# block 1

block_1/met2.png
Drawn at 4 px/um.
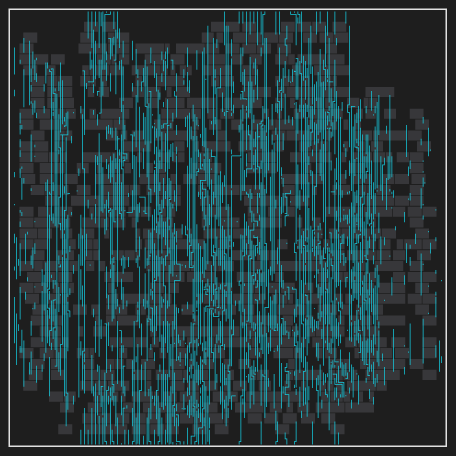
block_1/cell_classes.png
Drawn at 3 px/um. Fill, decap, tap and diode cells in grey.
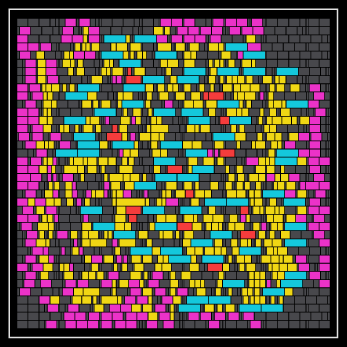
### src/rtl/pc_next_unit.sv
// -----------------------------------------------------------------------------
// pc_next_unit
//
// Registered program counter for the front of the fetch stage. Each cycle the
// next PC is chosen among the sequential increment and three redirect sources
// (trap > jump > branch). A redirect that arrives while the pipeline is stalled
// is held in a one-entry buffer and applied on the first unstalled edge. A trap
// is never buffered: it loads the PC even while stalled.
//
// Parameters:
//   WIDTH     PC / target width in bits
//   INC       sequential increment (1 = word-addressed, 4 = byte-addressed)
//   RESET_PC  PC value loaded by reset
//
// Ports:
//   clk             in   system clock, rising edge
//   rst             in   synchronous reset, active high, beats every other input
//   stall           in   hold the PC this cycle
//   br_valid        in   branch redirect request
//   br_target       in   branch target (ignored unless br_valid)
//   jmp_valid       in   jump redirect request
//   jmp_target      in   jump target (ignored unless jmp_valid)
//   trap_valid      in   trap redirect request, overrides stall
//   trap_target     in   trap vector (ignored unless trap_valid)
//   pc              out  current PC (registered), instruction-memory address
//   pc_plus         out  pc + INC, combinational, wraps modulo 2^WIDTH
//   redirect_taken  out  high for the cycle after pc was loaded from a redirect
//   pending         out  a buffered redirect is waiting for the stall to drop
//   redirect_cnt    out  (only with PCNU_REDIRECT_CNT_EN) saturating 16-bit
//                        count of redirect loads into pc
//
// Build option:
//   PCNU_REDIRECT_CNT_EN  adds the redirect_cnt port and its counter.
//
// Implicit states (no separate state register; derived from stall/pending):
//   state      | meaning
//   RUN        | pending=0, PC advances or takes a redirect
//   HOLD       | stall=1, pending=0, PC held, no redirect buffered yet
//   HOLD_PEND  | stall=1, pending=1, PC held, one redirect buffered
//   HOLD_PEND -> RUN on stall release (buffered redirect applied) or on trap.
// -----------------------------------------------------------------------------

module pc_next_unit #(
    parameter int unsigned           WIDTH    = 32,
    parameter int unsigned           INC      = 1,
    parameter logic [WIDTH-1:0]      RESET_PC = '0
) (
    input  logic                     clk,
    input  logic                     rst,
    input  logic                     stall,
    input  logic                     br_valid,
    input  logic [WIDTH-1:0]         br_target,
    input  logic                     jmp_valid,
    input  logic [WIDTH-1:0]         jmp_target,
    input  logic                     trap_valid,
    input  logic [WIDTH-1:0]         trap_target,
    output logic [WIDTH-1:0]         pc,
    output logic [WIDTH-1:0]         pc_plus,
    output logic                     redirect_taken,
`ifdef PCNU_REDIRECT_CNT_EN
    output logic [15:0]              redirect_cnt,
`endif
    output logic                     pending
);

    localparam logic [1:0] PRI_NONE = 2'd0;
    localparam logic [1:0] PRI_BR   = 2'd1;
    localparam logic [1:0] PRI_JMP  = 2'd2;
    localparam logic [1:0] PRI_TRAP = 2'd3;

    localparam logic [WIDTH-1:0] INC_W = WIDTH'(INC);

    // Registered state
    logic [WIDTH-1:0] r_pc;
    logic             r_redirect_taken;
    logic             r_pending;
    logic [1:0]       r_pend_pri;
    logic [WIDTH-1:0] r_pend_tgt;
`ifdef PCNU_REDIRECT_CNT_EN
    logic [15:0]      r_redirect_cnt;
`endif

    // Next-state values
    logic [WIDTH-1:0] w_pc_nxt;
    logic             w_redirect_taken_nxt;
    logic             w_pending_nxt;
    logic [1:0]       w_pend_pri_nxt;
    logic [WIDTH-1:0] w_pend_tgt_nxt;
`ifdef PCNU_REDIRECT_CNT_EN
    logic [15:0]      w_redirect_cnt_nxt;
`endif

    // Request resolution
    logic [1:0]       w_cur_pri;
    logic [WIDTH-1:0] w_cur_tgt;
    logic             w_take_cur;
    logic             w_eff_valid;
    logic [WIDTH-1:0] w_eff_tgt;
    logic [WIDTH-1:0] w_pc_inc;

    assign w_pc_inc = r_pc + INC_W;

    // -------------------------------------------------------------------------
    // State register
    // -------------------------------------------------------------------------
    always_ff @(posedge clk) begin
        if (rst) begin
            r_pc             <= RESET_PC;
            r_redirect_taken <= 1'b0;
            r_pending        <= 1'b0;
            r_pend_pri       <= PRI_NONE;
            r_pend_tgt       <= '0;
`ifdef PCNU_REDIRECT_CNT_EN
            r_redirect_cnt   <= 16'd0;
`endif
        end else begin
            r_pc             <= w_pc_nxt;
            r_redirect_taken <= w_redirect_taken_nxt;
            r_pending        <= w_pending_nxt;
            r_pend_pri       <= w_pend_pri_nxt;
            r_pend_tgt       <= w_pend_tgt_nxt;
`ifdef PCNU_REDIRECT_CNT_EN
            r_redirect_cnt   <= w_redirect_cnt_nxt;
`endif
        end
    end

    // -------------------------------------------------------------------------
    // Next-state logic
    // -------------------------------------------------------------------------
    always_comb begin
        // Highest-priority valid source this cycle
        w_cur_pri = PRI_NONE;
        w_cur_tgt = '0;
        if (trap_valid) begin
            w_cur_pri = PRI_TRAP;
            w_cur_tgt = trap_target;
        end else if (jmp_valid) begin
            w_cur_pri = PRI_JMP;
            w_cur_tgt = jmp_target;
        end else if (br_valid) begin
            w_cur_pri = PRI_BR;
            w_cur_tgt = br_target;
        end

        // r_pend_pri is PRI_NONE whenever nothing is buffered, so a plain
        // compare covers both the empty and occupied buffer; ties go to the
        // current request.
        w_take_cur  = (w_cur_pri != PRI_NONE) && (w_cur_pri >= r_pend_pri);
        w_eff_valid = w_take_cur || r_pending;
        w_eff_tgt   = w_take_cur ? w_cur_tgt : r_pend_tgt;

        w_pc_nxt             = r_pc;
        w_redirect_taken_nxt = 1'b0;
        w_pending_nxt        = r_pending;
        w_pend_pri_nxt       = r_pend_pri;
        w_pend_tgt_nxt       = r_pend_tgt;

        // A trap always wins the effective compare, so the stalled-trap case
        // falls through the same load path as an unstalled redirect.
        if (!stall || trap_valid) begin
            if (w_eff_valid) begin
                w_pc_nxt             = w_eff_tgt;
                w_redirect_taken_nxt = 1'b1;
                w_pending_nxt        = 1'b0;
                w_pend_pri_nxt       = PRI_NONE;
                w_pend_tgt_nxt       = '0;
            end else begin
                w_pc_nxt = w_pc_inc;
            end
        end else if (w_take_cur) begin
            // Stalled: buffer the request if it does not lose to what is
            // already held; lower-priority requests are dropped.
            w_pending_nxt  = 1'b1;
            w_pend_pri_nxt = w_cur_pri;
            w_pend_tgt_nxt = w_cur_tgt;
        end

`ifdef PCNU_REDIRECT_CNT_EN
        w_redirect_cnt_nxt = r_redirect_cnt;
        if (w_redirect_taken_nxt && (r_redirect_cnt != 16'hFFFF)) begin
            w_redirect_cnt_nxt = r_redirect_cnt + 16'd1;
        end
`endif
    end

    // -------------------------------------------------------------------------
    // Outputs
    // -------------------------------------------------------------------------
    always_comb begin
        pc             = r_pc;
        pc_plus        = w_pc_inc;
        redirect_taken = r_redirect_taken;
        pending        = r_pending;
`ifdef PCNU_REDIRECT_CNT_EN
        redirect_cnt   = r_redirect_cnt;
`endif
    end

endmodule

### config.mk
export PLATFORM = sky130hd
export DESIGN_NAME = pc_next_unit
export DESIGN_NICKNAME = d
export VERILOG_FILES = /design/src/rtl/pc_next_unit.sv
export SDC_FILE = /design/constraint.sdc
export NUM_CORES = 1
export LEC_CHECK = 0
export CAP_MARGIN = 10
export CORE_MARGIN = 2
export CORE_UTILIZATION = 40
export DETAILED_ROUTE_END_ITERATION = 7
export GPL_TIMING_DRIVEN = 0
export HOLD_SLACK_MARGIN = 0.03
export PLACE_DENSITY = 0.75
export SYNTH_ARGS = -nofsm -noshare
export SYNTH_HDL_FRONTEND = slang
export SYNTH_SLANG_ARGS = --single-unit
### constraint.sdc
create_clock -name clk -period 4.3 [get_ports clk]
set_input_delay 1.075 -clock clk [delete_from_list [all_inputs] [get_ports clk]]
set_output_delay 1.075 -clock clk [all_outputs]
set_load 0.05 [all_outputs]
==> GITHUB_STEP_SUMMARY <==
## Implementation flow summary

| Metric | Value |
|---|---|
| Status | complete, no violations |
| TritonCTS Sinks | 68 |
| CTS Buffer Depth | 2 |
| Log Warnings | 27 |
| Comb. cell area | 2769 um2 |
| CTS tree | done |
| Comb area leader | AND-OR/OR-AND gates |
| # diodes | 0 |
| Biggest Area Class | logic gates |
| Adder-Cell Fraction of Synth Area | 0.008528 |
| Pins Over Slew Limit | 0 |
| Largest Pwr Group | combinational cells |
| Final Skew | 0.009848 ns |
| Post-Syn Area | 4402 um2 |
| Seq. cell area | 1361 um2 |
| Top Layout Cells | clkdlybuf4s50_1, dfxtp_1, nand2_1, o21ai_0, a21oi_1 |
| Period minus WS final | 4.291 ns |
| YS chip area | 4402 um2 |
| # IOs | 168 |
| Commonest Layout Cell | clkdlybuf4s50_1 |
| Total GRT Usage | 0.2912 |
| WP buf/inv | 1 |
| Nets@finish | 836 |
| Hold_sp | r_pend_tgt[5]$_SDFFE_PP0P_ |
| Syn nets | 659 |
| Comb/total area | 0.4279 |
| Crit-path max cell delay | 0.82 ns |
| Met2 Use GR | 0.4738 |
About block_1/met2.png:
- nets with wire on the layer: 722
- wire length on this layer: 8120 um
- longest straight run: 71.2 um

About block_1/cell_classes.png:
- yellow: all other logic (cells 443)
- red: clock drivers and dummy loads (cells 16)
- magenta: other buffers and delay cells (cells 209)
- cyan: flip-flops (cells 68)
flop share of the area: 0.2104
Core Region: 10790 um2


# block 2

`src/rtl/ip_backward_ctrl.sv`:
```
// Issue/drain sequencer for a pipelined dot-product datapath: issues NUM_OUT rows, then retires their results.
// Optional id checking is compiled in with IP_BACKWARD_CTRL_ID_CHECK_EN.
module ip_backward_ctrl #(
  parameter int unsigned NUM_OUT = 16,
  parameter int unsigned LATENCY = 20
) (
  input  logic        clk,
  input  logic        reset,
  input  logic        start,
  input  logic        hold,
  output logic        busy,
  output logic        done,
  output logic        issue,
  output logic [7:0]  row_idx,
  output logic [7:0]  dp_in_id,
  input  logic [31:0] dp_out_data,
  input  logic [7:0]  dp_out_id,
  output logic        res_valid,
  output logic [31:0] res_data,
  output logic [7:0]  res_idx,
  output logic        id_err
);

  localparam logic [8:0] LAST = 9'(NUM_OUT - 1);

  typedef enum logic [1:0] {IDLE, ISSUE, DRAIN, DONE} state_t;

  state_t        state_q, state_d;
  logic [8:0]    issue_cnt_q, issue_cnt_d;
  logic [8:0]    retire_cnt_q, retire_cnt_d;
  logic [LATENCY:0] vld_q, vld_d;
  logic [7:0]    last_row_q, last_row_d;
  logic [31:0]   res_data_q;
  logic [7:0]    res_idx_q;

  always_comb begin
    state_d      = state_q;
    issue_cnt_d  = issue_cnt_q;
    retire_cnt_d = retire_cnt_q;
    last_row_d   = last_row_q;
    issue        = 1'b0;
    if (res_valid) retire_cnt_d = retire_cnt_q + 9'd1;
    case (state_q)
      IDLE: begin
        if (start) begin
          state_d      = ISSUE;
          issue_cnt_d  = '0;
          retire_cnt_d = '0;
        end
      end
      ISSUE: begin
        issue = !hold;
        if (issue) begin
          last_row_d  = issue_cnt_q[7:0];
          issue_cnt_d = issue_cnt_q + 9'd1;
          if (issue_cnt_q == LAST) state_d = DRAIN;
        end
      end
      DRAIN: begin
        if (res_valid && (retire_cnt_q == LAST)) state_d = DONE;
      end
      DONE:    state_d = IDLE;
      default: state_d = IDLE;
    endcase
  end

  // Tap LATENCY-1 marks the cycle the datapath output belongs to an issued row.
  assign vld_d = {vld_q[LATENCY-1:0], issue};

  always_ff @(posedge clk or posedge reset) begin
    if (reset) begin
      state_q      <= IDLE;
      issue_cnt_q  <= '0;
      retire_cnt_q <= '0;
      vld_q        <= '0;
      last_row_q   <= '0;
      res_data_q   <= '0;
      res_idx_q    <= '0;
    end else begin
      state_q      <= state_d;
      issue_cnt_q  <= issue_cnt_d;
      retire_cnt_q <= retire_cnt_d;
      vld_q        <= vld_d;
      last_row_q   <= last_row_d;
      if (vld_q[LATENCY-1]) begin
        res_data_q <= dp_out_data;
        res_idx_q  <= dp_out_id;
      end
    end
  end

  assign busy      = (state_q != IDLE);
  assign done      = (state_q == DONE);
  assign row_idx   = issue ? issue_cnt_q[7:0] : last_row_q;
  assign dp_in_id  = row_idx;
  assign res_valid = vld_q[LATENCY];
  assign res_data  = res_data_q;
  assign res_idx   = res_idx_q;

`ifdef IP_BACKWARD_CTRL_ID_CHECK_EN
  logic start_acc;
  logic id_err_q, id_err_d;

  assign start_acc = (state_q == IDLE) && start;

  always_comb begin
    id_err_d = id_err_q;
    if (start_acc) id_err_d = 1'b0;
    else if (res_valid && (res_idx_q != retire_cnt_q[7:0])) id_err_d = 1'b1;
  end

  always_ff @(posedge clk or posedge reset) begin
    if (reset) id_err_q <= 1'b0;
    else       id_err_q <= id_err_d;
  end

  assign id_err = id_err_q;
`else
  assign id_err = 1'b0;
`endif

endmodule

```
`config.mk`:
```
export PLATFORM = sky130hd
export DESIGN_NAME = ip_backward_ctrl
export DESIGN_NICKNAME = d
export VERILOG_FILES = /design/src/rtl/ip_backward_ctrl.sv
export SDC_FILE = /design/constraint.sdc
export NUM_CORES = 1
export LEC_CHECK = 0
export CAP_MARGIN = 20
export CORE_AREA = 4 4 89 91
export CTS_CLUSTER_DIAMETER = 60
export CTS_CLUSTER_SIZE = 28
export DETAILED_ROUTE_END_ITERATION = 8
export DIE_AREA = 0 0 93 95
export GPL_TIMING_DRIVEN = 1
export PLACE_DENSITY = 0.83
export SYNTH_ARGS = -nofsm -noshare
export SYNTH_HDL_FRONTEND = slang
export SYNTH_SLANG_ARGS = --single-unit
```
`constraint.sdc`:
```
create_clock -name clk -period 4.5 [get_ports clk]
set_input_delay 0.9 -clock clk [delete_from_list [all_inputs] [get_ports clk]]
set_output_delay 0.9 -clock clk [all_outputs]
set_load 0.02 [all_outputs]
```
block_2/clock_map.png
Drawn at 4 px/um.
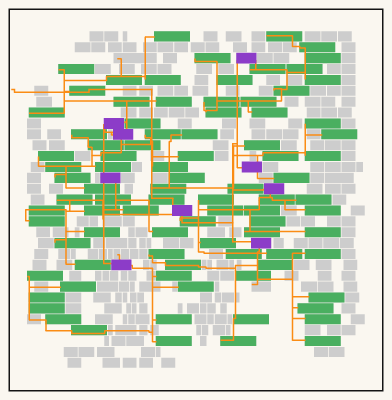
- purple: cells driving clock nets (count 9)
- green: flip-flops (count 89)
- orange: clock wires (length 974 um)
- flops lie: spread over the die

==> GITHUB_STEP_SUMMARY <==
## Implementation flow summary

| Metric | Value |
|---|---|
| WP depth | 4 |
| H-tree depth | 3 |
| Clock buffer count in the final layout | 12 |
| WL met2 | 3.264 mm |
| Crit path launch | hold |
| Met1 usage | 0.2061 |
| Grt total ovfl | 0 |
| Worst Path Class, Setup | in -> out |
| Post-synth EDFFs | 0 |
| Total GRT Usage | 0.1556 |
| Core Region | 7137 um2 |
| Combinational share of power | 0.422 |
| Nets@finish | 394 |
| Comb area leader | multiplexers |
| Crit path top cell by count | clkdlybuf4s50_1 |
| Top cells by count | dfrtp_1, mux2_2, nor2_1, buf_4, nand3_1 |
| Switching share of power | 0.3280 |
| Synth Instances | 243 |
| First-pass iteration count of the detailed router | 5 |
| Max reg flops | 32 |
| NonClk Buf Share | 0.2235 |
| Final setup fails | 0 |
| XOR/XNOR Area Share | 0.03518 |
| Hold_sp | vld_q[15]$_DFF_PP0_ |
| Final setup TNS | 0 ns |
| Buffers on Ports | 103 |
| Fill cells | 566 |
| Top layer in use | met4 |
| Layout cells sized above 1 | 0.2155 |
| Internal power | 2.025 mW |
| CTS tree | done |
| Comb. cell area | 1137 um2 |
| Worst hold stages | 0 |
| CP cell instances | clkdlybuf4s50_1 > nor2_2 > mux2_2 > clkdlybuf4s50_1 |
| DP Wirelength | 4.794 mm |
| # diodes | 0 |
| CP Max Fanout | 10 |
| WL met1 | 2.872 mm |
| Met3 usage in global routing | 0.04223 |
| Dpl cells | 431 |
| Status | complete, no violations |
| CTS Buffer Depth | 2 |
| Final core utilization | 0.6683 |
| Slowest cell on crit path | clkdlybuf4s50_1 |
| Init Core Util | 0.4884 |
| CTS Root Cell | clkbuf_8 |
| Complex Gates by Area | 0.01759 |
| Initial antenna violation count | 0 |
| Adder-Cell Fraction of Synth Area | 0.02154 |
| Fin cells | 447 |
| Die Wd | 93 um |
| HP Class | reg -> reg |
| ClkCell Share | 0.04092 |
| Number of global-route vias before repair | 2267 |
| DRC Markers | 0 |
| CTS buffer count | 9 |
| Clk pwr | 534 uW |
| Vias per cell | 4.919 |
| # Cells Yosys | 243 |
| CP Launch Type | primary input |
| WHS | 0.3519 ns |
| Cell row count | 31 |
block_2/final_clocks.png
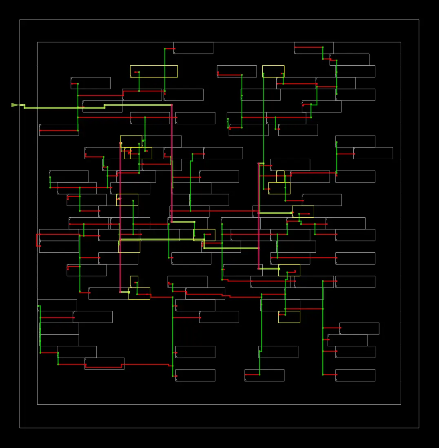
Latency at later pin: 0.34 ns
TritonCTS Sinks: 89
Final Skew: 0.005700 ns


# block 3

`src/rtl/coor_pkg.sv`:
```
// Shared fixed-point widths and output tdata field layout for the coordinate
// address generator and the bilinear interpolation stage that consumes it.
package coor_pkg;

    localparam int COOR_W = 16;
    localparam int FRAC_W = 4;
    localparam int ADDR_W = 20;

    // m_axis_tdata = {oob, frac_y, frac_x, addr}
    localparam int ADDR_LSB  = 0;
    localparam int FRACX_LSB = ADDR_LSB + ADDR_W;
    localparam int FRACY_LSB = FRACX_LSB + FRAC_W;
    localparam int OOB_BIT   = FRACY_LSB + FRAC_W;
    localparam int TDATA_W   = OOB_BIT + 1;

endpackage

```
`src/rtl/axis_pipe_reg.sv`:
```
// Single valid/ready register slice; the enable depends only on the slice's
// own occupancy and the downstream ready, so in_ready never looks at in_valid.
module axis_pipe_reg #(
    parameter int W = 8
) (
    input  logic         clk,
    input  logic         rst_n,
    input  logic         in_valid,
    output logic         in_ready,
    input  logic [W-1:0] in_data,
    output logic         out_valid,
    input  logic         out_ready,
    output logic [W-1:0] out_data
);

    assign in_ready = ~out_valid | out_ready;

    always_ff @(posedge clk or negedge rst_n) begin
        if (!rst_n) begin
            out_valid <= 1'b0;
            out_data  <= '0;
        end else if (in_ready) begin
            out_valid <= in_valid;
            out_data  <= in_data;
        end
    end

endmodule

```
`src/rtl/coor_addr_gen.sv`:
```
// Turns warped fixed-point source coordinates into the top-left bilinear
// neighbour address, fractional weights and an out-of-bounds flag (2-stage pipe).
module coor_addr_gen #(
    parameter int ROW    = 4,
    parameter int COL    = 6,
    parameter int COOR_W = coor_pkg::COOR_W,
    parameter int FRAC_W = coor_pkg::FRAC_W,
    parameter int ADDR_W = coor_pkg::ADDR_W
) (
    input  logic                       s_axis_aclk,
    input  logic                       s_axis_aresetn,
    input  logic                       s_axis_tvalid,
    output logic                       s_axis_tready,
    input  logic [2*COOR_W-1:0]        s_axis_tdata,
    input  logic                       s_axis_tlast,
    output logic                       m_axis_tvalid,
    input  logic                       m_axis_tready,
    output logic [ADDR_W+2*FRAC_W:0]   m_axis_tdata,
    output logic                       m_axis_tlast,
    output logic                       frame_err
);

    localparam int IW    = COOR_W - FRAC_W;
    localparam int BEATS = ROW * COL;
    localparam int CNT_W = (BEATS > 1) ? $clog2(BEATS) : 1;
    localparam int S1_W  = 2 + 2*FRAC_W + 2*IW;
    localparam int OUT_W = ADDR_W + 2*FRAC_W + 1;
    localparam int S2_W  = OUT_W + 1;

    localparam logic signed [IW-1:0] X_MAX = IW'(COL - 2);
    localparam logic signed [IW-1:0] Y_MAX = IW'(ROW - 2);

    logic signed [IW-1:0] x_int, y_int;
    logic [FRAC_W-1:0]    frac_x, frac_y;
    logic                 oob;
    logic [S1_W-1:0]      s1_din, s1_q;
    logic                 v1, en2;

    // Dropping the fraction bits of a two's complement value is a floor shift.
    assign x_int  = $signed(s_axis_tdata[COOR_W-1:FRAC_W]);
    assign y_int  = $signed(s_axis_tdata[2*COOR_W-1:COOR_W+FRAC_W]);
    assign frac_x = s_axis_tdata[FRAC_W-1:0];
    assign frac_y = s_axis_tdata[COOR_W+FRAC_W-1:COOR_W];
    assign oob    = x_int[IW-1] | (x_int > X_MAX) | y_int[IW-1] | (y_int > Y_MAX);
    assign s1_din = {s_axis_tlast, oob, frac_y, frac_x, y_int, x_int};

    axis_pipe_reg #(.W(S1_W)) u_s1 (
        .clk       (s_axis_aclk),
        .rst_n     (s_axis_aresetn),
        .in_valid  (s_axis_tvalid),
        .in_ready  (s_axis_tready),
        .in_data   (s1_din),
        .out_valid (v1),
        .out_ready (en2),
        .out_data  (s1_q)
    );

    logic [IW-1:0]     s1_x, s1_y;
    logic [FRAC_W-1:0] s1_fx, s1_fy;
    logic              s1_oob, s1_last;
    logic [ADDR_W-1:0] addr_lin;
    logic [S2_W-1:0]   s2_din, s2_q;

    assign s1_x    = s1_q[IW-1:0];
    assign s1_y    = s1_q[2*IW-1:IW];
    assign s1_fx   = s1_q[2*IW +: FRAC_W];
    assign s1_fy   = s1_q[2*IW+FRAC_W +: FRAC_W];
    assign s1_oob  = s1_q[2*IW+2*FRAC_W];
    assign s1_last = s1_q[S1_W-1];

    // Only consumed when in bounds, so both integer parts are non-negative here.
    assign addr_lin = ADDR_W'(s1_y) * ADDR_W'(COL) + ADDR_W'(s1_x);
    assign s2_din   = s1_oob ? {s1_last, 1'b1, {(2*FRAC_W+ADDR_W){1'b0}}}
                             : {s1_last, 1'b0, s1_fy, s1_fx, addr_lin};

    axis_pipe_reg #(.W(S2_W)) u_s2 (
        .clk       (s_axis_aclk),
        .rst_n     (s_axis_aresetn),
        .in_valid  (v1),
        .in_ready  (en2),
        .in_data   (s2_din),
        .out_valid (m_axis_tvalid),
        .out_ready (m_axis_tready),
        .out_data  (s2_q)
    );

    assign m_axis_tdata = s2_q[OUT_W-1:0];
    assign m_axis_tlast = s2_q[S2_W-1];

    logic [CNT_W-1:0] beat_cnt;
    logic             in_hs, at_last;

    assign in_hs   = s_axis_tvalid & s_axis_tready;
    assign at_last = (beat_cnt == CNT_W'(BEATS - 1));

    always_ff @(posedge s_axis_aclk or negedge s_axis_aresetn) begin
        if (!s_axis_aresetn) begin
            beat_cnt  <= '0;
            frame_err <= 1'b0;
        end else if (in_hs) begin
            beat_cnt <= (s_axis_tlast | at_last) ? '0 : beat_cnt + CNT_W'(1);
            if (s_axis_tlast != at_last)
                frame_err <= 1'b1;
        end
    end

endmodule

```
`config.mk`:
```
export PLATFORM = sky130hd
export DESIGN_NAME = coor_addr_gen
export DESIGN_NICKNAME = d
export VERILOG_FILES = /design/src/rtl/coor_pkg.sv /design/src/rtl/axis_pipe_reg.sv /design/src/rtl/coor_addr_gen.sv
export SDC_FILE = /design/constraint.sdc
export NUM_CORES = 1
export LEC_CHECK = 0
export CORE_MARGIN = 2
export CORE_UTILIZATION = 50
export DETAILED_ROUTE_END_ITERATION = 12
export PLACE_DENSITY = 0.75
export SLEW_MARGIN = 20
export SYNTH_ARGS = -nofsm -noshare
export SYNTH_HDL_FRONTEND = slang
export SYNTH_HIERARCHICAL = 1
export SYNTH_SLANG_ARGS = --single-unit
export TNS_END_PERCENT = 30
```
`constraint.sdc`:
```
create_clock -name s_axis_aclk -period 3.6 [get_ports s_axis_aclk]
set_input_delay 0.36 -clock s_axis_aclk [delete_from_list [all_inputs] [get_ports s_axis_aclk]]
set_output_delay 0.36 -clock s_axis_aclk [all_outputs]
set_load 0.03 [all_outputs]
```
block_3/final_clocks.png
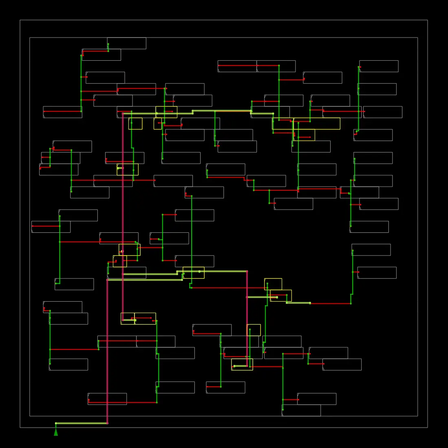
clk pwr: 661 uW
CTS buffer count: 9

==> GITHUB_STEP_SUMMARY <==
## Implementation flow summary

| Metric | Value |
|---|---|
| Status | complete, no violations |
| CP Launch Type | register |
| Peak Freq | 0.2860 GHz |
| Total Wirelength | 8.464 mm |
| Vias post-DR | 2923 |
| ANT nets after route | 0 |
| CP Capture Point | u_s2/out_data[15]$_DFFE_PN0P_ |
| XOR/XNOR Area Share | 0.03469 |
| Die Wd | 96.65 um |
| Slowest cell on crit path | dfrtp_1 |
| CTS Root Cell | clkbuf_8 |
| Post-synthesis simple-gate area fraction | 0.1000 |
| YS chip area | 4292 um2 |
| Worst reg2reg path endpoint | u_s2/out_data[15]$_DFFE_PN0P_ |
| Pwr/cell area | 473.5 nW/um2 |
| First-pass GRT wire length | 14.39 mm |
| DRC Markers | 0 |
| Adder-Cell Fraction of Synth Area | 0.08805 |
| Max reg flops | 34 |
| First-pass iteration count of the detailed router | 4 |
| TritonCTS Sinks | 72 |
| Layout area overhead | 22.80% |
| Placer's final routability congestion estimate | 0.8210 |
| Most flop-heavy register | u_s1/out_data |
| Seq. cell area | 1802 um2 |
| Most frequent cell after synthesis | dfrtp_1 |
| Met2 Use GR | 0.3381 |
| Flop share of the area | 0.3419 |
| Clock Pin Slew Worst Setup and Hold Paths | 0.09 ns |
| Crit path top cell by count | a21oi_2 |
| DP Area | 5000 um2 |
| H-tree depth | 3 |
| P_seq | 932 uW |
| Setup ws final | 0.1031 ns |
block_3/port_nets.png
Drawn at 4 px/um.
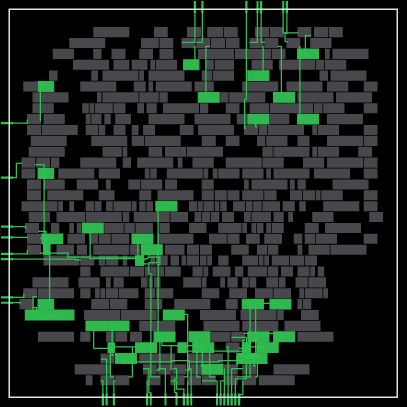
- green: s_axis_tdata (direction input; edge 17 bottom, 8 left, 7 top; end cells 39; buffers 32; wire 793 um)


# block 4

block_4/cell_classes.png
Drawn at 6 px/um. Fill, decap, tap and diode cells in grey.
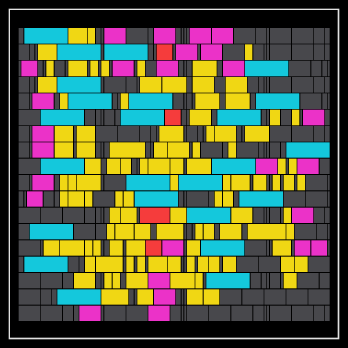
block_4/clock_map.png
Drawn at 8 px/um.
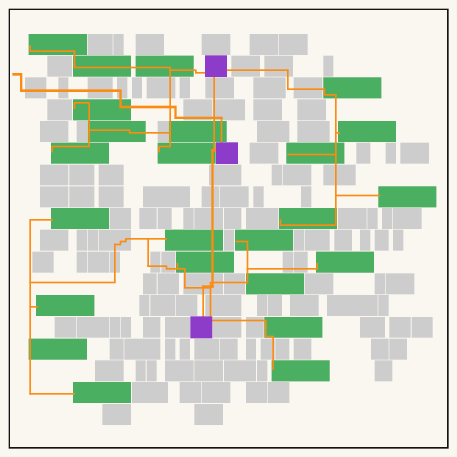
<file path="config.mk">
export PLATFORM = sky130hd
export DESIGN_NAME = shifter_secuencial
export DESIGN_NICKNAME = d
export VERILOG_FILES = /design/src/rtl/shifter_secuencial.sv
export SDC_FILE = /design/constraint.sdc
export NUM_CORES = 1
export LEC_CHECK = 0
export CAP_MARGIN = 10
export CORE_UTILIZATION = 45
export DETAILED_ROUTE_END_ITERATION = 8
export PLACE_DENSITY = 0.77
export SLEW_MARGIN = 15
export SYNTH_ARGS = -nofsm -noshare
export SYNTH_HDL_FRONTEND = slang
export SYNTH_SLANG_ARGS = --single-unit
</file>
<file path="constraint.sdc">
create_clock -name clk -period 3.2 [get_ports clk]
set_input_delay 0.48 -clock clk [delete_from_list [all_inputs] [get_ports clk]]
set_output_delay 0.48 -clock clk [all_outputs]
set_load 0.1 [all_outputs]
</file>
<file path="src/rtl/shifter_secuencial.sv">
// Sequential barrel-free shifter: one bit position per clock, result published on DONE.
// Shift count saturates at N; right shifts optionally replicate the MSB.
module shifter_secuencial #(
  parameter  int N  = 8,
  localparam int AW = $clog2(N) + 1
) (
  input  logic          clk,
  input  logic          rst_n,
  input  logic          start,
  input  logic [N-1:0]  Ain,
  input  logic [AW-1:0] amt,
  input  logic          dir,
  input  logic          sel,
  output logic [N-1:0]  Aout,
  output logic          busy,
  output logic          done
);

  typedef enum logic [1:0] {
    IDLE  = 2'd0,
    SHIFT = 2'd1,
    DONE  = 2'd2
  } state_t;

  state_t        state_q, state_d;
  logic [N-1:0]  work_q, work_d;
  logic [N-1:0]  aout_q, aout_d;
  logic [AW-1:0] cnt_q, cnt_d;
  logic          dir_q, dir_d;
  logic          sel_q, sel_d;
  logic [AW-1:0] amt_clamped;

  assign amt_clamped = (amt > AW'(N)) ? AW'(N) : amt;

  always_comb begin
    state_d = state_q;
    work_d  = work_q;
    aout_d  = aout_q;
    cnt_d   = cnt_q;
    dir_d   = dir_q;
    sel_d   = sel_q;
    case (state_q)
      IDLE: begin
        if (start) begin
          work_d  = Ain;
          dir_d   = dir;
          sel_d   = sel;
          cnt_d   = amt_clamped;
          state_d = (amt_clamped != '0) ? SHIFT : DONE;
        end
      end
      SHIFT: begin
        if (cnt_q == '0) begin
          state_d = DONE;
        end else begin
          if (dir_q) begin
            work_d = {work_q[N-2:0], 1'b0};
          end else begin
            work_d = {sel_q & work_q[N-1], work_q[N-1:1]};
          end
          cnt_d = cnt_q - AW'(1);
          if (cnt_d == '0) begin
            state_d = DONE;
          end
        end
      end
      DONE: begin
        state_d = IDLE;
      end
      default: begin
        state_d = IDLE;
      end
    endcase
    // Publish on entry to DONE so Aout is already valid while done is high.
    if (state_d == DONE) begin
      aout_d = work_d;
    end
  end

  always_ff @(posedge clk) begin
    if (!rst_n) begin
      state_q <= IDLE;
      work_q  <= '0;
      aout_q  <= '0;
      cnt_q   <= '0;
      dir_q   <= 1'b0;
      sel_q   <= 1'b0;
    end else begin
      state_q <= state_d;
      work_q  <= work_d;
      aout_q  <= aout_d;
      cnt_q   <= cnt_d;
      dir_q   <= dir_d;
      sel_q   <= sel_d;
    end
  end

  assign Aout = aout_q;
  assign busy = (state_q != IDLE);
  assign done = (state_q == DONE);

endmodule

</file>
==> GITHUB_STEP_SUMMARY <==
## Implementation flow summary

| Metric | Value |
|---|---|
| Pins Over Slew Limit | 0 |
| Fill cells | 230 |
| Met3 usage in global routing | 0.02778 |
| Most used routing layer | met2 |
| Inverters | 7 |
| WL met1 | 1.443 mm |
| Seq. cell area | 480.5 um2 |
| Post-synth seq share | 0.3855 |
| Init Core Util | 0.4897 |
| WP depth | 1 |
| Top cells by count | dfxtp_1, nor2_1, nand2_1 |
| Wire per inst | 15.85 um |
| TritonCTS Sinks | 24 |
| Layout cells sized above 1 | 0.1500 |
| P_seq | 366 uW |
| Fin cells | 190 |
| Synth top area share | 0.3855 |
| Post-CTS Setup Bufs | 0 |
| Synthesis warning total | 0 |
| CP Max Fanout | 2 |
| Worst reg2reg path endpoint | Aout[4]$_SDFFE_PN0N_ |
| CTS Root Cell | clkbuf_4 |
| HP Class | reg -> reg |
| Post-layout instance area | 1538 um2 |
| Buffers on Ports | 26 |
| Initial antenna violation count | 0 |
| Cell row count | 18 |
| Combinational power | 380 uW |
| Total GRT Usage | 0.2229 |
| NonClk Buf Share | 0.1627 |
| Clock buffer count in the final layout | 4 |
| Status | complete, no violations |
| WL met2 | 1.376 mm |
| Yosys cell types | 44 |
| Period minus WS final | 2.340 ns |
| Post-synthesis simple-gate area fraction | 0.2289 |
| Vias post-DR | 1149 |
| Worst reg2reg path startpoint | cnt_q[0]$_SDFFE_PN0P_ |
| # Cells Yosys | 136 |
| Crit path launch | Aout[7]$_SDFFE_PN0N_ |
| First-pass GRT wire length | 4.747 mm |
| Combinational share of power | 0.418 |
| Complex Gates by Area | 0.2470 |
| Max-cap violations | 0 |
| Detail Route met3 WL | 174 um |
| YS chip area | 1246 um2 |
| Final core utilization | 0.6042 |
| Internal power | 530.3 uW |
| Worst Path Class, Setup | reg -> out |
| Comb. cell area | 706.9 um2 |
| Top Layout Cells | dfxtp_1, clkdlybuf4s50_1, nor2_1, nand2_1 |
About block_4/cell_classes.png:
- yellow: all other logic (cells 106)
- magenta: other buffers and delay cells (cells 26)
- red: clock drivers and dummy loads (cells 4)
- cyan: flip-flops (cells 24)

About block_4/clock_map.png:
- orange: clock wires (length 296 um)
- green: flip-flops (count 24)
- purple: cells driving clock nets (count 3)
- flops lie: spread over the die
Latency at later pin: 0.32 ns
Clk network pwr share: 0.179
clk pwr: 163 uW
Final Skew: 0.001698 ns


# block 5

block_5/clock_map.png
Drawn at 8 px/um.
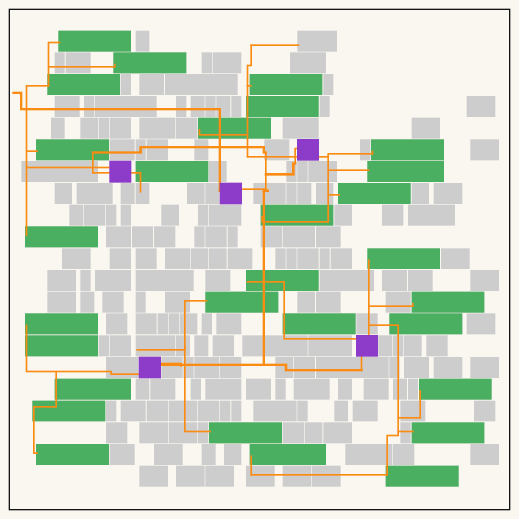
block_5/final_clocks.png
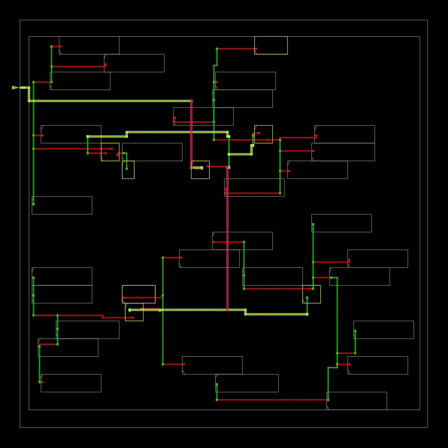
## config.mk

```make
export PLATFORM = sky130hd
export DESIGN_NAME = change_dispenser
export DESIGN_NICKNAME = d
export VERILOG_FILES = /design/src/rtl/vend_pkg.sv /design/src/rtl/coin_select.sv /design/src/rtl/change_dispenser.sv
export SDC_FILE = /design/constraint.sdc
export NUM_CORES = 1
export LEC_CHECK = 0
export ABC_CLOCK_PERIOD_IN_PS = 1900
export CAP_MARGIN = 10
export CORE_UTILIZATION = 49
export CTS_BUF_LIST = sky130_fd_sc_hd__clkbuf_4 sky130_fd_sc_hd__clkbuf_8 sky130_fd_sc_hd__clkbuf_16
export CTS_CLUSTER_SIZE = 8
export DETAILED_ROUTE_END_ITERATION = 12
export PLACE_DENSITY = 0.75
export SYNTH_ARGS = -nofsm -noshare
export SYNTH_HDL_FRONTEND = slang
export SYNTH_SLANG_ARGS = --single-unit
```

## constraint.sdc

```tcl
create_clock -name clk -period 1.9 [get_ports clk]
set_input_delay 0.19 -clock clk [delete_from_list [all_inputs] [get_ports clk]]
set_output_delay 0.19 -clock clk [all_outputs]
set_load 0.005 [all_outputs]
```

## src/rtl/vend_pkg.sv

```systemverilog
// Shared constants and state encoding for the vending controller and change dispenser.
package vend_pkg;

    localparam int unsigned AMT_W = 5;

    localparam logic [AMT_W-1:0] COIN10_UNITS  = AMT_W'(1);
    localparam logic [AMT_W-1:0] COIN50_UNITS  = AMT_W'(5);
    localparam logic [AMT_W-1:0] COIN100_UNITS = AMT_W'(10);

    localparam logic [AMT_W-1:0] CAN1_PRICE = AMT_W'(12);
    localparam logic [AMT_W-1:0] CAN2_PRICE = AMT_W'(13);
    localparam logic [AMT_W-1:0] CAN3_PRICE = AMT_W'(14);

    // One-hot denomination, bit order matches {eject100, eject50, eject10}
    localparam logic [2:0] DENOM_NONE = 3'b000;
    localparam logic [2:0] DENOM_100  = 3'b100;
    localparam logic [2:0] DENOM_50   = 3'b010;
    localparam logic [2:0] DENOM_10   = 3'b001;

    typedef enum logic [2:0] {
        StIdle,
        StSelect,
        StEject,
        StWaitAck,
        StDone,
        StFault
    } disp_state_e;

endpackage

```

## src/rtl/coin_select.sv

```systemverilog
// Greedy denomination chooser: largest non-empty coin whose value fits in the amount owed.
module coin_select
    import vend_pkg::*;
(
    input  logic [AMT_W-1:0] remaining,
    input  logic             empty100,
    input  logic             empty50,
    input  logic             empty10,
    output logic [2:0]       denom,
    output logic [AMT_W-1:0] value,
    output logic             none_ok
);

    always_comb begin
        denom   = DENOM_NONE;
        value   = '0;
        none_ok = 1'b1;
        if (!empty100 && remaining >= COIN100_UNITS) begin
            denom   = DENOM_100;
            value   = COIN100_UNITS;
            none_ok = 1'b0;
        end else if (!empty50 && remaining >= COIN50_UNITS) begin
            denom   = DENOM_50;
            value   = COIN50_UNITS;
            none_ok = 1'b0;
        end else if (!empty10 && remaining >= COIN10_UNITS) begin
            denom   = DENOM_10;
            value   = COIN10_UNITS;
            none_ok = 1'b0;
        end
    end

endmodule

```

## src/rtl/change_dispenser.sv

```systemverilog
// Pays out a change amount coin by coin through three hoppers with a pulse/sense handshake.
module change_dispenser
    import vend_pkg::*;
#(
    parameter int unsigned PULSE_CYCLES   = 4,
    parameter int unsigned TIMEOUT_CYCLES = 64
) (
    input  logic             clk,
    input  logic             rst,
    input  logic             chng_valid,
    input  logic [AMT_W-1:0] chng,
    output logic             chng_ready,
    input  logic             empty100,
    input  logic             empty50,
    input  logic             empty10,
    input  logic             coin_sensed,
    output logic             eject100,
    output logic             eject50,
    output logic             eject10,
    output logic             busy,
    output logic             done,
    output logic             fault,
    output logic [AMT_W-1:0] remaining
);

    localparam int unsigned PW = $clog2(PULSE_CYCLES + 1);
    localparam int unsigned TW = $clog2(TIMEOUT_CYCLES + 1);
    localparam logic [PW-1:0] PulseLast   = PW'(PULSE_CYCLES - 1);
    localparam logic [TW-1:0] TimeoutLast = TW'(TIMEOUT_CYCLES - 1);

    disp_state_e      state;
    logic [PW-1:0]    pcnt;
    logic [TW-1:0]    tcnt;
    logic [AMT_W-1:0] value_q;
    logic             pending;

    logic [2:0]       sel_denom;
    logic [AMT_W-1:0] sel_value;
    logic             sel_none;
    logic             sensed;
    logic [AMT_W-1:0] diff;

    coin_select u_coin_select (
        .remaining (remaining),
        .empty100  (empty100),
        .empty50   (empty50),
        .empty10   (empty10),
        .denom     (sel_denom),
        .value     (sel_value),
        .none_ok   (sel_none)
    );

    assign sensed = coin_sensed | pending;
    assign diff   = remaining - value_q;

    always_ff @(posedge clk or negedge rst) begin
        if (!rst) begin
            state      <= StIdle;
            chng_ready <= 1'b1;
            busy       <= 1'b0;
            done       <= 1'b0;
            fault      <= 1'b0;
            eject100   <= 1'b0;
            eject50    <= 1'b0;
            eject10    <= 1'b0;
            remaining  <= '0;
            pcnt       <= '0;
            tcnt       <= '0;
            value_q    <= '0;
            pending    <= 1'b0;
        end else begin
            done <= 1'b0;
            case (state)
                StIdle: begin
                    if (chng_valid && chng_ready) begin
                        remaining  <= chng;
                        chng_ready <= 1'b0;
                        busy       <= 1'b1;
                        state      <= (chng == '0) ? StDone : StSelect;
                    end else begin
                        chng_ready <= 1'b1;
                    end
                end
                StSelect: begin
                    if (sel_none) begin
                        fault <= 1'b1;
                        state <= StFault;
                    end else begin
                        value_q                       <= sel_value;
                        {eject100, eject50, eject10}  <= sel_denom;
                        pcnt                          <= PulseLast;
                        pending                       <= 1'b0;
                        state                         <= StEject;
                    end
                end
                StEject: begin
                    // A fast sensor may fire before the pulse ends; keep one sense for WAIT_ACK
                    if (coin_sensed) pending <= 1'b1;
                    if (pcnt == '0) begin
                        {eject100, eject50, eject10} <= DENOM_NONE;
                        tcnt                         <= '0;
                        state                        <= StWaitAck;
                    end else begin
                        pcnt <= pcnt - 1'b1;
                    end
                end
                StWaitAck: begin
                    pending <= 1'b0;
                    if (sensed) begin
                        remaining <= diff;
                        state     <= (diff == '0) ? StDone : StSelect;
                    end else if (tcnt == TimeoutLast) begin
                        fault <= 1'b1;
                        state <= StFault;
                    end else begin
                        tcnt <= tcnt + 1'b1;
                    end
                end
                StDone: begin
                    // chng_ready stays low for the done cycle and rises in the following one
                    done  <= 1'b1;
                    busy  <= 1'b0;
                    state <= StIdle;
                end
                StFault: begin
                end
                default: state <= StFault;
            endcase
        end
    end

endmodule

```

==> GITHUB_STEP_SUMMARY <==
## Implementation flow summary

| Metric | Value |
|---|---|
| Main area contributors after synthesis | dfrtp_1, ha_1, nor2_1 |
| Least-Margin Pin Slew | 0.3741 ns |
| Status | complete, no violations |
| Worst Path Class, Setup | reg -> reg |
| First-pass GRT wire length | 6.548 mm |
| Ys flop type | dfrtp_1 |
| CTS-repair resized insts | 3 |
| Mux area share | 0.01822 |
| P_seq | 1.24 mW |
| Fin cells | 260 |
| # diodes | 0 |
| Complex Gates by Area | 0.2411 |
| Post-Syn Area | 1785 um2 |
| H-tree depth | 2 |
| Clock Pin Slew Worst Setup and Hold Paths | 0.10 ns |
| ClkCell Share | 0.03111 |
| Wire per inst | 14.52 um |
| Vias post-DR | 1491 |
| CP Max Fanout | 2 |
| Multi-In Gates | 129 |
| Post-synthesis simple-gate area fraction | 0.1997 |
| Total GRT Usage | 0.2150 |
| CP Capture Point | state[0]$_DFFE_PN0P_ |
| Slew headroom | 0.7506 |
| Buffers on Ports | 23 |
| Worst reg2reg path depth | 7 |
| Fill cells | 269 |
| Slowest cell on crit path | fa_2 |
| Setup ws final | 0.01217 ns |
| Most used routing layer | met2 |
| Largest net degree at the start of global routing | 30 |
| Hold Buf Count CTS | 0 |
| Worst Path Arrival | 2.14 ns |
| # Cells Yosys | 175 |
| Pins Over Slew Limit | 0 |
| Tap Cells | 46 |
| Most flop-heavy register | tcnt |
| XOR/XNOR Area Share | 0.02943 |
| Cell row count | 21 |
| WP depth | 7 |
| Top cells by count | dfrtp_1, nor2_1, inv_1, nand2_1, a21oi_1 |
| Met2 Use GR | 0.3269 |
| CP Launch Type | register |
| NonClk Buf Share | 0.1456 |
| Initial antenna violation count | 0 |
| Fin crit share | 0.9936 |
| Tot Pwr | 4.006 mW |
| Critical path endpoint category | register |
| Combinational power | 2.32 mW |
| Top Registers | tcnt (7), remaining (5) |
| Cell type with the largest total area | dfrtp_1 |
## Picture notes: block_5/clock_map.png
- purple: cells driving clock nets (count 5)
- orange: clock wires (length 415 um)
- green: flip-flops (count 29)
- routed clock nets: 6
clk pwr: 444 uW
Latency at later pin: 0.34 ns

## Picture notes: block_5/final_clocks.png
clock buffer count in the final layout: 7
total number of sequential cells: 29
TritonCTS Sinks: 29
CTS buffer count: 5
Final Skew: 0.01591 ns


# block 6

===== src/rtl/hq_tod_pkg.sv =====
// Shared HaveQuick time-of-day definitions: nibble layout, error codes and
// the assembler state encoding. The nibble source uses the same constants.
package hq_tod_pkg;

    localparam int N_NIBBLES = 12;
    localparam int N_FIELDS  = 11;

    localparam int IDX_HH_MS  = 0;
    localparam int IDX_HH_LS  = 1;
    localparam int IDX_MM_MS  = 2;
    localparam int IDX_MM_LS  = 3;
    localparam int IDX_SS_MS  = 4;
    localparam int IDX_SS_LS  = 5;
    localparam int IDX_DOY_MS = 6;
    localparam int IDX_DOY_DS = 7;
    localparam int IDX_DOY_LS = 8;
    localparam int IDX_YY_MS  = 9;
    localparam int IDX_YY_LS  = 10;
    localparam int IDX_MARKER = 11;

    localparam logic [2:0] ERR_NONE    = 3'd0;
    localparam logic [2:0] ERR_DECODE  = 3'd1;
    localparam logic [2:0] ERR_MARKER  = 3'd2;
    localparam logic [2:0] ERR_BCD     = 3'd3;
    localparam logic [2:0] ERR_RANGE   = 3'd4;
    localparam logic [2:0] ERR_TIMEOUT = 3'd5;

    typedef enum logic [1:0] {
        ST_IDLE,
        ST_COLLECT,
        ST_CHECK,
        ST_PUBLISH
    } tod_state_e;

    // Widths leave headroom so illegal BCD digits cannot wrap into a legal value.
    function automatic logic [7:0] bcd2_value(input logic [3:0] ms, input logic [3:0] ls);
        return 8'(ms) * 8'd10 + 8'(ls);
    endfunction

    function automatic logic [10:0] bcd3_value(input logic [3:0] hs, input logic [3:0] ds,
                                               input logic [3:0] ls);
        return 11'(hs) * 11'd100 + 11'(ds) * 11'd10 + 11'(ls);
    endfunction

endpackage


===== src/rtl/tod_range_check.sv =====
// Combinational legality check of one collected frame: marker value, BCD
// digit legality and calendar/clock field ranges.
module tod_range_check
    import hq_tod_pkg::*;
#(
    parameter logic [3:0] MARKER = 4'd1
) (
    input  logic [4*N_NIBBLES-1:0] nibbles,
    output logic                   bcd_fail,
    output logic                   range_fail,
    output logic                   marker_fail
);

    logic [7:0]  hh;
    logic [7:0]  mm;
    logic [7:0]  ss;
    logic [10:0] doy;

    // Leap years are not distinguished; day 366 is always accepted.
    always_comb begin
        bcd_fail = 1'b0;
        for (int i = 0; i < N_FIELDS; i++) begin
            if (nibbles[4*i +: 4] > 4'd9) begin
                bcd_fail = 1'b1;
            end
        end
        hh  = bcd2_value(nibbles[4*IDX_HH_MS +: 4], nibbles[4*IDX_HH_LS +: 4]);
        mm  = bcd2_value(nibbles[4*IDX_MM_MS +: 4], nibbles[4*IDX_MM_LS +: 4]);
        ss  = bcd2_value(nibbles[4*IDX_SS_MS +: 4], nibbles[4*IDX_SS_LS +: 4]);
        doy = bcd3_value(nibbles[4*IDX_DOY_MS +: 4], nibbles[4*IDX_DOY_DS +: 4],
                         nibbles[4*IDX_DOY_LS +: 4]);
        range_fail  = (hh > 8'd23) | (mm > 8'd59) | (ss > 8'd59) |
                      (doy == 11'd0) | (doy > 11'd366);
        marker_fail = (nibbles[4*IDX_MARKER +: 4] != MARKER);
    end

endmodule


===== src/rtl/bcd_tod_assembler.sv =====
// Reassembles decoded HaveQuick nibbles into a checked time-of-day word and
// publishes it with a one-cycle time_valid, or rejects it with an error code.
module bcd_tod_assembler
    import hq_tod_pkg::*;
#(
    parameter int         TIMEOUT_CYCLES = 1024,
    parameter logic [3:0] MARKER         = 4'd1
) (
    input  logic       clk,
    input  logic       rst,
    input  logic       sync,
    input  logic [3:0] in_data,
    input  logic       in_valid,
    input  logic       in_err,
    output logic       ready,
    output logic [3:0] hh_ms,
    output logic [3:0] hh_ls,
    output logic [3:0] mm_ms,
    output logic [3:0] mm_ls,
    output logic [3:0] ss_ms,
    output logic [3:0] ss_ls,
    output logic [3:0] doy_ms,
    output logic [3:0] doy_ds,
    output logic [3:0] doy_ls,
    output logic [3:0] yy_ms,
    output logic [3:0] yy_ls,
    output logic       time_valid,
    output logic       frame_err,
    output logic [2:0] err_code,
    output logic       busy
);

    localparam int            TW         = $clog2(TIMEOUT_CYCLES);
    localparam logic [TW-1:0] TIMER_LAST = TW'(TIMEOUT_CYCLES - 1);

    tod_state_e    state_q, state_d;
    logic [3:0]    idx_q, idx_d;
    logic          derr_q, derr_d;
    logic [TW-1:0] timer_q, timer_d;
    logic [3:0]    nib_q [N_NIBBLES];
    logic [3:0]    nib_d [N_NIBBLES];
    logic [3:0]    fld_q [N_FIELDS];
    logic [3:0]    fld_d [N_FIELDS];
    logic          ready_q, ready_d;
    logic          time_valid_q, time_valid_d;
    logic          frame_err_q, frame_err_d;
    logic [2:0]    err_code_q, err_code_d;
    logic          busy_q, busy_d;

    logic                   accept;
    logic [4*N_NIBBLES-1:0] nib_flat;
    logic                   bcd_fail;
    logic                   range_fail;
    logic                   marker_fail;
    logic [2:0]             check_code;

    assign accept = in_valid & ready_q;

    always_comb begin
        nib_flat = '0;
        for (int i = 0; i < N_NIBBLES; i++) begin
            nib_flat[4*i +: 4] = nib_q[i];
        end
    end

    tod_range_check #(
        .MARKER(MARKER)
    ) u_range_check (
        .nibbles    (nib_flat),
        .bcd_fail   (bcd_fail),
        .range_fail (range_fail),
        .marker_fail(marker_fail)
    );

    // Lowest error code wins when several faults coincide.
    always_comb begin
        check_code = ERR_NONE;
        if (derr_q) begin
            check_code = ERR_DECODE;
        end else if (marker_fail) begin
            check_code = ERR_MARKER;
        end else if (bcd_fail) begin
            check_code = ERR_BCD;
        end else if (range_fail) begin
            check_code = ERR_RANGE;
        end
    end

    always_comb begin
        state_d      = state_q;
        idx_d        = idx_q;
        derr_d       = derr_q;
        timer_d      = timer_q;
        nib_d        = nib_q;
        fld_d        = fld_q;
        time_valid_d = 1'b0;
        frame_err_d  = 1'b0;
        err_code_d   = ERR_NONE;

        case (state_q)
            ST_IDLE: begin
                derr_d  = 1'b0;
                timer_d = '0;
                if (accept) begin
                    nib_d[0] = in_data;
                    derr_d   = in_err;
                    idx_d    = 4'd1;
                    state_d  = ST_COLLECT;
                end
            end
            ST_COLLECT: begin
                if (accept) begin
                    nib_d[idx_q] = in_data;
                    derr_d       = derr_q | in_err;
                    timer_d      = '0;
                    if (idx_q == 4'(IDX_MARKER)) begin
                        state_d = ST_CHECK;
                    end else begin
                        idx_d = idx_q + 4'd1;
                    end
                end else if (timer_q == TIMER_LAST) begin
                    frame_err_d = 1'b1;
                    err_code_d  = ERR_TIMEOUT;
                    idx_d       = 4'd0;
                    derr_d      = 1'b0;
                    timer_d     = '0;
                    state_d     = ST_IDLE;
                end else begin
                    timer_d = timer_q + TW'(1);
                end
            end
            ST_CHECK: begin
                idx_d   = 4'd0;
                state_d = ST_PUBLISH;
                if (check_code != ERR_NONE) begin
                    frame_err_d = 1'b1;
                    err_code_d  = check_code;
                end else begin
                    time_valid_d = 1'b1;
                    for (int i = 0; i < N_FIELDS; i++) begin
                        fld_d[i] = nib_q[i];
                    end
                end
            end
            ST_PUBLISH: begin
                derr_d  = 1'b0;
                state_d = ST_IDLE;
            end
            default: begin
                state_d = ST_IDLE;
            end
        endcase

        // sync wins over everything: a nibble arriving with it is dropped.
        if (sync) begin
            state_d      = ST_IDLE;
            idx_d        = 4'd0;
            derr_d       = 1'b0;
            timer_d      = '0;
            nib_d        = nib_q;
            fld_d        = fld_q;
            time_valid_d = 1'b0;
            frame_err_d  = 1'b0;
            err_code_d   = ERR_NONE;
        end

        ready_d = (state_d == ST_IDLE) || (state_d == ST_COLLECT);
        busy_d  = (state_d != ST_IDLE);
    end

    always_ff @(posedge clk) begin
        if (rst) begin
            state_q      <= ST_IDLE;
            idx_q        <= 4'd0;
            derr_q       <= 1'b0;
            timer_q      <= '0;
            ready_q      <= 1'b0;
            time_valid_q <= 1'b0;
            frame_err_q  <= 1'b0;
            err_code_q   <= ERR_NONE;
            busy_q       <= 1'b0;
            for (int i = 0; i < N_NIBBLES; i++) begin
                nib_q[i] <= 4'd0;
            end
            for (int i = 0; i < N_FIELDS; i++) begin
                fld_q[i] <= 4'd0;
            end
        end else begin
            state_q      <= state_d;
            idx_q        <= idx_d;
            derr_q       <= derr_d;
            timer_q      <= timer_d;
            ready_q      <= ready_d;
            time_valid_q <= time_valid_d;
            frame_err_q  <= frame_err_d;
            err_code_q   <= err_code_d;
            busy_q       <= busy_d;
            nib_q        <= nib_d;
            fld_q        <= fld_d;
        end
    end

    assign ready      = ready_q;
    assign time_valid = time_valid_q;
    assign frame_err  = frame_err_q;
    assign err_code   = err_code_q;
    assign busy       = busy_q;
    assign hh_ms      = fld_q[IDX_HH_MS];
    assign hh_ls      = fld_q[IDX_HH_LS];
    assign mm_ms      = fld_q[IDX_MM_MS];
    assign mm_ls      = fld_q[IDX_MM_LS];
    assign ss_ms      = fld_q[IDX_SS_MS];
    assign ss_ls      = fld_q[IDX_SS_LS];
    assign doy_ms     = fld_q[IDX_DOY_MS];
    assign doy_ds     = fld_q[IDX_DOY_DS];
    assign doy_ls     = fld_q[IDX_DOY_LS];
    assign yy_ms      = fld_q[IDX_YY_MS];
    assign yy_ls      = fld_q[IDX_YY_LS];

endmodule


===== config.mk =====
export PLATFORM = sky130hd
export DESIGN_NAME = bcd_tod_assembler
export DESIGN_NICKNAME = d
export VERILOG_FILES = /design/src/rtl/hq_tod_pkg.sv /design/src/rtl/tod_range_check.sv /design/src/rtl/bcd_tod_assembler.sv
export SDC_FILE = /design/constraint.sdc
export NUM_CORES = 1
export LEC_CHECK = 0
export CAP_MARGIN = 5
export CORE_MARGIN = 5
export CORE_UTILIZATION = 60
export DETAILED_ROUTE_END_ITERATION = 6
export GPL_ROUTABILITY_DRIVEN = 0
export GPL_TIMING_DRIVEN = 0
export PLACE_DENSITY = 0.93
export RECOVER_POWER = 50
export SLEW_MARGIN = 30
export SYNTH_ARGS = -nofsm -noshare
export SYNTH_HDL_FRONTEND = slang
export SYNTH_SLANG_ARGS = --single-unit
export TNS_END_PERCENT = 10

===== constraint.sdc =====
create_clock -name clk -period 8.4 [get_ports clk]
set_clock_uncertainty 0.2 [all_clocks]
set_input_delay 1.68 -clock clk [delete_from_list [all_inputs] [get_ports clk]]
set_output_delay 1.68 -clock clk [all_outputs]
set_load 0.005 [all_outputs]

block_6/cell_classes.png
Drawn at 3 px/um. Fill, decap, tap and diode cells in grey.
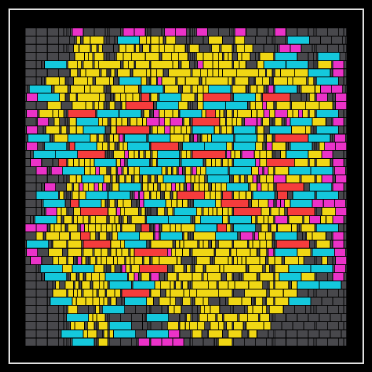
- cyan: flip-flops (cells 116)
- magenta: other buffers and delay cells (cells 114)
- red: clock drivers and dummy loads (cells 32)
- yellow: all other logic (cells 627)
cell row count: 39
final core utilization: 0.7348
flop share of the area: 0.2780
post-layout instance area: 8354 um2
Core Region: 11370 um2

block_6/port_nets.png
Drawn at 3 px/um.
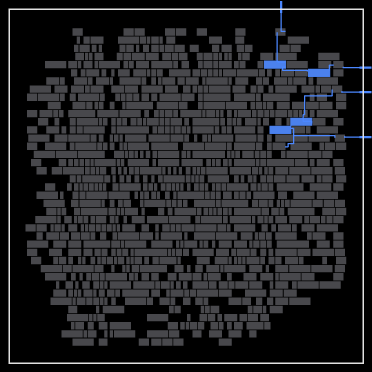
- blue: ss_ms (direction output; edge 3 right, 1 top; end cells 4; buffers 4; wire 102 um)
# IOs: 60
Buffers on Ports: 58

==> GITHUB_STEP_SUMMARY <==
## Implementation flow summary

| Metric | Value |
|---|---|
| Status | complete, no violations |
| Most used routing layer | met2 |
| Combinational power | 52.5 uW |
| Layout cells sized above 1 | 0.1091 |
| Total number of sequential cells | 116 |
| Largest Pwr Group | clock |
| H-tree depth | 4 |
| R2R Setup Slk | 3.39 ns |
| RSZ-0062 raised after global routing | no |
| Post-synth EDFFs | 0 |
| Clk network pwr share | 0.570 |
| Post-CTS Setup Bufs | 0 |
| WP depth | 15 |
| WL met2 | 9.257 mm |
| Mux area share | 0.003068 |
| Complex Gates by Area | 0.2344 |
| Yosys cell types | 64 |
| Dpl cells | 1000 |
| Latency at later pin | 0.42 ns |
| Final setup fails | 0 |
| Post-synthesis simple-gate area fraction | 0.2039 |
| Init Core Util | 0.6098 |
| First-pass GRT wire length | 32.71 mm |
| Slew headroom | 0.4566 |
| Die Ht | 117.5 um |
| Number of global-route vias before repair | 6706 |
| Met3 usage in global routing | 0.06679 |
| XOR/XNOR Area Share | 0.02653 |
| Pwr/cell area | 169.2 nW/um2 |
| Comb area leader | AND-OR/OR-AND gates |
| Least-Margin Pin Slew | 0.8089 ns |
| Top Layout Cells | dfxtp_1, a21oi_1, nand2_1, ha_1, nand3_1 |
| Peak Freq | 0.1996 GHz |
| Commonest Layout Cell | dfxtp_1 |
| Crit-path max cell delay | 0.63 ns |
| WP data required | 8.53 ns |
| Ys async rst share | 0 |
| NonClk Buf Share | 0.1036 |
| Top cells by count | dfxtp_1, a21oi_1, nand2_1, ha_1, nand3_1 |
| Largest net degree at the start of global routing | 17 |
| Vias per cell | 6.629 |
| HP Class | reg -> reg |
| Main area contributors after synthesis | dfxtp_1, ha_1, a21oi_1 |
| Die Wd | 117.5 um |
| Synth top area share | 0.3350 |
| Clock buffer count in the final layout | 17 |
| CTS tree | done |
| DP Wirelength | 13.26 mm |
| Worst Hold Endpoint | nib_flat[40]$_SDFFE_PP0P_ |
| Setup ws final | 3.389 ns |
| Switching share of power | 0.2264 |
| CP Launch Type | register |
| Tap Cells | 143 |

# block 7

block_7/cell_classes.png
Drawn at 1.5 px/um. Fill, decap, tap and diode cells in grey.
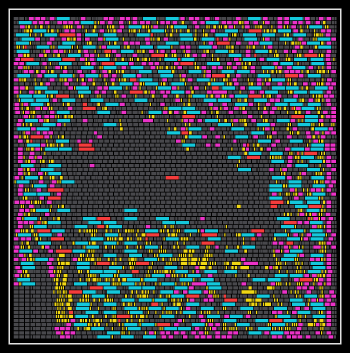
block_7/met2.png
Drawn at 2 px/um.
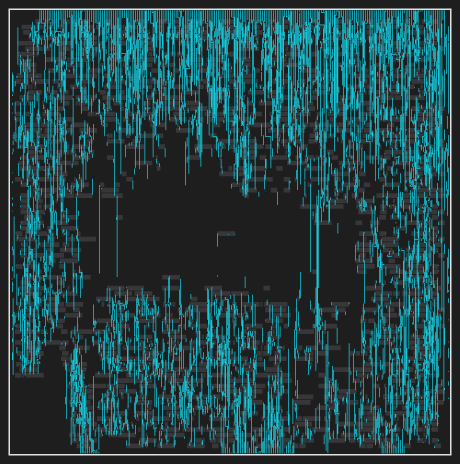
File: src/rtl/instruction_decode_if.sv
// Bus between the instruction decode stage and its neighbours: the fetch
// unit, the register file and EXE. The master modport is the decoder's view;
// the slave modport is the view of the surrounding pipeline.
interface instruction_decode_if #(
    parameter int INSTR_W = 64,
    parameter int OP_W    = 16,
    parameter int ADDR_W  = 16,
    parameter int DATA_W  = 96
);
    // Fetch unit -> decode
    logic [INSTR_W-1:0] iInstruction;
    logic               iInstructionAvailable;
    logic [ADDR_W-1:0]  iIP;

    // Register file read ports
    logic [15:0]        oRFReadAddr0;
    logic [15:0]        oRFReadAddr1;
    logic [DATA_W-1:0]  iRFData0;
    logic [DATA_W-1:0]  iRFData1;

    // Decode -> EXE handshake
    logic [OP_W-1:0]    oOperation;
    logic [15:0]        oDestination;
    logic [DATA_W-1:0]  oSource0Value;
    logic [DATA_W-1:0]  oSource1Value;
    logic               oDecodeValid;
    logic               iEXEReady;

    // Return-address stack results back to fetch, plus status flags
    logic [ADDR_W-1:0]  oReturnAddress;
    logic               oSubroutineReturn;
    logic               oProgramEnd;
    logic               oStackError;
    logic               oOverrun;

    modport master (
        input  iInstruction, iInstructionAvailable, iIP,
        input  iRFData0, iRFData1, iEXEReady,
        output oRFReadAddr0, oRFReadAddr1,
        output oOperation, oDestination, oSource0Value, oSource1Value, oDecodeValid,
        output oReturnAddress, oSubroutineReturn, oProgramEnd, oStackError, oOverrun
    );

    modport slave (
        output iInstruction, iInstructionAvailable, iIP,
        output iRFData0, iRFData1, iEXEReady,
        input  oRFReadAddr0, oRFReadAddr1,
        input  oOperation, oDestination, oSource0Value, oSource1Value, oDecodeValid,
        input  oReturnAddress, oSubroutineReturn, oProgramEnd, oStackError, oOverrun
    );
endinterface

File: src/rtl/instruction_decode.sv
// Instruction decode stage: captures fetched instructions, reads both source
// operands from the register file, presents the decoded operation to EXE on a
// valid/ready handshake and maintains the subroutine return-address stack.
module instruction_decode #(
    parameter int              INSTR_W     = 64,
    parameter int              OP_W        = 16,
    parameter int              ADDR_W      = 16,
    parameter int              DATA_W      = 96,
    parameter int              STACK_DEPTH = 4,
    parameter logic [OP_W-1:0] OP_CALL     = 16'h0030,
    parameter logic [OP_W-1:0] OP_RETURN   = 16'h0031
) (
    input logic                  Clock,
    input logic                  Reset,
    instruction_decode_if.master bus
);

    localparam int PTR_W = $clog2(STACK_DEPTH);
    localparam int CNT_W = PTR_W + 1;

    typedef enum logic [1:0] {
        IDLE,
        READ,
        LATCH,
        VALID
    } state_t;

    state_t              state_q, state_d;
    logic [INSTR_W-1:0]  instr_q;
    logic [15:0]         rfAddr0_q, rfAddr1_q;
    logic [DATA_W-1:0]   src0_q, src1_q;
    logic [ADDR_W-1:0]   stack_q [STACK_DEPTH];
    logic [CNT_W-1:0]    count_q;
    logic [ADDR_W-1:0]   retAddr_q;
    logic                subRet_q, progEnd_q, stackErr_q, overrun_q;

    logic                transfer, capture;
    logic [OP_W-1:0]     newOp;
    logic                newIsCall, newIsReturn, newIsStackOp;
    logic                stackFull, stackEmpty;
    logic [PTR_W-1:0]    pushIdx, popIdx;

    // A new instruction may be taken when idle or in the very cycle the
    // current operation hands off to EXE, which gives back-to-back issue.
    assign transfer     = (state_q == VALID) && bus.iEXEReady;
    assign capture      = bus.iInstructionAvailable && ((state_q == IDLE) || transfer);
    assign newOp        = bus.iInstruction[INSTR_W-1 -: OP_W];
    assign newIsCall    = (newOp == OP_CALL);
    assign newIsReturn  = (newOp == OP_RETURN);
    assign newIsStackOp = newIsCall || newIsReturn;
    assign stackFull    = (count_q == CNT_W'(STACK_DEPTH));
    assign stackEmpty   = (count_q == '0);
    assign pushIdx      = count_q[PTR_W-1:0];
    assign popIdx       = PTR_W'(count_q - CNT_W'(1));

    // Next-state logic; a capture overrides whatever the current state implies
    always_comb begin
        state_d = state_q;
        case (state_q)
            IDLE:    state_d = IDLE;
            READ:    state_d = LATCH;
            LATCH:   state_d = VALID;
            VALID:   if (transfer) state_d = IDLE;
            default: state_d = IDLE;
        endcase
        if (capture) begin
            state_d = newIsStackOp ? VALID : READ;
        end
    end

    // State register
    always_ff @(posedge Clock or posedge Reset) begin
        if (Reset) begin
            state_q <= IDLE;
        end else begin
            state_q <= state_d;
        end
    end

    // Instruction, operand, read-address and flag registers
    always_ff @(posedge Clock or posedge Reset) begin
        if (Reset) begin
            instr_q    <= '0;
            rfAddr0_q  <= '0;
            rfAddr1_q  <= '0;
            src0_q     <= '0;
            src1_q     <= '0;
            retAddr_q  <= '0;
            subRet_q   <= 1'b0;
            progEnd_q  <= 1'b0;
            stackErr_q <= 1'b0;
            overrun_q  <= 1'b0;
        end else begin
            subRet_q  <= 1'b0;
            progEnd_q <= 1'b0;
            if (bus.iInstructionAvailable && !capture) begin
                overrun_q <= 1'b1;
            end
            if (capture) begin
                instr_q <= bus.iInstruction;
                if (newIsStackOp) begin
                    src0_q <= '0;
                    src1_q <= '0;
                end else begin
                    rfAddr0_q <= bus.iInstruction[15:0];
                    rfAddr1_q <= bus.iInstruction[31:16];
                end
                if (newIsCall && stackFull) begin
                    stackErr_q <= 1'b1;
                end
                if (newIsReturn) begin
                    if (!stackEmpty) begin
                        retAddr_q <= stack_q[popIdx];
                        subRet_q  <= 1'b1;
                    end else begin
                        progEnd_q <= 1'b1;
                    end
                end
            end
            if (state_q == LATCH) begin
                src0_q <= bus.iRFData0;
                src1_q <= bus.iRFData1;
            end
        end
    end

    // Return-address stack: push on CALL with room, pop on RETURN with entries
    always_ff @(posedge Clock or posedge Reset) begin
        if (Reset) begin
            count_q <= '0;
            for (int i = 0; i < STACK_DEPTH; i++) begin
                stack_q[i] <= '0;
            end
        end else if (capture && newIsCall && !stackFull) begin
            stack_q[pushIdx] <= bus.iIP + ADDR_W'(1);
            count_q          <= count_q + CNT_W'(1);
        end else if (capture && newIsReturn && !stackEmpty) begin
            count_q <= count_q - CNT_W'(1);
        end
    end

    assign bus.oOperation        = instr_q[INSTR_W-1 -: OP_W];
    assign bus.oDestination      = instr_q[47:32];
    assign bus.oSource0Value     = src0_q;
    assign bus.oSource1Value     = src1_q;
    assign bus.oDecodeValid      = (state_q == VALID);
    assign bus.oRFReadAddr0      = rfAddr0_q;
    assign bus.oRFReadAddr1      = rfAddr1_q;
    assign bus.oReturnAddress    = retAddr_q;
    assign bus.oSubroutineReturn = subRet_q;
    assign bus.oProgramEnd       = progEnd_q;
    assign bus.oStackError       = stackErr_q;
    assign bus.oOverrun          = overrun_q;

endmodule

File: src/flat_wrapper.sv
// flat-port wrapper written by rule: the top's interface ports become plain ports
module instruction_decode_flat 
#(
    parameter int              INSTR_W     = 64,
    parameter int              OP_W        = 16,
    parameter int              ADDR_W      = 16,
    parameter int              DATA_W      = 96,
    parameter int              STACK_DEPTH = 4,
    parameter logic [OP_W-1:0] OP_CALL     = 16'h0030,
    parameter logic [OP_W-1:0] OP_RETURN   = 16'h0031
)
  (Clock, Reset, bus_iInstruction, bus_iInstructionAvailable, bus_iIP, bus_iRFData0, bus_iRFData1, bus_iEXEReady, bus_oRFReadAddr0, bus_oRFReadAddr1, bus_oOperation, bus_oDestination, bus_oSource0Value, bus_oSource1Value, bus_oDecodeValid, bus_oReturnAddress, bus_oSubroutineReturn, bus_oProgramEnd, bus_oStackError, bus_oOverrun);
  instruction_decode_if #(.INSTR_W(INSTR_W), .OP_W(OP_W), .ADDR_W(ADDR_W), .DATA_W(DATA_W)) bus_i ();
  input logic Clock;
  input logic Reset;
  input wire logic [$bits(bus_i.iInstruction)-1:0] bus_iInstruction;
  input wire logic [$bits(bus_i.iInstructionAvailable)-1:0] bus_iInstructionAvailable;
  input wire logic [$bits(bus_i.iIP)-1:0] bus_iIP;
  input wire logic [$bits(bus_i.iRFData0)-1:0] bus_iRFData0;
  input wire logic [$bits(bus_i.iRFData1)-1:0] bus_iRFData1;
  input wire logic [$bits(bus_i.iEXEReady)-1:0] bus_iEXEReady;
  output wire logic [$bits(bus_i.oRFReadAddr0)-1:0] bus_oRFReadAddr0;
  output wire logic [$bits(bus_i.oRFReadAddr1)-1:0] bus_oRFReadAddr1;
  output wire logic [$bits(bus_i.oOperation)-1:0] bus_oOperation;
  output wire logic [$bits(bus_i.oDestination)-1:0] bus_oDestination;
  output wire logic [$bits(bus_i.oSource0Value)-1:0] bus_oSource0Value;
  output wire logic [$bits(bus_i.oSource1Value)-1:0] bus_oSource1Value;
  output wire logic [$bits(bus_i.oDecodeValid)-1:0] bus_oDecodeValid;
  output wire logic [$bits(bus_i.oReturnAddress)-1:0] bus_oReturnAddress;
  output wire logic [$bits(bus_i.oSubroutineReturn)-1:0] bus_oSubroutineReturn;
  output wire logic [$bits(bus_i.oProgramEnd)-1:0] bus_oProgramEnd;
  output wire logic [$bits(bus_i.oStackError)-1:0] bus_oStackError;
  output wire logic [$bits(bus_i.oOverrun)-1:0] bus_oOverrun;
  assign bus_i.iInstruction = bus_iInstruction;
  assign bus_i.iInstructionAvailable = bus_iInstructionAvailable;
  assign bus_i.iIP = bus_iIP;
  assign bus_i.iRFData0 = bus_iRFData0;
  assign bus_i.iRFData1 = bus_iRFData1;
  assign bus_i.iEXEReady = bus_iEXEReady;
  assign bus_oRFReadAddr0 = bus_i.oRFReadAddr0;
  assign bus_oRFReadAddr1 = bus_i.oRFReadAddr1;
  assign bus_oOperation = bus_i.oOperation;
  assign bus_oDestination = bus_i.oDestination;
  assign bus_oSource0Value = bus_i.oSource0Value;
  assign bus_oSource1Value = bus_i.oSource1Value;
  assign bus_oDecodeValid = bus_i.oDecodeValid;
  assign bus_oReturnAddress = bus_i.oReturnAddress;
  assign bus_oSubroutineReturn = bus_i.oSubroutineReturn;
  assign bus_oProgramEnd = bus_i.oProgramEnd;
  assign bus_oStackError = bus_i.oStackError;
  assign bus_oOverrun = bus_i.oOverrun;
  instruction_decode #(.INSTR_W(INSTR_W), .OP_W(OP_W), .ADDR_W(ADDR_W), .DATA_W(DATA_W), .STACK_DEPTH(STACK_DEPTH), .OP_CALL(OP_CALL), .OP_RETURN(OP_RETURN)) u_core (.Clock(Clock), .Reset(Reset), .bus(bus_i));
endmodule
File: config.mk
export PLATFORM = sky130hd
export DESIGN_NAME = instruction_decode_flat
export DESIGN_NICKNAME = d
export VERILOG_FILES = /design/src/rtl/instruction_decode_if.sv /design/src/rtl/instruction_decode.sv /design/src/flat_wrapper.sv
export SDC_FILE = /design/constraint.sdc
export NUM_CORES = 1
export LEC_CHECK = 0
export ABC_AREA = 1
export CAP_MARGIN = 20
export CORE_AREA = 2 2 218 220
export DETAILED_ROUTE_END_ITERATION = 16
export DIE_AREA = 0 0 220 222
export SETUP_SLACK_MARGIN = 0.1
export SYNTH_ARGS = -nofsm -noshare
export SYNTH_HDL_FRONTEND = slang
export SYNTH_SLANG_ARGS = --single-unit
File: constraint.sdc
create_clock -name Clock -period 18 [get_ports Clock]
set_input_delay 3.6 -clock Clock [delete_from_list [all_inputs] [get_ports Clock]]
set_output_delay 3.6 -clock Clock [all_outputs]
set_load 0.005 [all_outputs]
==> GITHUB_STEP_SUMMARY <==
## Implementation flow summary

| Metric | Value |
|---|---|
| Post-CTS Setup Bufs | 0 |
| Worst Path Arrival | 6.57 ns |
| Psw | 1.116 mW |
| CTS-repair resized insts | 0 |
| WP data required | 18.42 ns |
| Biggest Area Class | registers |
| Syn Area/Cell | 8.778 um2 |
| Top layer in use | met5 |
| Nets@finish | 2433 |
| Met3 usage in global routing | 0.06584 |
| Ys async rst share | 1.000 |
| Status | complete, no violations |
| Log Warnings | 40 |
| YS chip area | 14560 um2 |
| Top Layout Cells | nand2_1, clkdlybuf4s50_1, dfrtp_1, nand4_1, o21ai_0 |
| Post-layout instance area | 21990 um2 |
| First-pass iteration count of the detailed router | 5 |
| Core Region | 46260 um2 |
| Most used routing layer | met2 |
| Family with the most delay on the worst path | buffers and inverters |
| Synth Instances | 1659 |
| Clk pwr | 865 uW |
| Hold_sp | u_core.bus.oStackError$_DFFE_PP0P_ |
| Total GRT Usage | 0.2179 |
| Init Core Util | 0.3148 |
| Total Wirelength | 54.77 mm |
| Least-Margin Pin Slew | 1.074 ns |
| Latency at later pin | 0.56 ns |
| Post-synth EDFFs | 0 |
| ANT nets after route | 0 |
| Slew headroom | 0.2843 |
| Comb area leader | simple AND/OR/NAND/NOR gates |
| Final Skew | 0.02339 ns |
Notes on block_7/cell_classes.png above:
- yellow: all other logic (cells 1189)
- cyan: flip-flops (cells 345)
- magenta: other buffers and delay cells (cells 570)
- red: clock drivers and dummy loads (cells 73)

Notes on block_7/met2.png above:
- longest straight run: 144 um
- share of all routed wire: 47%


# block 8

## src/rtl/npu_act_pkg.sv

```systemverilog
// Shared types for the NPU activation stream: activation selectors and the
// sequencer FSM encoding.
package npu_act_pkg;

  localparam int ACT_TYPE_W = 4;
  localparam int Q_FRAC     = 24;

  typedef enum logic [ACT_TYPE_W-1:0] {
    RELU    = 4'd0,
    PRELU   = 4'd1,
    SILU    = 4'd2,
    GELU    = 4'd3,
    SIGMOID = 4'd4,
    TANH    = 4'd5,
    SWISH   = 4'd6,
    PASS    = 4'd15
  } act_type_e;

  typedef enum logic [1:0] {
    IDLE,
    RUN,
    DRAIN,
    DONE
  } seq_state_e;

endpackage

```

## src/rtl/npu_sync_fifo.sv

```systemverilog
// Show-ahead synchronous FIFO; head word is always visible on rdata_o.
// Push and pop together on a full or empty FIFO keep the count unchanged.
module npu_sync_fifo #(
  parameter int WIDTH = 32,
  parameter int DEPTH = 8
) (
  input  logic                   clk_i,
  input  logic                   rst_ni,
  input  logic                   push_i,
  input  logic                   pop_i,
  input  logic [WIDTH-1:0]       wdata_i,
  output logic [WIDTH-1:0]       rdata_o,
  output logic                   full_o,
  output logic                   empty_o,
  output logic [$clog2(DEPTH):0] count_o
);

  localparam int PTR_W = $clog2(DEPTH);
  localparam logic [PTR_W:0] FULL_CNT = (PTR_W+1)'(DEPTH);

  logic [WIDTH-1:0] mem_q [DEPTH];
  logic [PTR_W-1:0] wr_ptr_q, wr_ptr_d;
  logic [PTR_W-1:0] rd_ptr_q, rd_ptr_d;
  logic [PTR_W:0]   count_q, count_d;
  logic             do_push, do_pop;

  assign full_o  = (count_q == FULL_CNT);
  assign empty_o = (count_q == '0);
  assign count_o = count_q;
  assign rdata_o = mem_q[rd_ptr_q];

  assign do_push = push_i && (!full_o || pop_i);
  assign do_pop  = pop_i && (!empty_o || push_i);

  always_comb begin
    wr_ptr_d = wr_ptr_q;
    rd_ptr_d = rd_ptr_q;
    count_d  = count_q;
    if (do_push) wr_ptr_d = wr_ptr_q + PTR_W'(1);
    if (do_pop)  rd_ptr_d = rd_ptr_q + PTR_W'(1);
    case ({do_push, do_pop})
      2'b10:   count_d = count_q + (PTR_W+1)'(1);
      2'b01:   count_d = count_q - (PTR_W+1)'(1);
      default: count_d = count_q;
    endcase
  end

  always_ff @(posedge clk_i or negedge rst_ni) begin
    if (!rst_ni) begin
      wr_ptr_q <= '0;
      rd_ptr_q <= '0;
      count_q  <= '0;
    end else begin
      wr_ptr_q <= wr_ptr_d;
      rd_ptr_q <= rd_ptr_d;
      count_q  <= count_d;
    end
  end

  // Storage is not reset; emptiness is tracked by count_q alone.
  always_ff @(posedge clk_i) begin
    if (do_push) mem_q[wr_ptr_q] <= wdata_i;
  end

endmodule

```

## src/rtl/act_stream_sequencer.sv

```systemverilog
// Job sequencer: feeds MAC words into the fixed-latency activation pipe and
// collects results in a local FIFO, using credits so the pipe never stalls.
module act_stream_sequencer
  import npu_act_pkg::*;
#(
  parameter int DATA_WIDTH = 32,
  parameter int FIFO_DEPTH = 8,
  parameter int PIPE_LAT   = 5,
  parameter int LEN_WIDTH  = 16
) (
  input  logic                  clk_i,
  input  logic                  rst_ni,
  input  logic                  start_i,
  input  logic [ACT_TYPE_W-1:0] act_type_cfg_i,
  input  logic [LEN_WIDTH-1:0]  len_i,
  input  logic                  in_valid_i,
  input  logic [DATA_WIDTH-1:0] in_data_i,
  output logic                  in_ready_o,
  output logic                  act_valid_o,
  output logic [DATA_WIDTH-1:0] act_data_o,
  output logic [ACT_TYPE_W-1:0] act_type_o,
  input  logic                  res_valid_i,
  input  logic [DATA_WIDTH-1:0] res_data_i,
  output logic                  out_valid_o,
  output logic [DATA_WIDTH-1:0] out_data_o,
  input  logic                  out_ready_i,
  output logic                  busy_o,
  output logic                  done_o,
  output logic                  err_o
);

  localparam int CRED_W = $clog2(FIFO_DEPTH) + 1;
  localparam logic [CRED_W-1:0] CRED_MAX = CRED_W'(FIFO_DEPTH);

  if (FIFO_DEPTH < PIPE_LAT) begin : g_depth_chk
    $error("FIFO_DEPTH must be at least PIPE_LAT");
  end

  seq_state_e            state_q, state_d;
  logic [LEN_WIDTH-1:0]  len_q, len_d, issued_q, issued_d, recv_q, recv_d;
  logic [ACT_TYPE_W-1:0] type_q, type_d, act_type_q, act_type_d;
  logic [CRED_W-1:0]     credits_q, credits_d;
  logic                  err_q, err_d, armed_q, armed_d, done_q, done_d;
  logic                  act_valid_q, act_valid_d;
  logic [DATA_WIDTH-1:0] act_data_q, act_data_d;

  logic                  accept, pop, push, outstanding;
  logic [DATA_WIDTH-1:0] fifo_rdata;
  logic                  fifo_full, fifo_empty;
  logic [CRED_W-1:0]     fifo_count;

  assign in_ready_o  = (state_q == RUN) && (credits_q != '0) && (issued_q < len_q);
  assign accept      = in_valid_i && in_ready_o;
  assign pop         = !fifo_empty && out_ready_i;
  assign outstanding = (recv_q != issued_q);
  assign push        = res_valid_i && outstanding && !fifo_full;

  always_comb begin
    state_d     = state_q;
    len_d       = len_q;
    type_d      = type_q;
    issued_d    = issued_q;
    recv_d      = recv_q;
    credits_d   = credits_q;
    err_d       = err_q;
    armed_d     = armed_q;
    act_valid_d = 1'b0;
    act_data_d  = act_data_q;
    act_type_d  = act_type_q;
    done_d      = 1'b0;

    if (accept) begin
      act_valid_d = 1'b1;
      act_data_d  = in_data_i;
      act_type_d  = type_q;
      issued_d    = issued_q + LEN_WIDTH'(1);
    end

    // A result with nothing outstanding is dropped; it only counts as an
    // error once a job has been started since reset.
    if (push) begin
      recv_d = recv_q + LEN_WIDTH'(1);
    end else if (res_valid_i && !outstanding && armed_q) begin
      err_d = 1'b1;
    end

    case ({accept, pop})
      2'b10:   credits_d = credits_q - CRED_W'(1);
      2'b01:   if (credits_q != CRED_MAX) credits_d = credits_q + CRED_W'(1);
      default: credits_d = credits_q;
    endcase

    case (state_q)
      IDLE: begin
        if (start_i) begin
          len_d    = len_i;
          type_d   = act_type_cfg_i;
          err_d    = 1'b0;
          armed_d  = 1'b1;
          issued_d = '0;
          recv_d   = '0;
          state_d  = (len_i == '0) ? DONE : RUN;
        end
      end
      RUN: begin
        if (accept && (issued_d == len_q)) state_d = DRAIN;
      end
      DRAIN: begin
        if ((recv_q == len_q) && (fifo_count == '0)) state_d = DONE;
      end
      DONE: begin
        done_d  = 1'b1;
        state_d = IDLE;
      end
      default: state_d = IDLE;
    endcase
  end

  always_ff @(posedge clk_i or negedge rst_ni) begin
    if (!rst_ni) begin
      state_q     <= IDLE;
      len_q       <= '0;
      type_q      <= '0;
      issued_q    <= '0;
      recv_q      <= '0;
      credits_q   <= CRED_MAX;
      err_q       <= 1'b0;
      armed_q     <= 1'b0;
      done_q      <= 1'b0;
      act_valid_q <= 1'b0;
      act_data_q  <= '0;
      act_type_q  <= '0;
    end else begin
      state_q     <= state_d;
      len_q       <= len_d;
      type_q      <= type_d;
      issued_q    <= issued_d;
      recv_q      <= recv_d;
      credits_q   <= credits_d;
      err_q       <= err_d;
      armed_q     <= armed_d;
      done_q      <= done_d;
      act_valid_q <= act_valid_d;
      act_data_q  <= act_data_d;
      act_type_q  <= act_type_d;
    end
  end

  npu_sync_fifo #(
    .WIDTH(DATA_WIDTH),
    .DEPTH(FIFO_DEPTH)
  ) u_fifo (
    .clk_i  (clk_i),
    .rst_ni (rst_ni),
    .push_i (push),
    .pop_i  (pop),
    .wdata_i(res_data_i),
    .rdata_o(fifo_rdata),
    .full_o (fifo_full),
    .empty_o(fifo_empty),
    .count_o(fifo_count)
  );

  assign act_valid_o = act_valid_q;
  assign act_data_o  = act_data_q;
  assign act_type_o  = act_type_q;
  assign out_valid_o = !fifo_empty;
  assign out_data_o  = fifo_empty ? '0 : fifo_rdata;
  assign busy_o      = (state_q == RUN) || (state_q == DRAIN);
  assign done_o      = done_q;
  assign err_o       = err_q;

endmodule
```

## config.mk

```make
export PLATFORM = sky130hd
export DESIGN_NAME = act_stream_sequencer
export DESIGN_NICKNAME = d
export VERILOG_FILES = /design/src/rtl/npu_act_pkg.sv /design/src/rtl/npu_sync_fifo.sv /design/src/rtl/act_stream_sequencer.sv
export SDC_FILE = /design/constraint.sdc
export NUM_CORES = 1
export LEC_CHECK = 0
export CORE_MARGIN = 10
export CORE_UTILIZATION = 35
export DETAILED_ROUTE_END_ITERATION = 12
export GPL_TIMING_DRIVEN = 1
export SYNTH_ARGS = -nofsm -noshare
export SYNTH_HDL_FRONTEND = slang
export SYNTH_SLANG_ARGS = --single-unit
```

## constraint.sdc

```tcl
create_clock -name clk_i -period 7.14 [get_ports clk_i]
set_input_delay 1.428 -clock clk_i [delete_from_list [all_inputs] [get_ports clk_i]]
set_output_delay 1.428 -clock clk_i [all_outputs]
set_load 0.01 [all_outputs]
```

block_8/final_clocks.png
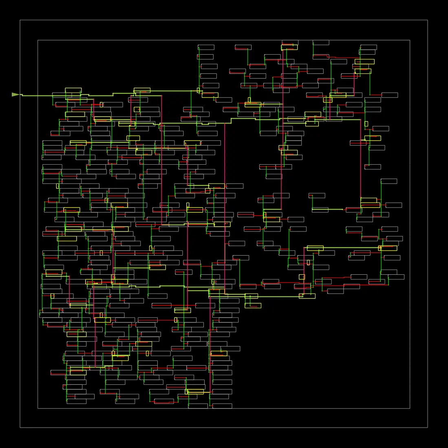
clock buffer count in the final layout: 55
CTS buffer count: 41
TritonCTS Sinks: 364
clk pwr: 2.14 mW

block_8/met2.png
Drawn at 2 px/um.
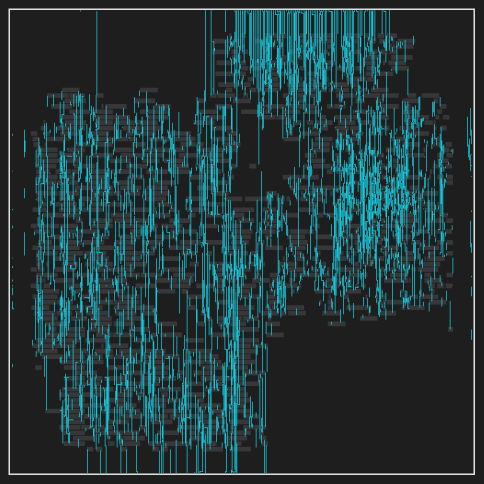
- wire length on this layer: 18700 um
- longest straight run: 94.9 um

block_8/clock_map.png
Drawn at 2 px/um.
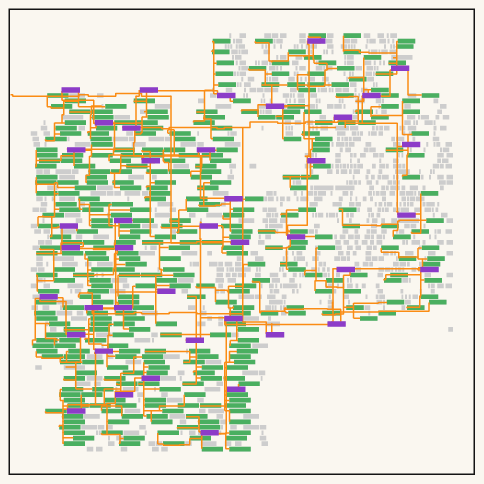
- orange: clock wires (length 4720 um)
- purple: cells driving clock nets (count 41)
- green: flip-flops (count 364)
- flops lie: spread over the die
Clk network pwr share: 0.268
Latency at later pin: 0.57 ns
Final Skew: 0.01977 ns

==> GITHUB_STEP_SUMMARY <==
## Implementation flow summary

| Metric | Value |
|---|---|
| Worst Hold Endpoint | act_type_o[1]$_DFFE_PN0N_ |
| YS chip area | 15700 um2 |
| Syn nets | 1190 |
| Worst Path Class, Setup | reg -> out |
| Commonest Layout Cell | edfxtp_1 |
| Fin crit share | 0.6934 |
| Layout area overhead | 23.67% |
| Clock Pin Slew Worst Setup and Hold Paths | 0.06 ns |
| First-pass GRT wire length | 59.08 mm |
| ClkCell Share | 0.07045 |
| Top Layout Cells | edfxtp_1, clkdlybuf4s50_1, nand2_1, dfrtp_1, nor2_1 |
| Switching share of power | 0.3272 |
| Slew headroom | 0.2608 |
| Seq pwr share | 0.389 |
| Met2 Use GR | 0.2328 |
| Internal power | 5.373 mW |
| Iter 0 DRT Violations | 673 |
| Status | complete, no violations |
| Placer's final routability congestion estimate | 0.9508 |
| WP buf/inv | 2 |
| Initial antenna violation count | 3 |
| P_seq | 3.10 mW |
| Comb. cell area | 5021 um2 |
| Cell row count | 77 |
| Final setup TNS | 0 ns |
| Init Core Util | 0.3542 |
| Fill cells | 4050 |
| Die Wd | 231.8 um |
| Tot Pwr | 7.986 mW |
| DP Wirelength | 23.86 mm |
| Family with the most delay on the worst path | buffers and inverters |
| CP Launch Type | register |
| Combinational share of power | 0.343 |
| Setup ws final | 2.189 ns |
| Vias post-DR | 9308 |
| Max reg flops | 256 |
| Most flop-heavy register | u_fifo.mem_q |
| Pwr/cell area | 411.4 nW/um2 |
| Core Region | 44320 um2 |
| CP Capture Point | out_data_o[25] |
| CTS Root Cell | clkbuf_16 |
| Seq. cell area | 10400 um2 |
| CTS-repair resized insts | 0 |
| Post-layout instance area | 19410 um2 |
| Non-CTS buffers | 181 |
| Static Leak | 7.168 nW |
| WHS | 0.4605 ns |
| Syn Area/Cell | 14.68 um2 |
| Worst hold stages | 2 |
| H-tree depth | 2 |
| Biggest Area Class | registers |
| Least-Margin Pin Slew | 1.109 ns |
| Hold_sp | type_q[1]$_DFFE_PN0P_ |
| Multi-In Gates | 621 |
| Worst Path Arrival | 3.52 ns |
| Mux area share | 0.1205 |
| CTS Buffer Depth | 3 |
| Hold Buf Count CTS | 0 |
| Log Warnings | 30 |
| Combinational power | 2.74 mW |
| Worst reg2reg path depth | 14 |
| Post-Syn Area | 15700 um2 |
| # diodes | 0 |
| ANT nets after route | 0 |

# block 9

block_9/port_nets.png
Drawn at 3 px/um.
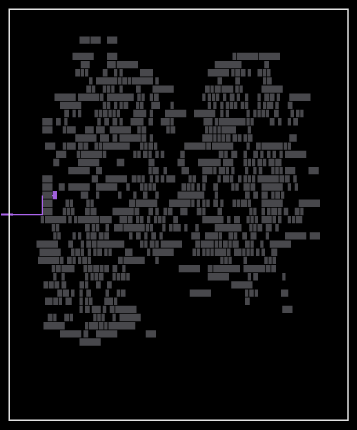
block_9/final_clocks.png
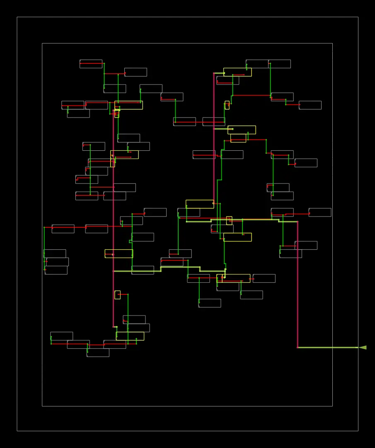
<file path="config.mk">
export PLATFORM = sky130hd
export DESIGN_NAME = ps2_host_tx
export DESIGN_NICKNAME = d
export VERILOG_FILES = /design/src/rtl/ps2_host_tx.sv
export SDC_FILE = /design/constraint.sdc
export NUM_CORES = 1
export LEC_CHECK = 0
export ABC_AREA = 1
export CAP_MARGIN = 0
export CORE_ASPECT_RATIO = 1.25
export CORE_MARGIN = 8
export CORE_UTILIZATION = 30
export DETAILED_ROUTE_END_ITERATION = 6
export REMOVE_ABC_BUFFERS = 1
export SYNTH_ARGS = -nofsm -noshare
export SYNTH_HDL_FRONTEND = slang
export SYNTH_SLANG_ARGS = --single-unit
</file>
<file path="constraint.sdc">
create_clock -name clk -period 2.19 [get_ports clk]
set_input_delay 0.3285 -clock clk [delete_from_list [all_inputs] [get_ports clk]]
set_output_delay 0.3285 -clock clk [all_outputs]
set_load 0.02 [all_outputs]
</file>
<file path="src/rtl/ps2_host_tx.sv">
// Host-to-device PS/2 transmitter: inhibit, request-to-send, 8 data bits, odd parity,
// stop and ack check, driving the open-drain clock/data pads through pull-low enables.
module ps2_host_tx #(
    parameter int INHIBIT_CYCLES = 5000,
    parameter int TIMEOUT_CYCLES = 1000000
) (
    input  logic       clk,
    input  logic       rst,
    input  logic [7:0] tx_data,
    input  logic       tx_valid,
    output logic       tx_ready,
    output logic       busy,
    output logic       tx_done,
    output logic       tx_error,
    input  logic       ps2_clk_in,
    input  logic       ps2_data_in,
    output logic       ps2_clk_oe,
    output logic       ps2_data_oe
);

    localparam int IW = $clog2(INHIBIT_CYCLES + 1);
    localparam int TW = $clog2(TIMEOUT_CYCLES + 1);
    localparam logic [IW-1:0] INH_LAST = IW'(INHIBIT_CYCLES - 1);
    localparam logic [TW-1:0] TO_LAST  = TW'(TIMEOUT_CYCLES - 1);
    localparam logic [TW-1:0] TO_MAX   = TW'(TIMEOUT_CYCLES);

    localparam logic [2:0] S_IDLE     = 3'd0;
    localparam logic [2:0] S_INHIBIT  = 3'd1;
    localparam logic [2:0] S_START    = 3'd2;
    localparam logic [2:0] S_SEND     = 3'd3;
    localparam logic [2:0] S_ACK_WAIT = 3'd4;
    localparam logic [2:0] S_RELEASE  = 3'd5;

    logic [2:0]    r_state;
    logic          r_clk_s1, r_clk_s2, r_clk_prev;
    logic          r_dat_s1, r_dat_s2;
    logic [7:0]    r_data;
    logic          r_par;
    logic [3:0]    r_n;
    logic [IW-1:0] r_inh_cnt;
    logic [TW-1:0] r_to_cnt;
    logic          r_clk_oe, r_data_oe;
    logic          r_done, r_error;

    logic          w_fe;
    logic          w_accept;
    logic          w_in_frame;
    logic          w_timeout;
    logic [3:0]    w_n_next;
    logic [2:0]    w_bit_idx;

    assign w_fe       = r_clk_prev & ~r_clk_s2;
    assign w_accept   = tx_valid && (r_state == S_IDLE);
    assign w_in_frame = (r_state == S_SEND) || (r_state == S_ACK_WAIT) || (r_state == S_RELEASE);
    assign w_timeout  = (r_to_cnt >= TO_LAST);
    assign w_n_next   = r_n + 4'd1;
    assign w_bit_idx  = w_n_next[2:0] - 3'd1;

    // Pads idle high, so the synchronizers reset to 1 to avoid a phantom edge.
    always_ff @(posedge clk) begin
        if (rst) begin
            r_clk_s1   <= 1'b1;
            r_clk_s2   <= 1'b1;
            r_clk_prev <= 1'b1;
            r_dat_s1   <= 1'b1;
            r_dat_s2   <= 1'b1;
        end else begin
            r_clk_s1   <= ps2_clk_in;
            r_clk_s2   <= r_clk_s1;
            r_clk_prev <= r_clk_s2;
            r_dat_s1   <= ps2_data_in;
            r_dat_s2   <= r_dat_s1;
        end
    end

    always_ff @(posedge clk) begin
        if (rst) begin
            r_state   <= S_IDLE;
            r_data    <= '0;
            r_par     <= 1'b0;
            r_n       <= '0;
            r_inh_cnt <= '0;
            r_to_cnt  <= '0;
            r_clk_oe  <= 1'b0;
            r_data_oe <= 1'b0;
            r_done    <= 1'b0;
            r_error   <= 1'b0;
        end else begin
            r_done  <= 1'b0;
            r_error <= 1'b0;
            case (r_state)
                S_IDLE: begin
                    if (w_accept) begin
                        r_data    <= tx_data;
                        r_par     <= ~^tx_data;
                        r_inh_cnt <= '0;
                        r_clk_oe  <= 1'b1;
                        r_state   <= S_INHIBIT;
                    end
                end
                S_INHIBIT: begin
                    if (r_inh_cnt == INH_LAST) begin
                        r_data_oe <= 1'b1;
                        r_state   <= S_START;
                    end else begin
                        r_inh_cnt <= r_inh_cnt + IW'(1);
                    end
                end
                S_START: begin
                    r_clk_oe <= 1'b0;
                    r_n      <= '0;
                    r_to_cnt <= '0;
                    r_state  <= S_SEND;
                end
                S_SEND: begin
                    if (w_fe) begin
                        r_n <= w_n_next;
                        if (w_n_next <= 4'd8) begin
                            r_data_oe <= ~r_data[w_bit_idx];
                        end else if (w_n_next == 4'd9) begin
                            r_data_oe <= ~r_par;
                        end else begin
                            r_data_oe <= 1'b0;
                            r_state   <= S_ACK_WAIT;
                        end
                    end
                end
                S_ACK_WAIT: begin
                    if (w_fe) begin
                        if (r_dat_s2) begin
                            r_error <= 1'b1;
                            r_state <= S_IDLE;
                        end else begin
                            r_state <= S_RELEASE;
                        end
                    end
                end
                S_RELEASE: begin
                    if (r_clk_s2 && r_dat_s2) begin
                        r_done  <= 1'b1;
                        r_state <= S_IDLE;
                    end
                end
                default: r_state <= S_IDLE;
            endcase

            // NOTE: the last non-blocking assignment wins, so a timeout overrides any
            // ack or done decision made by the case above in the same cycle.
            if (w_in_frame) begin
                if (w_timeout) begin
                    r_state   <= S_IDLE;
                    r_clk_oe  <= 1'b0;
                    r_data_oe <= 1'b0;
                    r_done    <= 1'b0;
                    r_error   <= 1'b1;
                end else if (r_to_cnt != TO_MAX) begin
                    r_to_cnt <= r_to_cnt + TW'(1);
                end
            end
        end
    end

    assign tx_ready    = (r_state == S_IDLE);
    assign busy        = (r_state != S_IDLE);
    assign tx_done     = r_done;
    assign tx_error    = r_error;
    assign ps2_clk_oe  = r_clk_oe;
    assign ps2_data_oe = r_data_oe;

endmodule

</file>
==> GITHUB_STEP_SUMMARY <==
## Implementation flow summary

| Metric | Value |
|---|---|
| Period minus WS final | 2.024 ns |
| CTS Buffer Depth | 2 |
| Seq pwr share | 0.431 |
| Met3 usage in global routing | 0.02340 |
| ANT nets after route | 0 |
| Status | complete, no violations |
| Layout area overhead | 16.69% |
| Top Layout Cells | nand2_1, nor2_1, dfxtp_1, inv_1, a21oi_1 |
| Fin cells | 718 |
| Iter 0 DRT Violations | 180 |
| Synth Instances | 555 |
| Most used routing layer | met2 |
| XOR/XNOR Area Share | 0.03266 |
| WHS | 0.4077 ns |
| YS chip area | 3486 um2 |
| Post-synthesis simple-gate area fraction | 0.4110 |
| Seq. cell area | 1161 um2 |
| Main area contributors after synthesis | dfxtp_1, nand2_1, nor2_1 |
| WL met2 | 4.351 mm |
| Slowest cell on crit path | clkdlybuf4s50_1 |
| Adder-Cell Fraction of Synth Area | 0.02154 |
| Static Leak | 1.596 nW |
| Comb. cell area | 1992 um2 |
| Complex Gates by Area | 0.1062 |
| Largest net degree at the start of global routing | 37 |
| Largest Pwr Group | clock |
| CP Capture Point | busy |
| Cell type with the largest total area | dfxtp_1 |
| Worst reg2reg path depth | 12 |
| Family with the most delay on the worst path | buffers and inverters |
| Peak Freq | 0.4940 GHz |
| Post-synth seq share | 0.3331 |
| Init Core Util | 0.3044 |
| # Cells Yosys | 555 |
| Log Warnings | 28 |
| Vias post-DR | 3454 |
| Inverters | 63 |
| Grt total ovfl | 0 |
| DP Wirelength | 6.366 mm |
| Worst Path Class, Setup | reg -> out |
| Worst Path Arrival | 1.70 ns |
| CTS tree | done |
| Multi-In Gates | 417 |
| Combinational power | 188 uW |
| Syn Area/Cell | 6.281 um2 |
| Post-synth EDFFs | 0 |
| Crit-path max cell delay | 0.63 ns |
| P_seq | 1.10 mW |
| First-pass iteration count of the detailed router | 5 |
| Detail Route met3 WL | 346 um |
| DP Area | 3802 um2 |
| R2R Setup Slk | 0.34 ns |
| Worst hold stages | 1 |
| Post-CTS Setup Bufs | 0 |
| Clock buffer count in the final layout | 13 |
| Top layer in use | met4 |
| Dpl cells | 702 |
| Number of global-route vias before repair | 3260 |
| Buffers on Ports | 18 |
| Switching share of power | 0.2340 |
| Crit path launch | r_state[0]$_SDFF_PP0_ |
| Comb/total area | 0.4897 |
| Pwr/cell area | 625.8 nW/um2 |
| Worst reg2reg path endpoint | ps2_data_oe$_SDFF_PP0_ |
| Cell row count | 44 |
| Tap Cells | 138 |
| # IOs | 19 |
| CP cell instances | nor2_1 > nand2_1 > clkdlybuf4s50_1 |
## Picture notes: block_9/port_nets.png
- purple: tx_valid (direction input; edge left; end cells 1; buffers 1; wire 17.1 um)

## Picture notes: block_9/final_clocks.png
clk pwr: 1.26 mW
total number of sequential cells: 58


# block 10

block_10/met2.png
Drawn at 8 px/um.
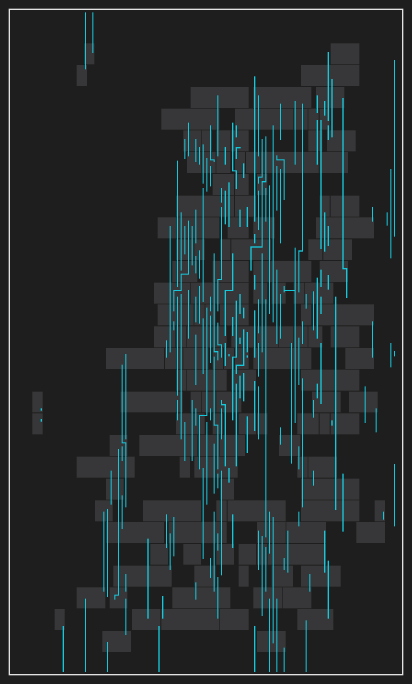
block_10/clock_map.png
Drawn at 8 px/um.
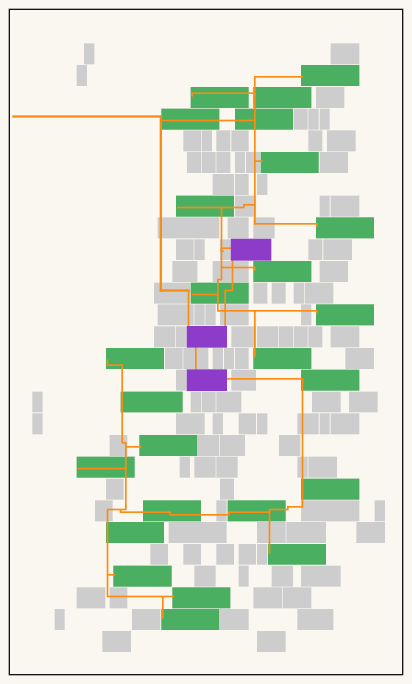
block_10/port_nets.png
Drawn at 6 px/um.
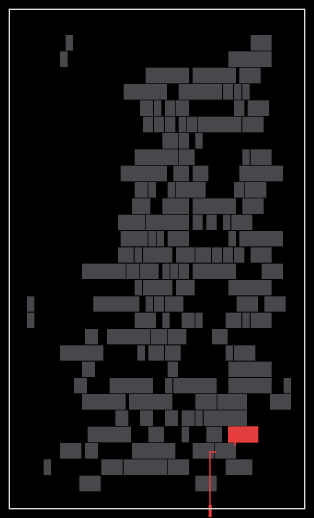
**src/rtl/sd_adc_pkg.sv**
```systemverilog
// Shared audio constants and the sigma-delta ADC state encoding.
package sd_adc_pkg;

   // Default PCM width and log2 of clk cycles per sample window
   localparam int unsigned BITDEPTH_DEF        = 14;
   localparam int unsigned SAMPLECLOCK_DIV_DEF = 8;

   // SYNC discards the partial window after reset; ACCUM counts ones per window
   typedef enum logic {
      SYNC  = 1'b0,
      ACCUM = 1'b1
   } sd_state_e;

endpackage

```
**src/rtl/sd_window_counter.sv**
```systemverilog
// Saturating ones counter for one sample window, with hold-at-zero and restart.
module sd_window_counter import sd_adc_pkg::*; #(
   parameter int unsigned SAMPLECLOCK_DIV = SAMPLECLOCK_DIV_DEF
) (
   input  logic                     clk,
   input  logic                     rst,
   input  logic                     hold_i,
   input  logic                     restart_i,
   input  logic                     inc_i,
   output logic [SAMPLECLOCK_DIV:0] count_o
);

   localparam logic [SAMPLECLOCK_DIV:0] CNT_MAX = {1'b1, {SAMPLECLOCK_DIV{1'b0}}};
   localparam logic [SAMPLECLOCK_DIV:0] CNT_ONE = {{SAMPLECLOCK_DIV{1'b0}}, 1'b1};

   logic [SAMPLECLOCK_DIV:0] count_q;
   logic [SAMPLECLOCK_DIV:0] count_d;

   // Restart loads the current bit so the edge cycle belongs to the new window
   always_comb begin
      count_d = count_q;
      if (hold_i) begin
         count_d = '0;
      end else if (restart_i) begin
         count_d = {{SAMPLECLOCK_DIV{1'b0}}, inc_i};
      end else if (inc_i && (count_q != CNT_MAX)) begin
         count_d = count_q + CNT_ONE;
      end
   end

   // Counter register
   always_ff @(posedge clk) begin
      if (!rst) count_q <= '0;
      else      count_q <= count_d;
   end

   assign count_o = count_q;

endmodule

```
**src/rtl/sd_adc.sv**
```systemverilog
// First-order sigma-delta ADC: comparator sync, feedback, window decimation, PCM handshake.
module sd_adc import sd_adc_pkg::*; #(
   parameter int unsigned BITDEPTH        = BITDEPTH_DEF,
   parameter int unsigned SAMPLECLOCK_DIV = SAMPLECLOCK_DIV_DEF
) (
   input  logic                clk,
   input  logic                rst,
   input  logic                sample_clock,
   input  logic                comp_in,
   output logic                fb_out,
   output logic [BITDEPTH-1:0] pcm,
   output logic                pcm_valid,
   input  logic                pcm_ready,
   output logic                overrun,
   input  logic                overrun_clr
);

   localparam int unsigned                 SHIFT   = BITDEPTH - SAMPLECLOCK_DIV;
   localparam logic [SAMPLECLOCK_DIV-1:0]  WIN_MAX = '1;

   logic                     comp_m_q, comp_s_q, fb_q;
   logic                     sc_q, sc_d_q;
   sd_state_e                state_q, state_d;
   logic [BITDEPTH-1:0]      pcm_q, pcm_d;
   logic                     valid_q, valid_d;
   logic                     ovr_q, ovr_d;
   logic [SAMPLECLOCK_DIV:0] count;
   logic [SAMPLECLOCK_DIV-1:0] win_sat_c;
   logic [BITDEPTH-1:0]      sample_c;
   logic                     tick_c, new_sample_c, transfer_c, drop_c;

   assign tick_c       = sc_q & ~sc_d_q;
   assign new_sample_c = tick_c && (state_q == ACCUM);
   assign transfer_c   = valid_q & pcm_ready;

   // A count of 2**DIV only happens with the MSB alone set, so MSB means saturate
   assign win_sat_c = count[SAMPLECLOCK_DIV] ? WIN_MAX : count[SAMPLECLOCK_DIV-1:0];
   assign sample_c  = BITDEPTH'(win_sat_c) << SHIFT;

   sd_window_counter #(
      .SAMPLECLOCK_DIV (SAMPLECLOCK_DIV)
   ) u_win_cnt (
      .clk       (clk),
      .rst       (rst),
      .hold_i    (state_q == SYNC),
      .restart_i (tick_c),
      .inc_i     (comp_s_q),
      .count_o   (count)
   );

   // Next state and handshake: a new sample loads only if the slot is free or draining
   always_comb begin
      state_d = state_q;
      pcm_d   = pcm_q;
      valid_d = valid_q;
      ovr_d   = ovr_q;
      drop_c  = 1'b0;
      case (state_q)
         SYNC:    if (tick_c) state_d = ACCUM;
         ACCUM:   state_d = ACCUM;
         default: state_d = SYNC;
      endcase
      if (new_sample_c) begin
         if (!valid_q || transfer_c) begin
            pcm_d   = sample_c;
            valid_d = 1'b1;
         end else begin
            drop_c = 1'b1;
         end
      end else if (transfer_c) begin
         valid_d = 1'b0;
      end
      if (drop_c)           ovr_d = 1'b1;
      else if (overrun_clr) ovr_d = 1'b0;
   end

   // Synchroniser, modulator feedback, tick detector and FSM/handshake registers
   always_ff @(posedge clk) begin
      if (!rst) begin
         comp_m_q <= 1'b0;
         comp_s_q <= 1'b0;
         fb_q     <= 1'b0;
         sc_q     <= 1'b0;
         sc_d_q   <= 1'b0;
         state_q  <= SYNC;
         pcm_q    <= '0;
         valid_q  <= 1'b0;
         ovr_q    <= 1'b0;
      end else begin
         comp_m_q <= comp_in;
         comp_s_q <= comp_m_q;
         fb_q     <= comp_s_q;
         sc_q     <= sample_clock;
         sc_d_q   <= sc_q;
         state_q  <= state_d;
         pcm_q    <= pcm_d;
         valid_q  <= valid_d;
         ovr_q    <= ovr_d;
      end
   end

   assign fb_out    = fb_q;
   assign pcm       = pcm_q;
   assign pcm_valid = valid_q;
   assign overrun   = ovr_q;

endmodule

```
**config.mk**
```make
export PLATFORM = sky130hd
export DESIGN_NAME = sd_adc
export DESIGN_NICKNAME = d
export VERILOG_FILES = /design/src/rtl/sd_adc_pkg.sv /design/src/rtl/sd_window_counter.sv /design/src/rtl/sd_adc.sv
export SDC_FILE = /design/constraint.sdc
export NUM_CORES = 1
export LEC_CHECK = 0
export CORE_AREA = 2 2 47 81
export CTS_BUF_LIST = sky130_fd_sc_hd__clkbuf_8
export CTS_CLUSTER_SIZE = 16
export DETAILED_ROUTE_END_ITERATION = 10
export DIE_AREA = 0 0 49 83
export HOLD_SLACK_MARGIN = 0.05
export SLEW_MARGIN = 20
export SYNTH_ARGS = -nofsm -noshare
export SYNTH_HDL_FRONTEND = slang
export SYNTH_HIERARCHICAL = 1
export SYNTH_SLANG_ARGS = --single-unit
export TNS_END_PERCENT = 1
```
**constraint.sdc**
```tcl
create_clock -name clk -period 1.65 [get_ports clk]
set_input_delay 0.4125 -clock clk [delete_from_list [all_inputs] [get_ports clk]]
set_output_delay 0.4125 -clock clk [all_outputs]
set_load 0.01 [all_outputs]
```
==> GITHUB_STEP_SUMMARY <==
## Implementation flow summary

| Metric | Value |
|---|---|
| Combinational share of power | 0.062 |
| Registers, synthesis | 25 |
| Crit-path max cell delay | 0.55 ns |
| Status | complete, no violations |
| Post-layout instance area | 1421 um2 |
| Iter 0 DRT Violations | 11 |
| Final setup fails | 0 |
| Crit path launch | pcm[11]$_SDFFE_PN0P_ |
| WL met2 | 1.203 mm |
| Pwr/cell area | 721.6 nW/um2 |
| Peak supply drop | 0.0004177 V |
| Worst Path Class, Setup | reg -> out |
| Largest net degree at the start of global routing | 15 |
| Layout cells sized above 1 | 0.1056 |
| DRC Markers | 0 |
| Clock Pin Slew Worst Setup and Hold Paths | 0.08 ns |
| Combinational power | 63.5 uW |
| Internal power | 809.4 uW |
| Worst Hold Endpoint | comp_s_q$_SDFF_PN0_ |
| Main area contributors after synthesis | dfxtp_1, mux2i_1, nand2_1 |
| Setup WS pre-CTS | -0.03166 ns |
| Worst hold stages | 1 |
| WHS | 0.4522 ns |
| Comb area leader | simple AND/OR/NAND/NOR gates |
| Detail Route met3 WL | 54 um |
| ClkCell Share | 0.03169 |
| Total Wirelength | 2.189 mm |
Notes on block_10/met2.png above:
- nets with wire on the layer: 135
- longest straight run: 29.6 um
- wire length on this layer: 1200 um

Notes on block_10/clock_map.png above:
- purple: cells driving clock nets (count 3)
- orange: clock wires (length 290 um)
- green: flip-flops (count 25)
- routed clock nets: 4
Final Skew: 0.003975 ns
Clk network pwr share: 0.337

Notes on block_10/port_nets.png above:
- red: pcm_ready (direction input; edge bottom; end cells 1; buffers 1; wire 12.9 um)
Buffers on Ports: 16
# IOs: 23


# block 11

--- src/rtl/mem_access_stage_if.sv ---
// Data-memory request/acknowledge bus between the MEM stage and data memory.
// The master issues a held request; the slave completes it with ack plus read data.
interface mem_access_stage_if;
  logic        req;
  logic        we;
  logic [31:0] addr;
  logic [3:0]  be;
  logic [31:0] wdata;
  logic        ack;
  logic [31:0] rdata;

  modport master (output req, we, addr, be, wdata, input  ack, rdata);
  modport slave  (input  req, we, addr, be, wdata, output ack, rdata);
endinterface

--- src/rtl/mem_access_stage.sv ---
// MEM pipeline stage: issues loads/stores on a variable-latency req/ack port,
// stalls EX/MEM while an access is in flight, and registers the MEM/WB payload.
module mem_access_stage #(
  parameter int DATA_BITS = 32,
  parameter int PC_BITS   = 32,
  parameter int IR_BITS   = 32
) (
  input  logic                 clk,
  input  logic                 rst,
  input  logic [PC_BITS-1:0]   PC_in,
  input  logic [IR_BITS-1:0]   IR_in,
  input  logic [DATA_BITS-1:0] result_1,
  input  logic [DATA_BITS-1:0] regfile_out2,
  input  logic [5:0]           write,
  input  logic                 MemToReg,
  input  logic                 MemWrite,
  input  logic                 RegWrite,
  input  logic                 Jal,
  input  logic                 Sh,
  input  logic                 Sb,
  input  logic                 ExtrSigned,
  input  logic                 Syscall,
  input  logic                 CP0ToReg,
  input  logic [1:0]           ExtrWord,
  input  logic [DATA_BITS-1:0] CP0_out,
  mem_access_stage_if.master   dmem,
  output logic                 mem_stall,
  output logic [PC_BITS-1:0]   wb_PC,
  output logic [IR_BITS-1:0]   wb_IR,
  output logic                 wb_RegWrite,
  output logic [5:0]           wb_write,
  output logic [DATA_BITS-1:0] wb_data,
  output logic                 wb_Syscall
);

  typedef enum logic [1:0] {IDLE, BUSY, DONE} state_t;

  state_t         state;
  logic           req_q, we_q;
  logic [31:0]    addr_q, wdata_q, rdata_q;
  logic [3:0]     be_q;

  logic           mem_op;
  logic [1:0]     off;
  logic [31:0]    addr_c, wdata_c;
  logic [3:0]     be_c;
  logic [15:0]    half;
  logic [7:0]     byte_v;
  logic [31:0]    load_val, wb_data_c;

  assign mem_op = MemToReg | MemWrite;
  assign off    = result_1[1:0];
  assign addr_c = {result_1[31:2], 2'b00};

  // Sb wins over Sh; narrow data is replicated so every enabled lane carries it.
  always_comb begin
    be_c    = 4'b1111;
    wdata_c = regfile_out2;
    if (MemWrite && Sb) begin
      be_c    = 4'b0001 << off;
      wdata_c = {4{regfile_out2[7:0]}};
    end else if (MemWrite && Sh) begin
      be_c    = off[1] ? 4'b1100 : 4'b0011;
      wdata_c = {2{regfile_out2[15:0]}};
    end
  end

  // Bus fields come from the registered request while the access is outstanding.
  assign dmem.req   = req_q & ~rst;
  assign dmem.we    = (state == BUSY) ? we_q    : MemWrite;
  assign dmem.addr  = (state == BUSY) ? addr_q  : addr_c;
  assign dmem.be    = (state == BUSY) ? be_q    : (MemWrite ? be_c : 4'b1111);
  assign dmem.wdata = (state == BUSY) ? wdata_q : wdata_c;

  assign mem_stall = (state == BUSY) || (state == IDLE && mem_op);

  always_comb begin
    half   = off[1] ? rdata_q[31:16] : rdata_q[15:0];
    byte_v = 8'h00;
    case (off)
      2'd0: byte_v = rdata_q[7:0];
      2'd1: byte_v = rdata_q[15:8];
      2'd2: byte_v = rdata_q[23:16];
      2'd3: byte_v = rdata_q[31:24];
      default: byte_v = 8'h00;
    endcase
    case (ExtrWord)
      2'b01:   load_val = ExtrSigned ? {{16{half[15]}}, half}    : {16'h0000, half};
      2'b10:   load_val = ExtrSigned ? {{24{byte_v[7]}}, byte_v} : {24'h000000, byte_v};
      default: load_val = rdata_q;
    endcase
  end

  always_comb begin
    wb_data_c = result_1;
    if (CP0ToReg)      wb_data_c = CP0_out;
    else if (Jal)      wb_data_c = DATA_BITS'(PC_in) + 32'd4;
    else if (MemToReg) wb_data_c = load_val;
  end

  always_ff @(posedge clk or posedge rst) begin
    if (rst) begin
      state       <= IDLE;
      req_q       <= 1'b0;
      we_q        <= 1'b0;
      addr_q      <= '0;
      be_q        <= '0;
      wdata_q     <= '0;
      rdata_q     <= '0;
      wb_PC       <= '0;
      wb_IR       <= '0;
      wb_RegWrite <= 1'b0;
      wb_write    <= '0;
      wb_data     <= '0;
      wb_Syscall  <= 1'b0;
    end else begin
      case (state)
        IDLE: if (mem_op) begin
          state   <= BUSY;
          req_q   <= 1'b1;
          we_q    <= MemWrite;
          addr_q  <= addr_c;
          be_q    <= MemWrite ? be_c : 4'b1111;
          wdata_q <= wdata_c;
        end
        BUSY: if (dmem.ack) begin
          state   <= DONE;
          req_q   <= 1'b0;
          rdata_q <= dmem.rdata;
        end
        DONE:    state <= IDLE;
        default: state <= IDLE;
      endcase

      // A stalled cycle feeds a bubble to WB.
      if (mem_stall) begin
        wb_PC       <= '0;
        wb_IR       <= '0;
        wb_RegWrite <= 1'b0;
        wb_write    <= '0;
        wb_data     <= '0;
        wb_Syscall  <= 1'b0;
      end else begin
        wb_PC       <= PC_in;
        wb_IR       <= IR_in;
        wb_RegWrite <= RegWrite;
        wb_write    <= write;
        wb_data     <= wb_data_c;
        wb_Syscall  <= Syscall;
      end
    end
  end

endmodule

--- src/flat_wrapper.sv ---
// flat-port wrapper written by rule: the top's interface ports become plain ports
module mem_access_stage_flat 
#(
  parameter int DATA_BITS = 32,
  parameter int PC_BITS   = 32,
  parameter int IR_BITS   = 32
)
  (clk, rst, PC_in, IR_in, result_1, regfile_out2, write, MemToReg, MemWrite, RegWrite, Jal, Sh, Sb, ExtrSigned, Syscall, CP0ToReg, ExtrWord, CP0_out, mem_stall, wb_PC, wb_IR, wb_RegWrite, wb_write, wb_data, wb_Syscall, dmem_req, dmem_we, dmem_addr, dmem_be, dmem_wdata, dmem_ack, dmem_rdata);
  mem_access_stage_if dmem_i ();
  input  logic clk;
  input  logic rst;
  input  logic [PC_BITS-1:0] PC_in;
  input  logic [IR_BITS-1:0] IR_in;
  input  logic [DATA_BITS-1:0] result_1;
  input  logic [DATA_BITS-1:0] regfile_out2;
  input  logic [5:0] write;
  input  logic MemToReg;
  input  logic MemWrite;
  input  logic RegWrite;
  input  logic Jal;
  input  logic Sh;
  input  logic Sb;
  input  logic ExtrSigned;
  input  logic Syscall;
  input  logic CP0ToReg;
  input  logic [1:0] ExtrWord;
  input  logic [DATA_BITS-1:0] CP0_out;
  output logic mem_stall;
  output logic [PC_BITS-1:0] wb_PC;
  output logic [IR_BITS-1:0] wb_IR;
  output logic wb_RegWrite;
  output logic [5:0] wb_write;
  output logic [DATA_BITS-1:0] wb_data;
  output logic wb_Syscall;
  output wire logic [$bits(dmem_i.req)-1:0] dmem_req;
  output wire logic [$bits(dmem_i.we)-1:0] dmem_we;
  output wire logic [$bits(dmem_i.addr)-1:0] dmem_addr;
  output wire logic [$bits(dmem_i.be)-1:0] dmem_be;
  output wire logic [$bits(dmem_i.wdata)-1:0] dmem_wdata;
  input wire logic [$bits(dmem_i.ack)-1:0] dmem_ack;
  input wire logic [$bits(dmem_i.rdata)-1:0] dmem_rdata;
  assign dmem_req = dmem_i.req;
  assign dmem_we = dmem_i.we;
  assign dmem_addr = dmem_i.addr;
  assign dmem_be = dmem_i.be;
  assign dmem_wdata = dmem_i.wdata;
  assign dmem_i.ack = dmem_ack;
  assign dmem_i.rdata = dmem_rdata;
  mem_access_stage #(.DATA_BITS(DATA_BITS), .PC_BITS(PC_BITS), .IR_BITS(IR_BITS)) u_core (.clk(clk), .rst(rst), .PC_in(PC_in), .IR_in(IR_in), .result_1(result_1), .regfile_out2(regfile_out2), .write(write), .MemToReg(MemToReg), .MemWrite(MemWrite), .RegWrite(RegWrite), .Jal(Jal), .Sh(Sh), .Sb(Sb), .ExtrSigned(ExtrSigned), .Syscall(Syscall), .CP0ToReg(CP0ToReg), .ExtrWord(ExtrWord), .CP0_out(CP0_out), .dmem(dmem_i), .mem_stall(mem_stall), .wb_PC(wb_PC), .wb_IR(wb_IR), .wb_RegWrite(wb_RegWrite), .wb_write(wb_write), .wb_data(wb_data), .wb_Syscall(wb_Syscall));
endmodule
--- config.mk ---
export PLATFORM = sky130hd
export DESIGN_NAME = mem_access_stage_flat
export DESIGN_NICKNAME = d
export VERILOG_FILES = /design/src/rtl/mem_access_stage_if.sv /design/src/rtl/mem_access_stage.sv /design/src/flat_wrapper.sv
export SDC_FILE = /design/constraint.sdc
export NUM_CORES = 1
export LEC_CHECK = 0
export CORE_MARGIN = 5
export CORE_UTILIZATION = 40
export CTS_CLUSTER_SIZE = 30
export DETAILED_ROUTE_END_ITERATION = 10
export HOLD_SLACK_MARGIN = 0.12
export MAX_ROUTING_LAYER = met4
export PLACE_DENSITY = 0.74
export SLEW_MARGIN = 20
export SYNTH_ARGS = -nofsm -noshare
export SYNTH_HDL_FRONTEND = slang
export SYNTH_SLANG_ARGS = --single-unit
--- constraint.sdc ---
create_clock -name clk -period 21.6 [get_ports clk]
set_input_delay 4.32 -clock clk [delete_from_list [all_inputs] [get_ports clk]]
set_output_delay 4.32 -clock clk [all_outputs]
set_load 0.005 [all_outputs]
block_11/cell_classes.png
Drawn at 2 px/um. Fill, decap, tap and diode cells in grey.
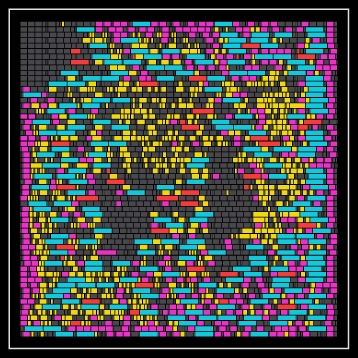
- yellow: all other logic (cells 748)
- red: clock drivers and dummy loads (cells 40)
- cyan: flip-flops (cells 206)
- magenta: other buffers and delay cells (cells 397)

block_11/port_nets.png
Drawn at 2 px/um.
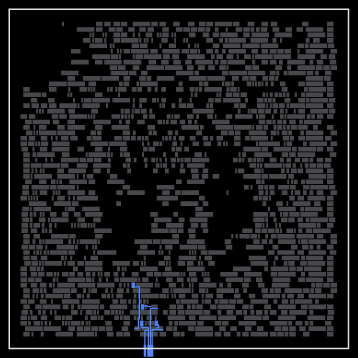
- blue: dmem_be (direction output; edge bottom; end cells 4; buffers 4; wire 95.7 um)

==> GITHUB_STEP_SUMMARY <==
## Implementation flow summary

| Metric | Value |
|---|---|
| Post-synthesis simple-gate area fraction | 0.1818 |
| Non-CTS buffers | 397 |
| Die Ht | 168.9 um |
| Layout area overhead | 49.08% |
| Die Wd | 168.9 um |
| CP cell instances | clkdlybuf4s50_1 > o21ai_2 > a22oi_1 > o21ai_0 > clkdlybuf4s50_1 |
| Fin cells | 1727 |
| Vias per cell | 5.360 |
| Slowest cell on crit path | o21ai_2 |
| Top layer in use | met4 |
| Clock buffer count in the final layout | 31 |
| DP Wirelength | 28.15 mm |
| Pwr/cell area | 115.2 nW/um2 |
| Ys flop type | dfrtp_1 |
| Seq. cell area | 5155 um2 |
| NonClk Buf Share | 0.2632 |
| CTS buffer count | 23 |
| WHS | 0.4785 ns |
| Pins Over Slew Limit | 0 |
| CTS-repair resized insts | 0 |
| Top cells by count | dfrtp_1, nand2_1, mux2_2, nor2b_1 |
| Crit path top cell by count | clkdlybuf4s50_1 |
| Critical path endpoint category | output port |
| Main area contributors after synthesis | dfrtp_1, mux2_2, nand2_1 |
| Complex Gates by Area | 0.1419 |
| Dpl cells | 1681 |
| Latency at later pin | 0.52 ns |
| Status | complete, no violations |
| # Cells Yosys | 1027 |
| R2R Setup Slk | 18.50 ns |
| Hold Buf Count CTS | 0 |
| Met3 usage in global routing | 0.07216 |
| Worst hold stages | 2 |
| Largest Pwr Group | combinational cells |
| Post-synth EDFFs | 0 |
| Most used routing layer | met2 |
| Tap Cells | 330 |
| Syn Area/Cell | 9.829 um2 |
| Cell row count | 58 |
| CTS Buffer Depth | 3 |
| DRC Markers | 0 |
| Final core utilization | 0.6011 |
| Crit path launch | Sb |
| Peak Freq | 0.08885 GHz |
| CTS Root Cell | clkbuf_16 |
| WL met2 | 17.96 mm |
| Buffers on Ports | 384 |


==> notes/layouts.md <==
Pictures saved along the way, in no particular order.

Cells coloured by class.
image #1
Drawn at 4 px/um. Fill, decap, tap and diode cells in grey.
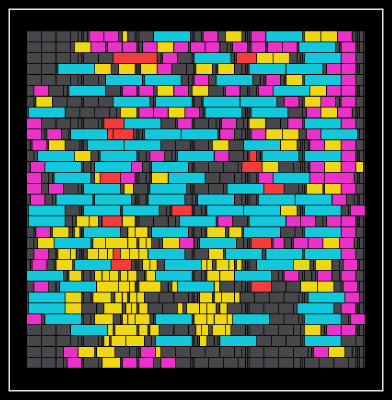
image #2
Drawn at 1.5 px/um. Fill, decap, tap and diode cells in grey.
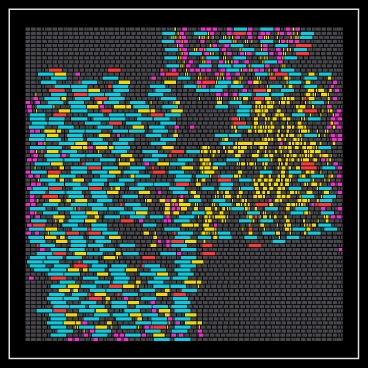
image #3
Drawn at 4 px/um. Fill, decap, tap and diode cells in grey.
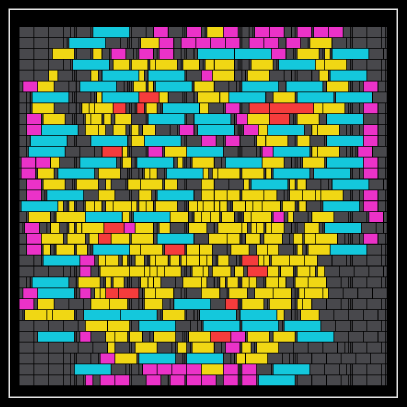
image #4
Drawn at 6 px/um. Fill, decap, tap and diode cells in grey.
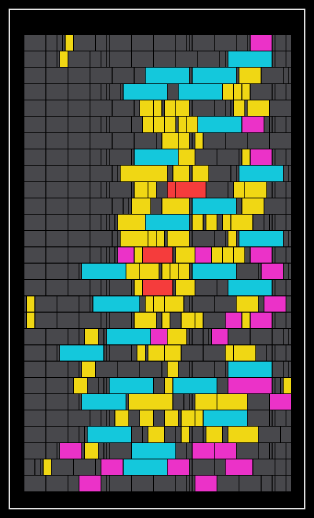
image #5
Drawn at 3 px/um. Fill, decap, tap and diode cells in grey.
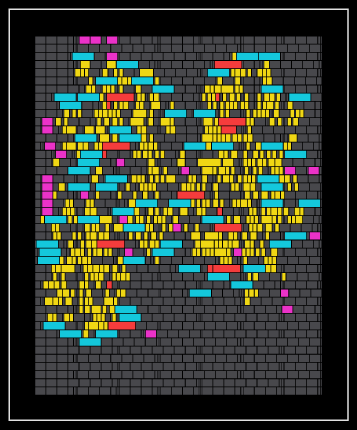
image #6
Drawn at 6 px/um. Fill, decap, tap and diode cells in grey.
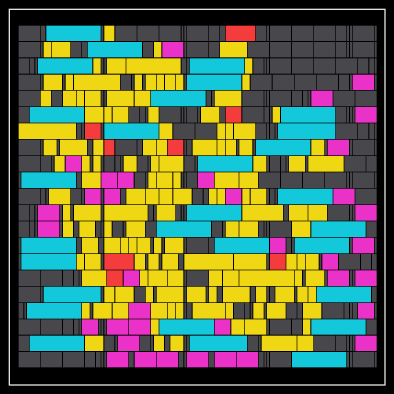
Of these, lowest utilization: image #5
Of these, largest die: image #2
- block 5 = image #6
- block 9 = image #5
- block 3 = image #3
- block 2 = image #1
- block 10 = image #4
- block 8 = image #2


==> screenshots <==
Clock distribution.
(a)
Drawn at 3 px/um.
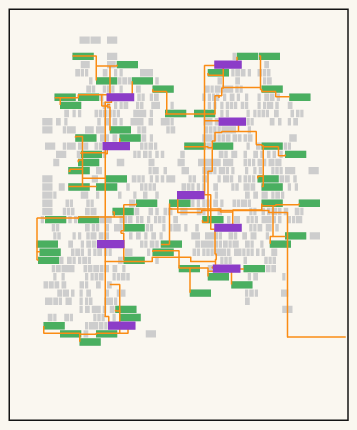
(b)
Drawn at 3 px/um.
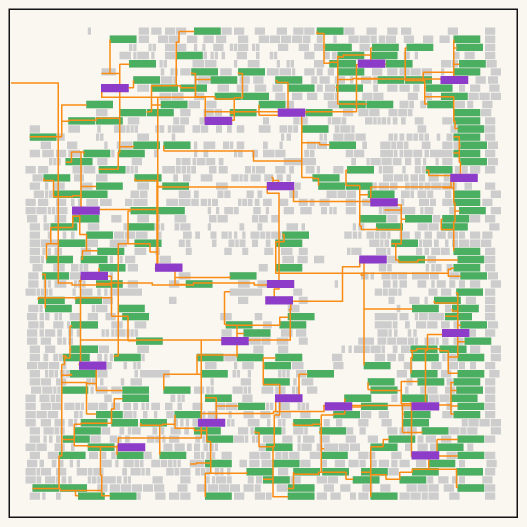
(c)
Drawn at 4 px/um.
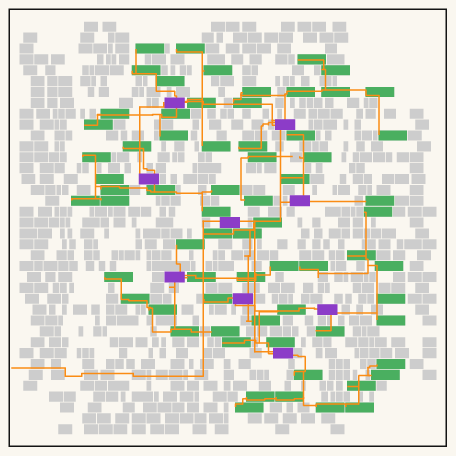
(d)
Drawn at 2 px/um.
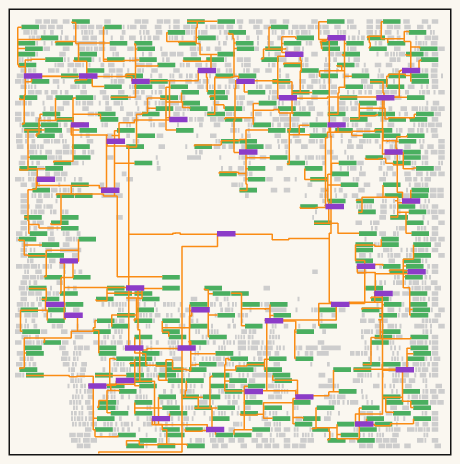
(e)
Drawn at 4 px/um.
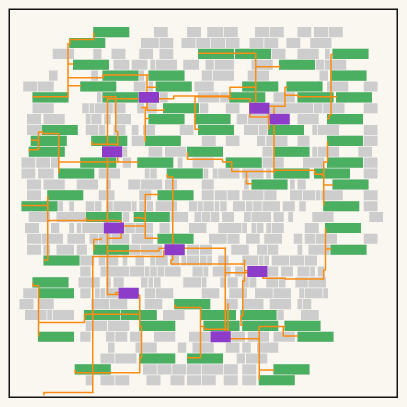
(f)
Drawn at 4 px/um.
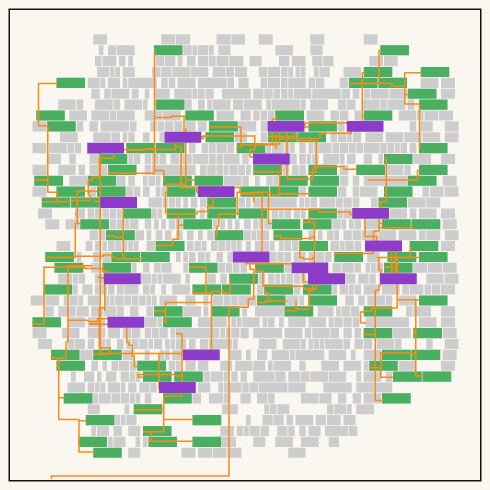
| from | picture |
|---|---|
| block 3 | (e) |
| block 11 | (b) |
| block 9 | (a) |
| block 6 | (f) |
| block 7 | (d) |
| block 1 | (c) |
Of these, smallest die: (e)
Of these, most sequential cells: (d)

Key to (b):
- orange: clock wires (length 2860 um)
- purple: cells driving clock nets (count 23)
- green: flip-flops (count 206)
- routed clock nets: 24
- flops lie: spread over the die

Power is estimated from default activity; no workload was simulated.
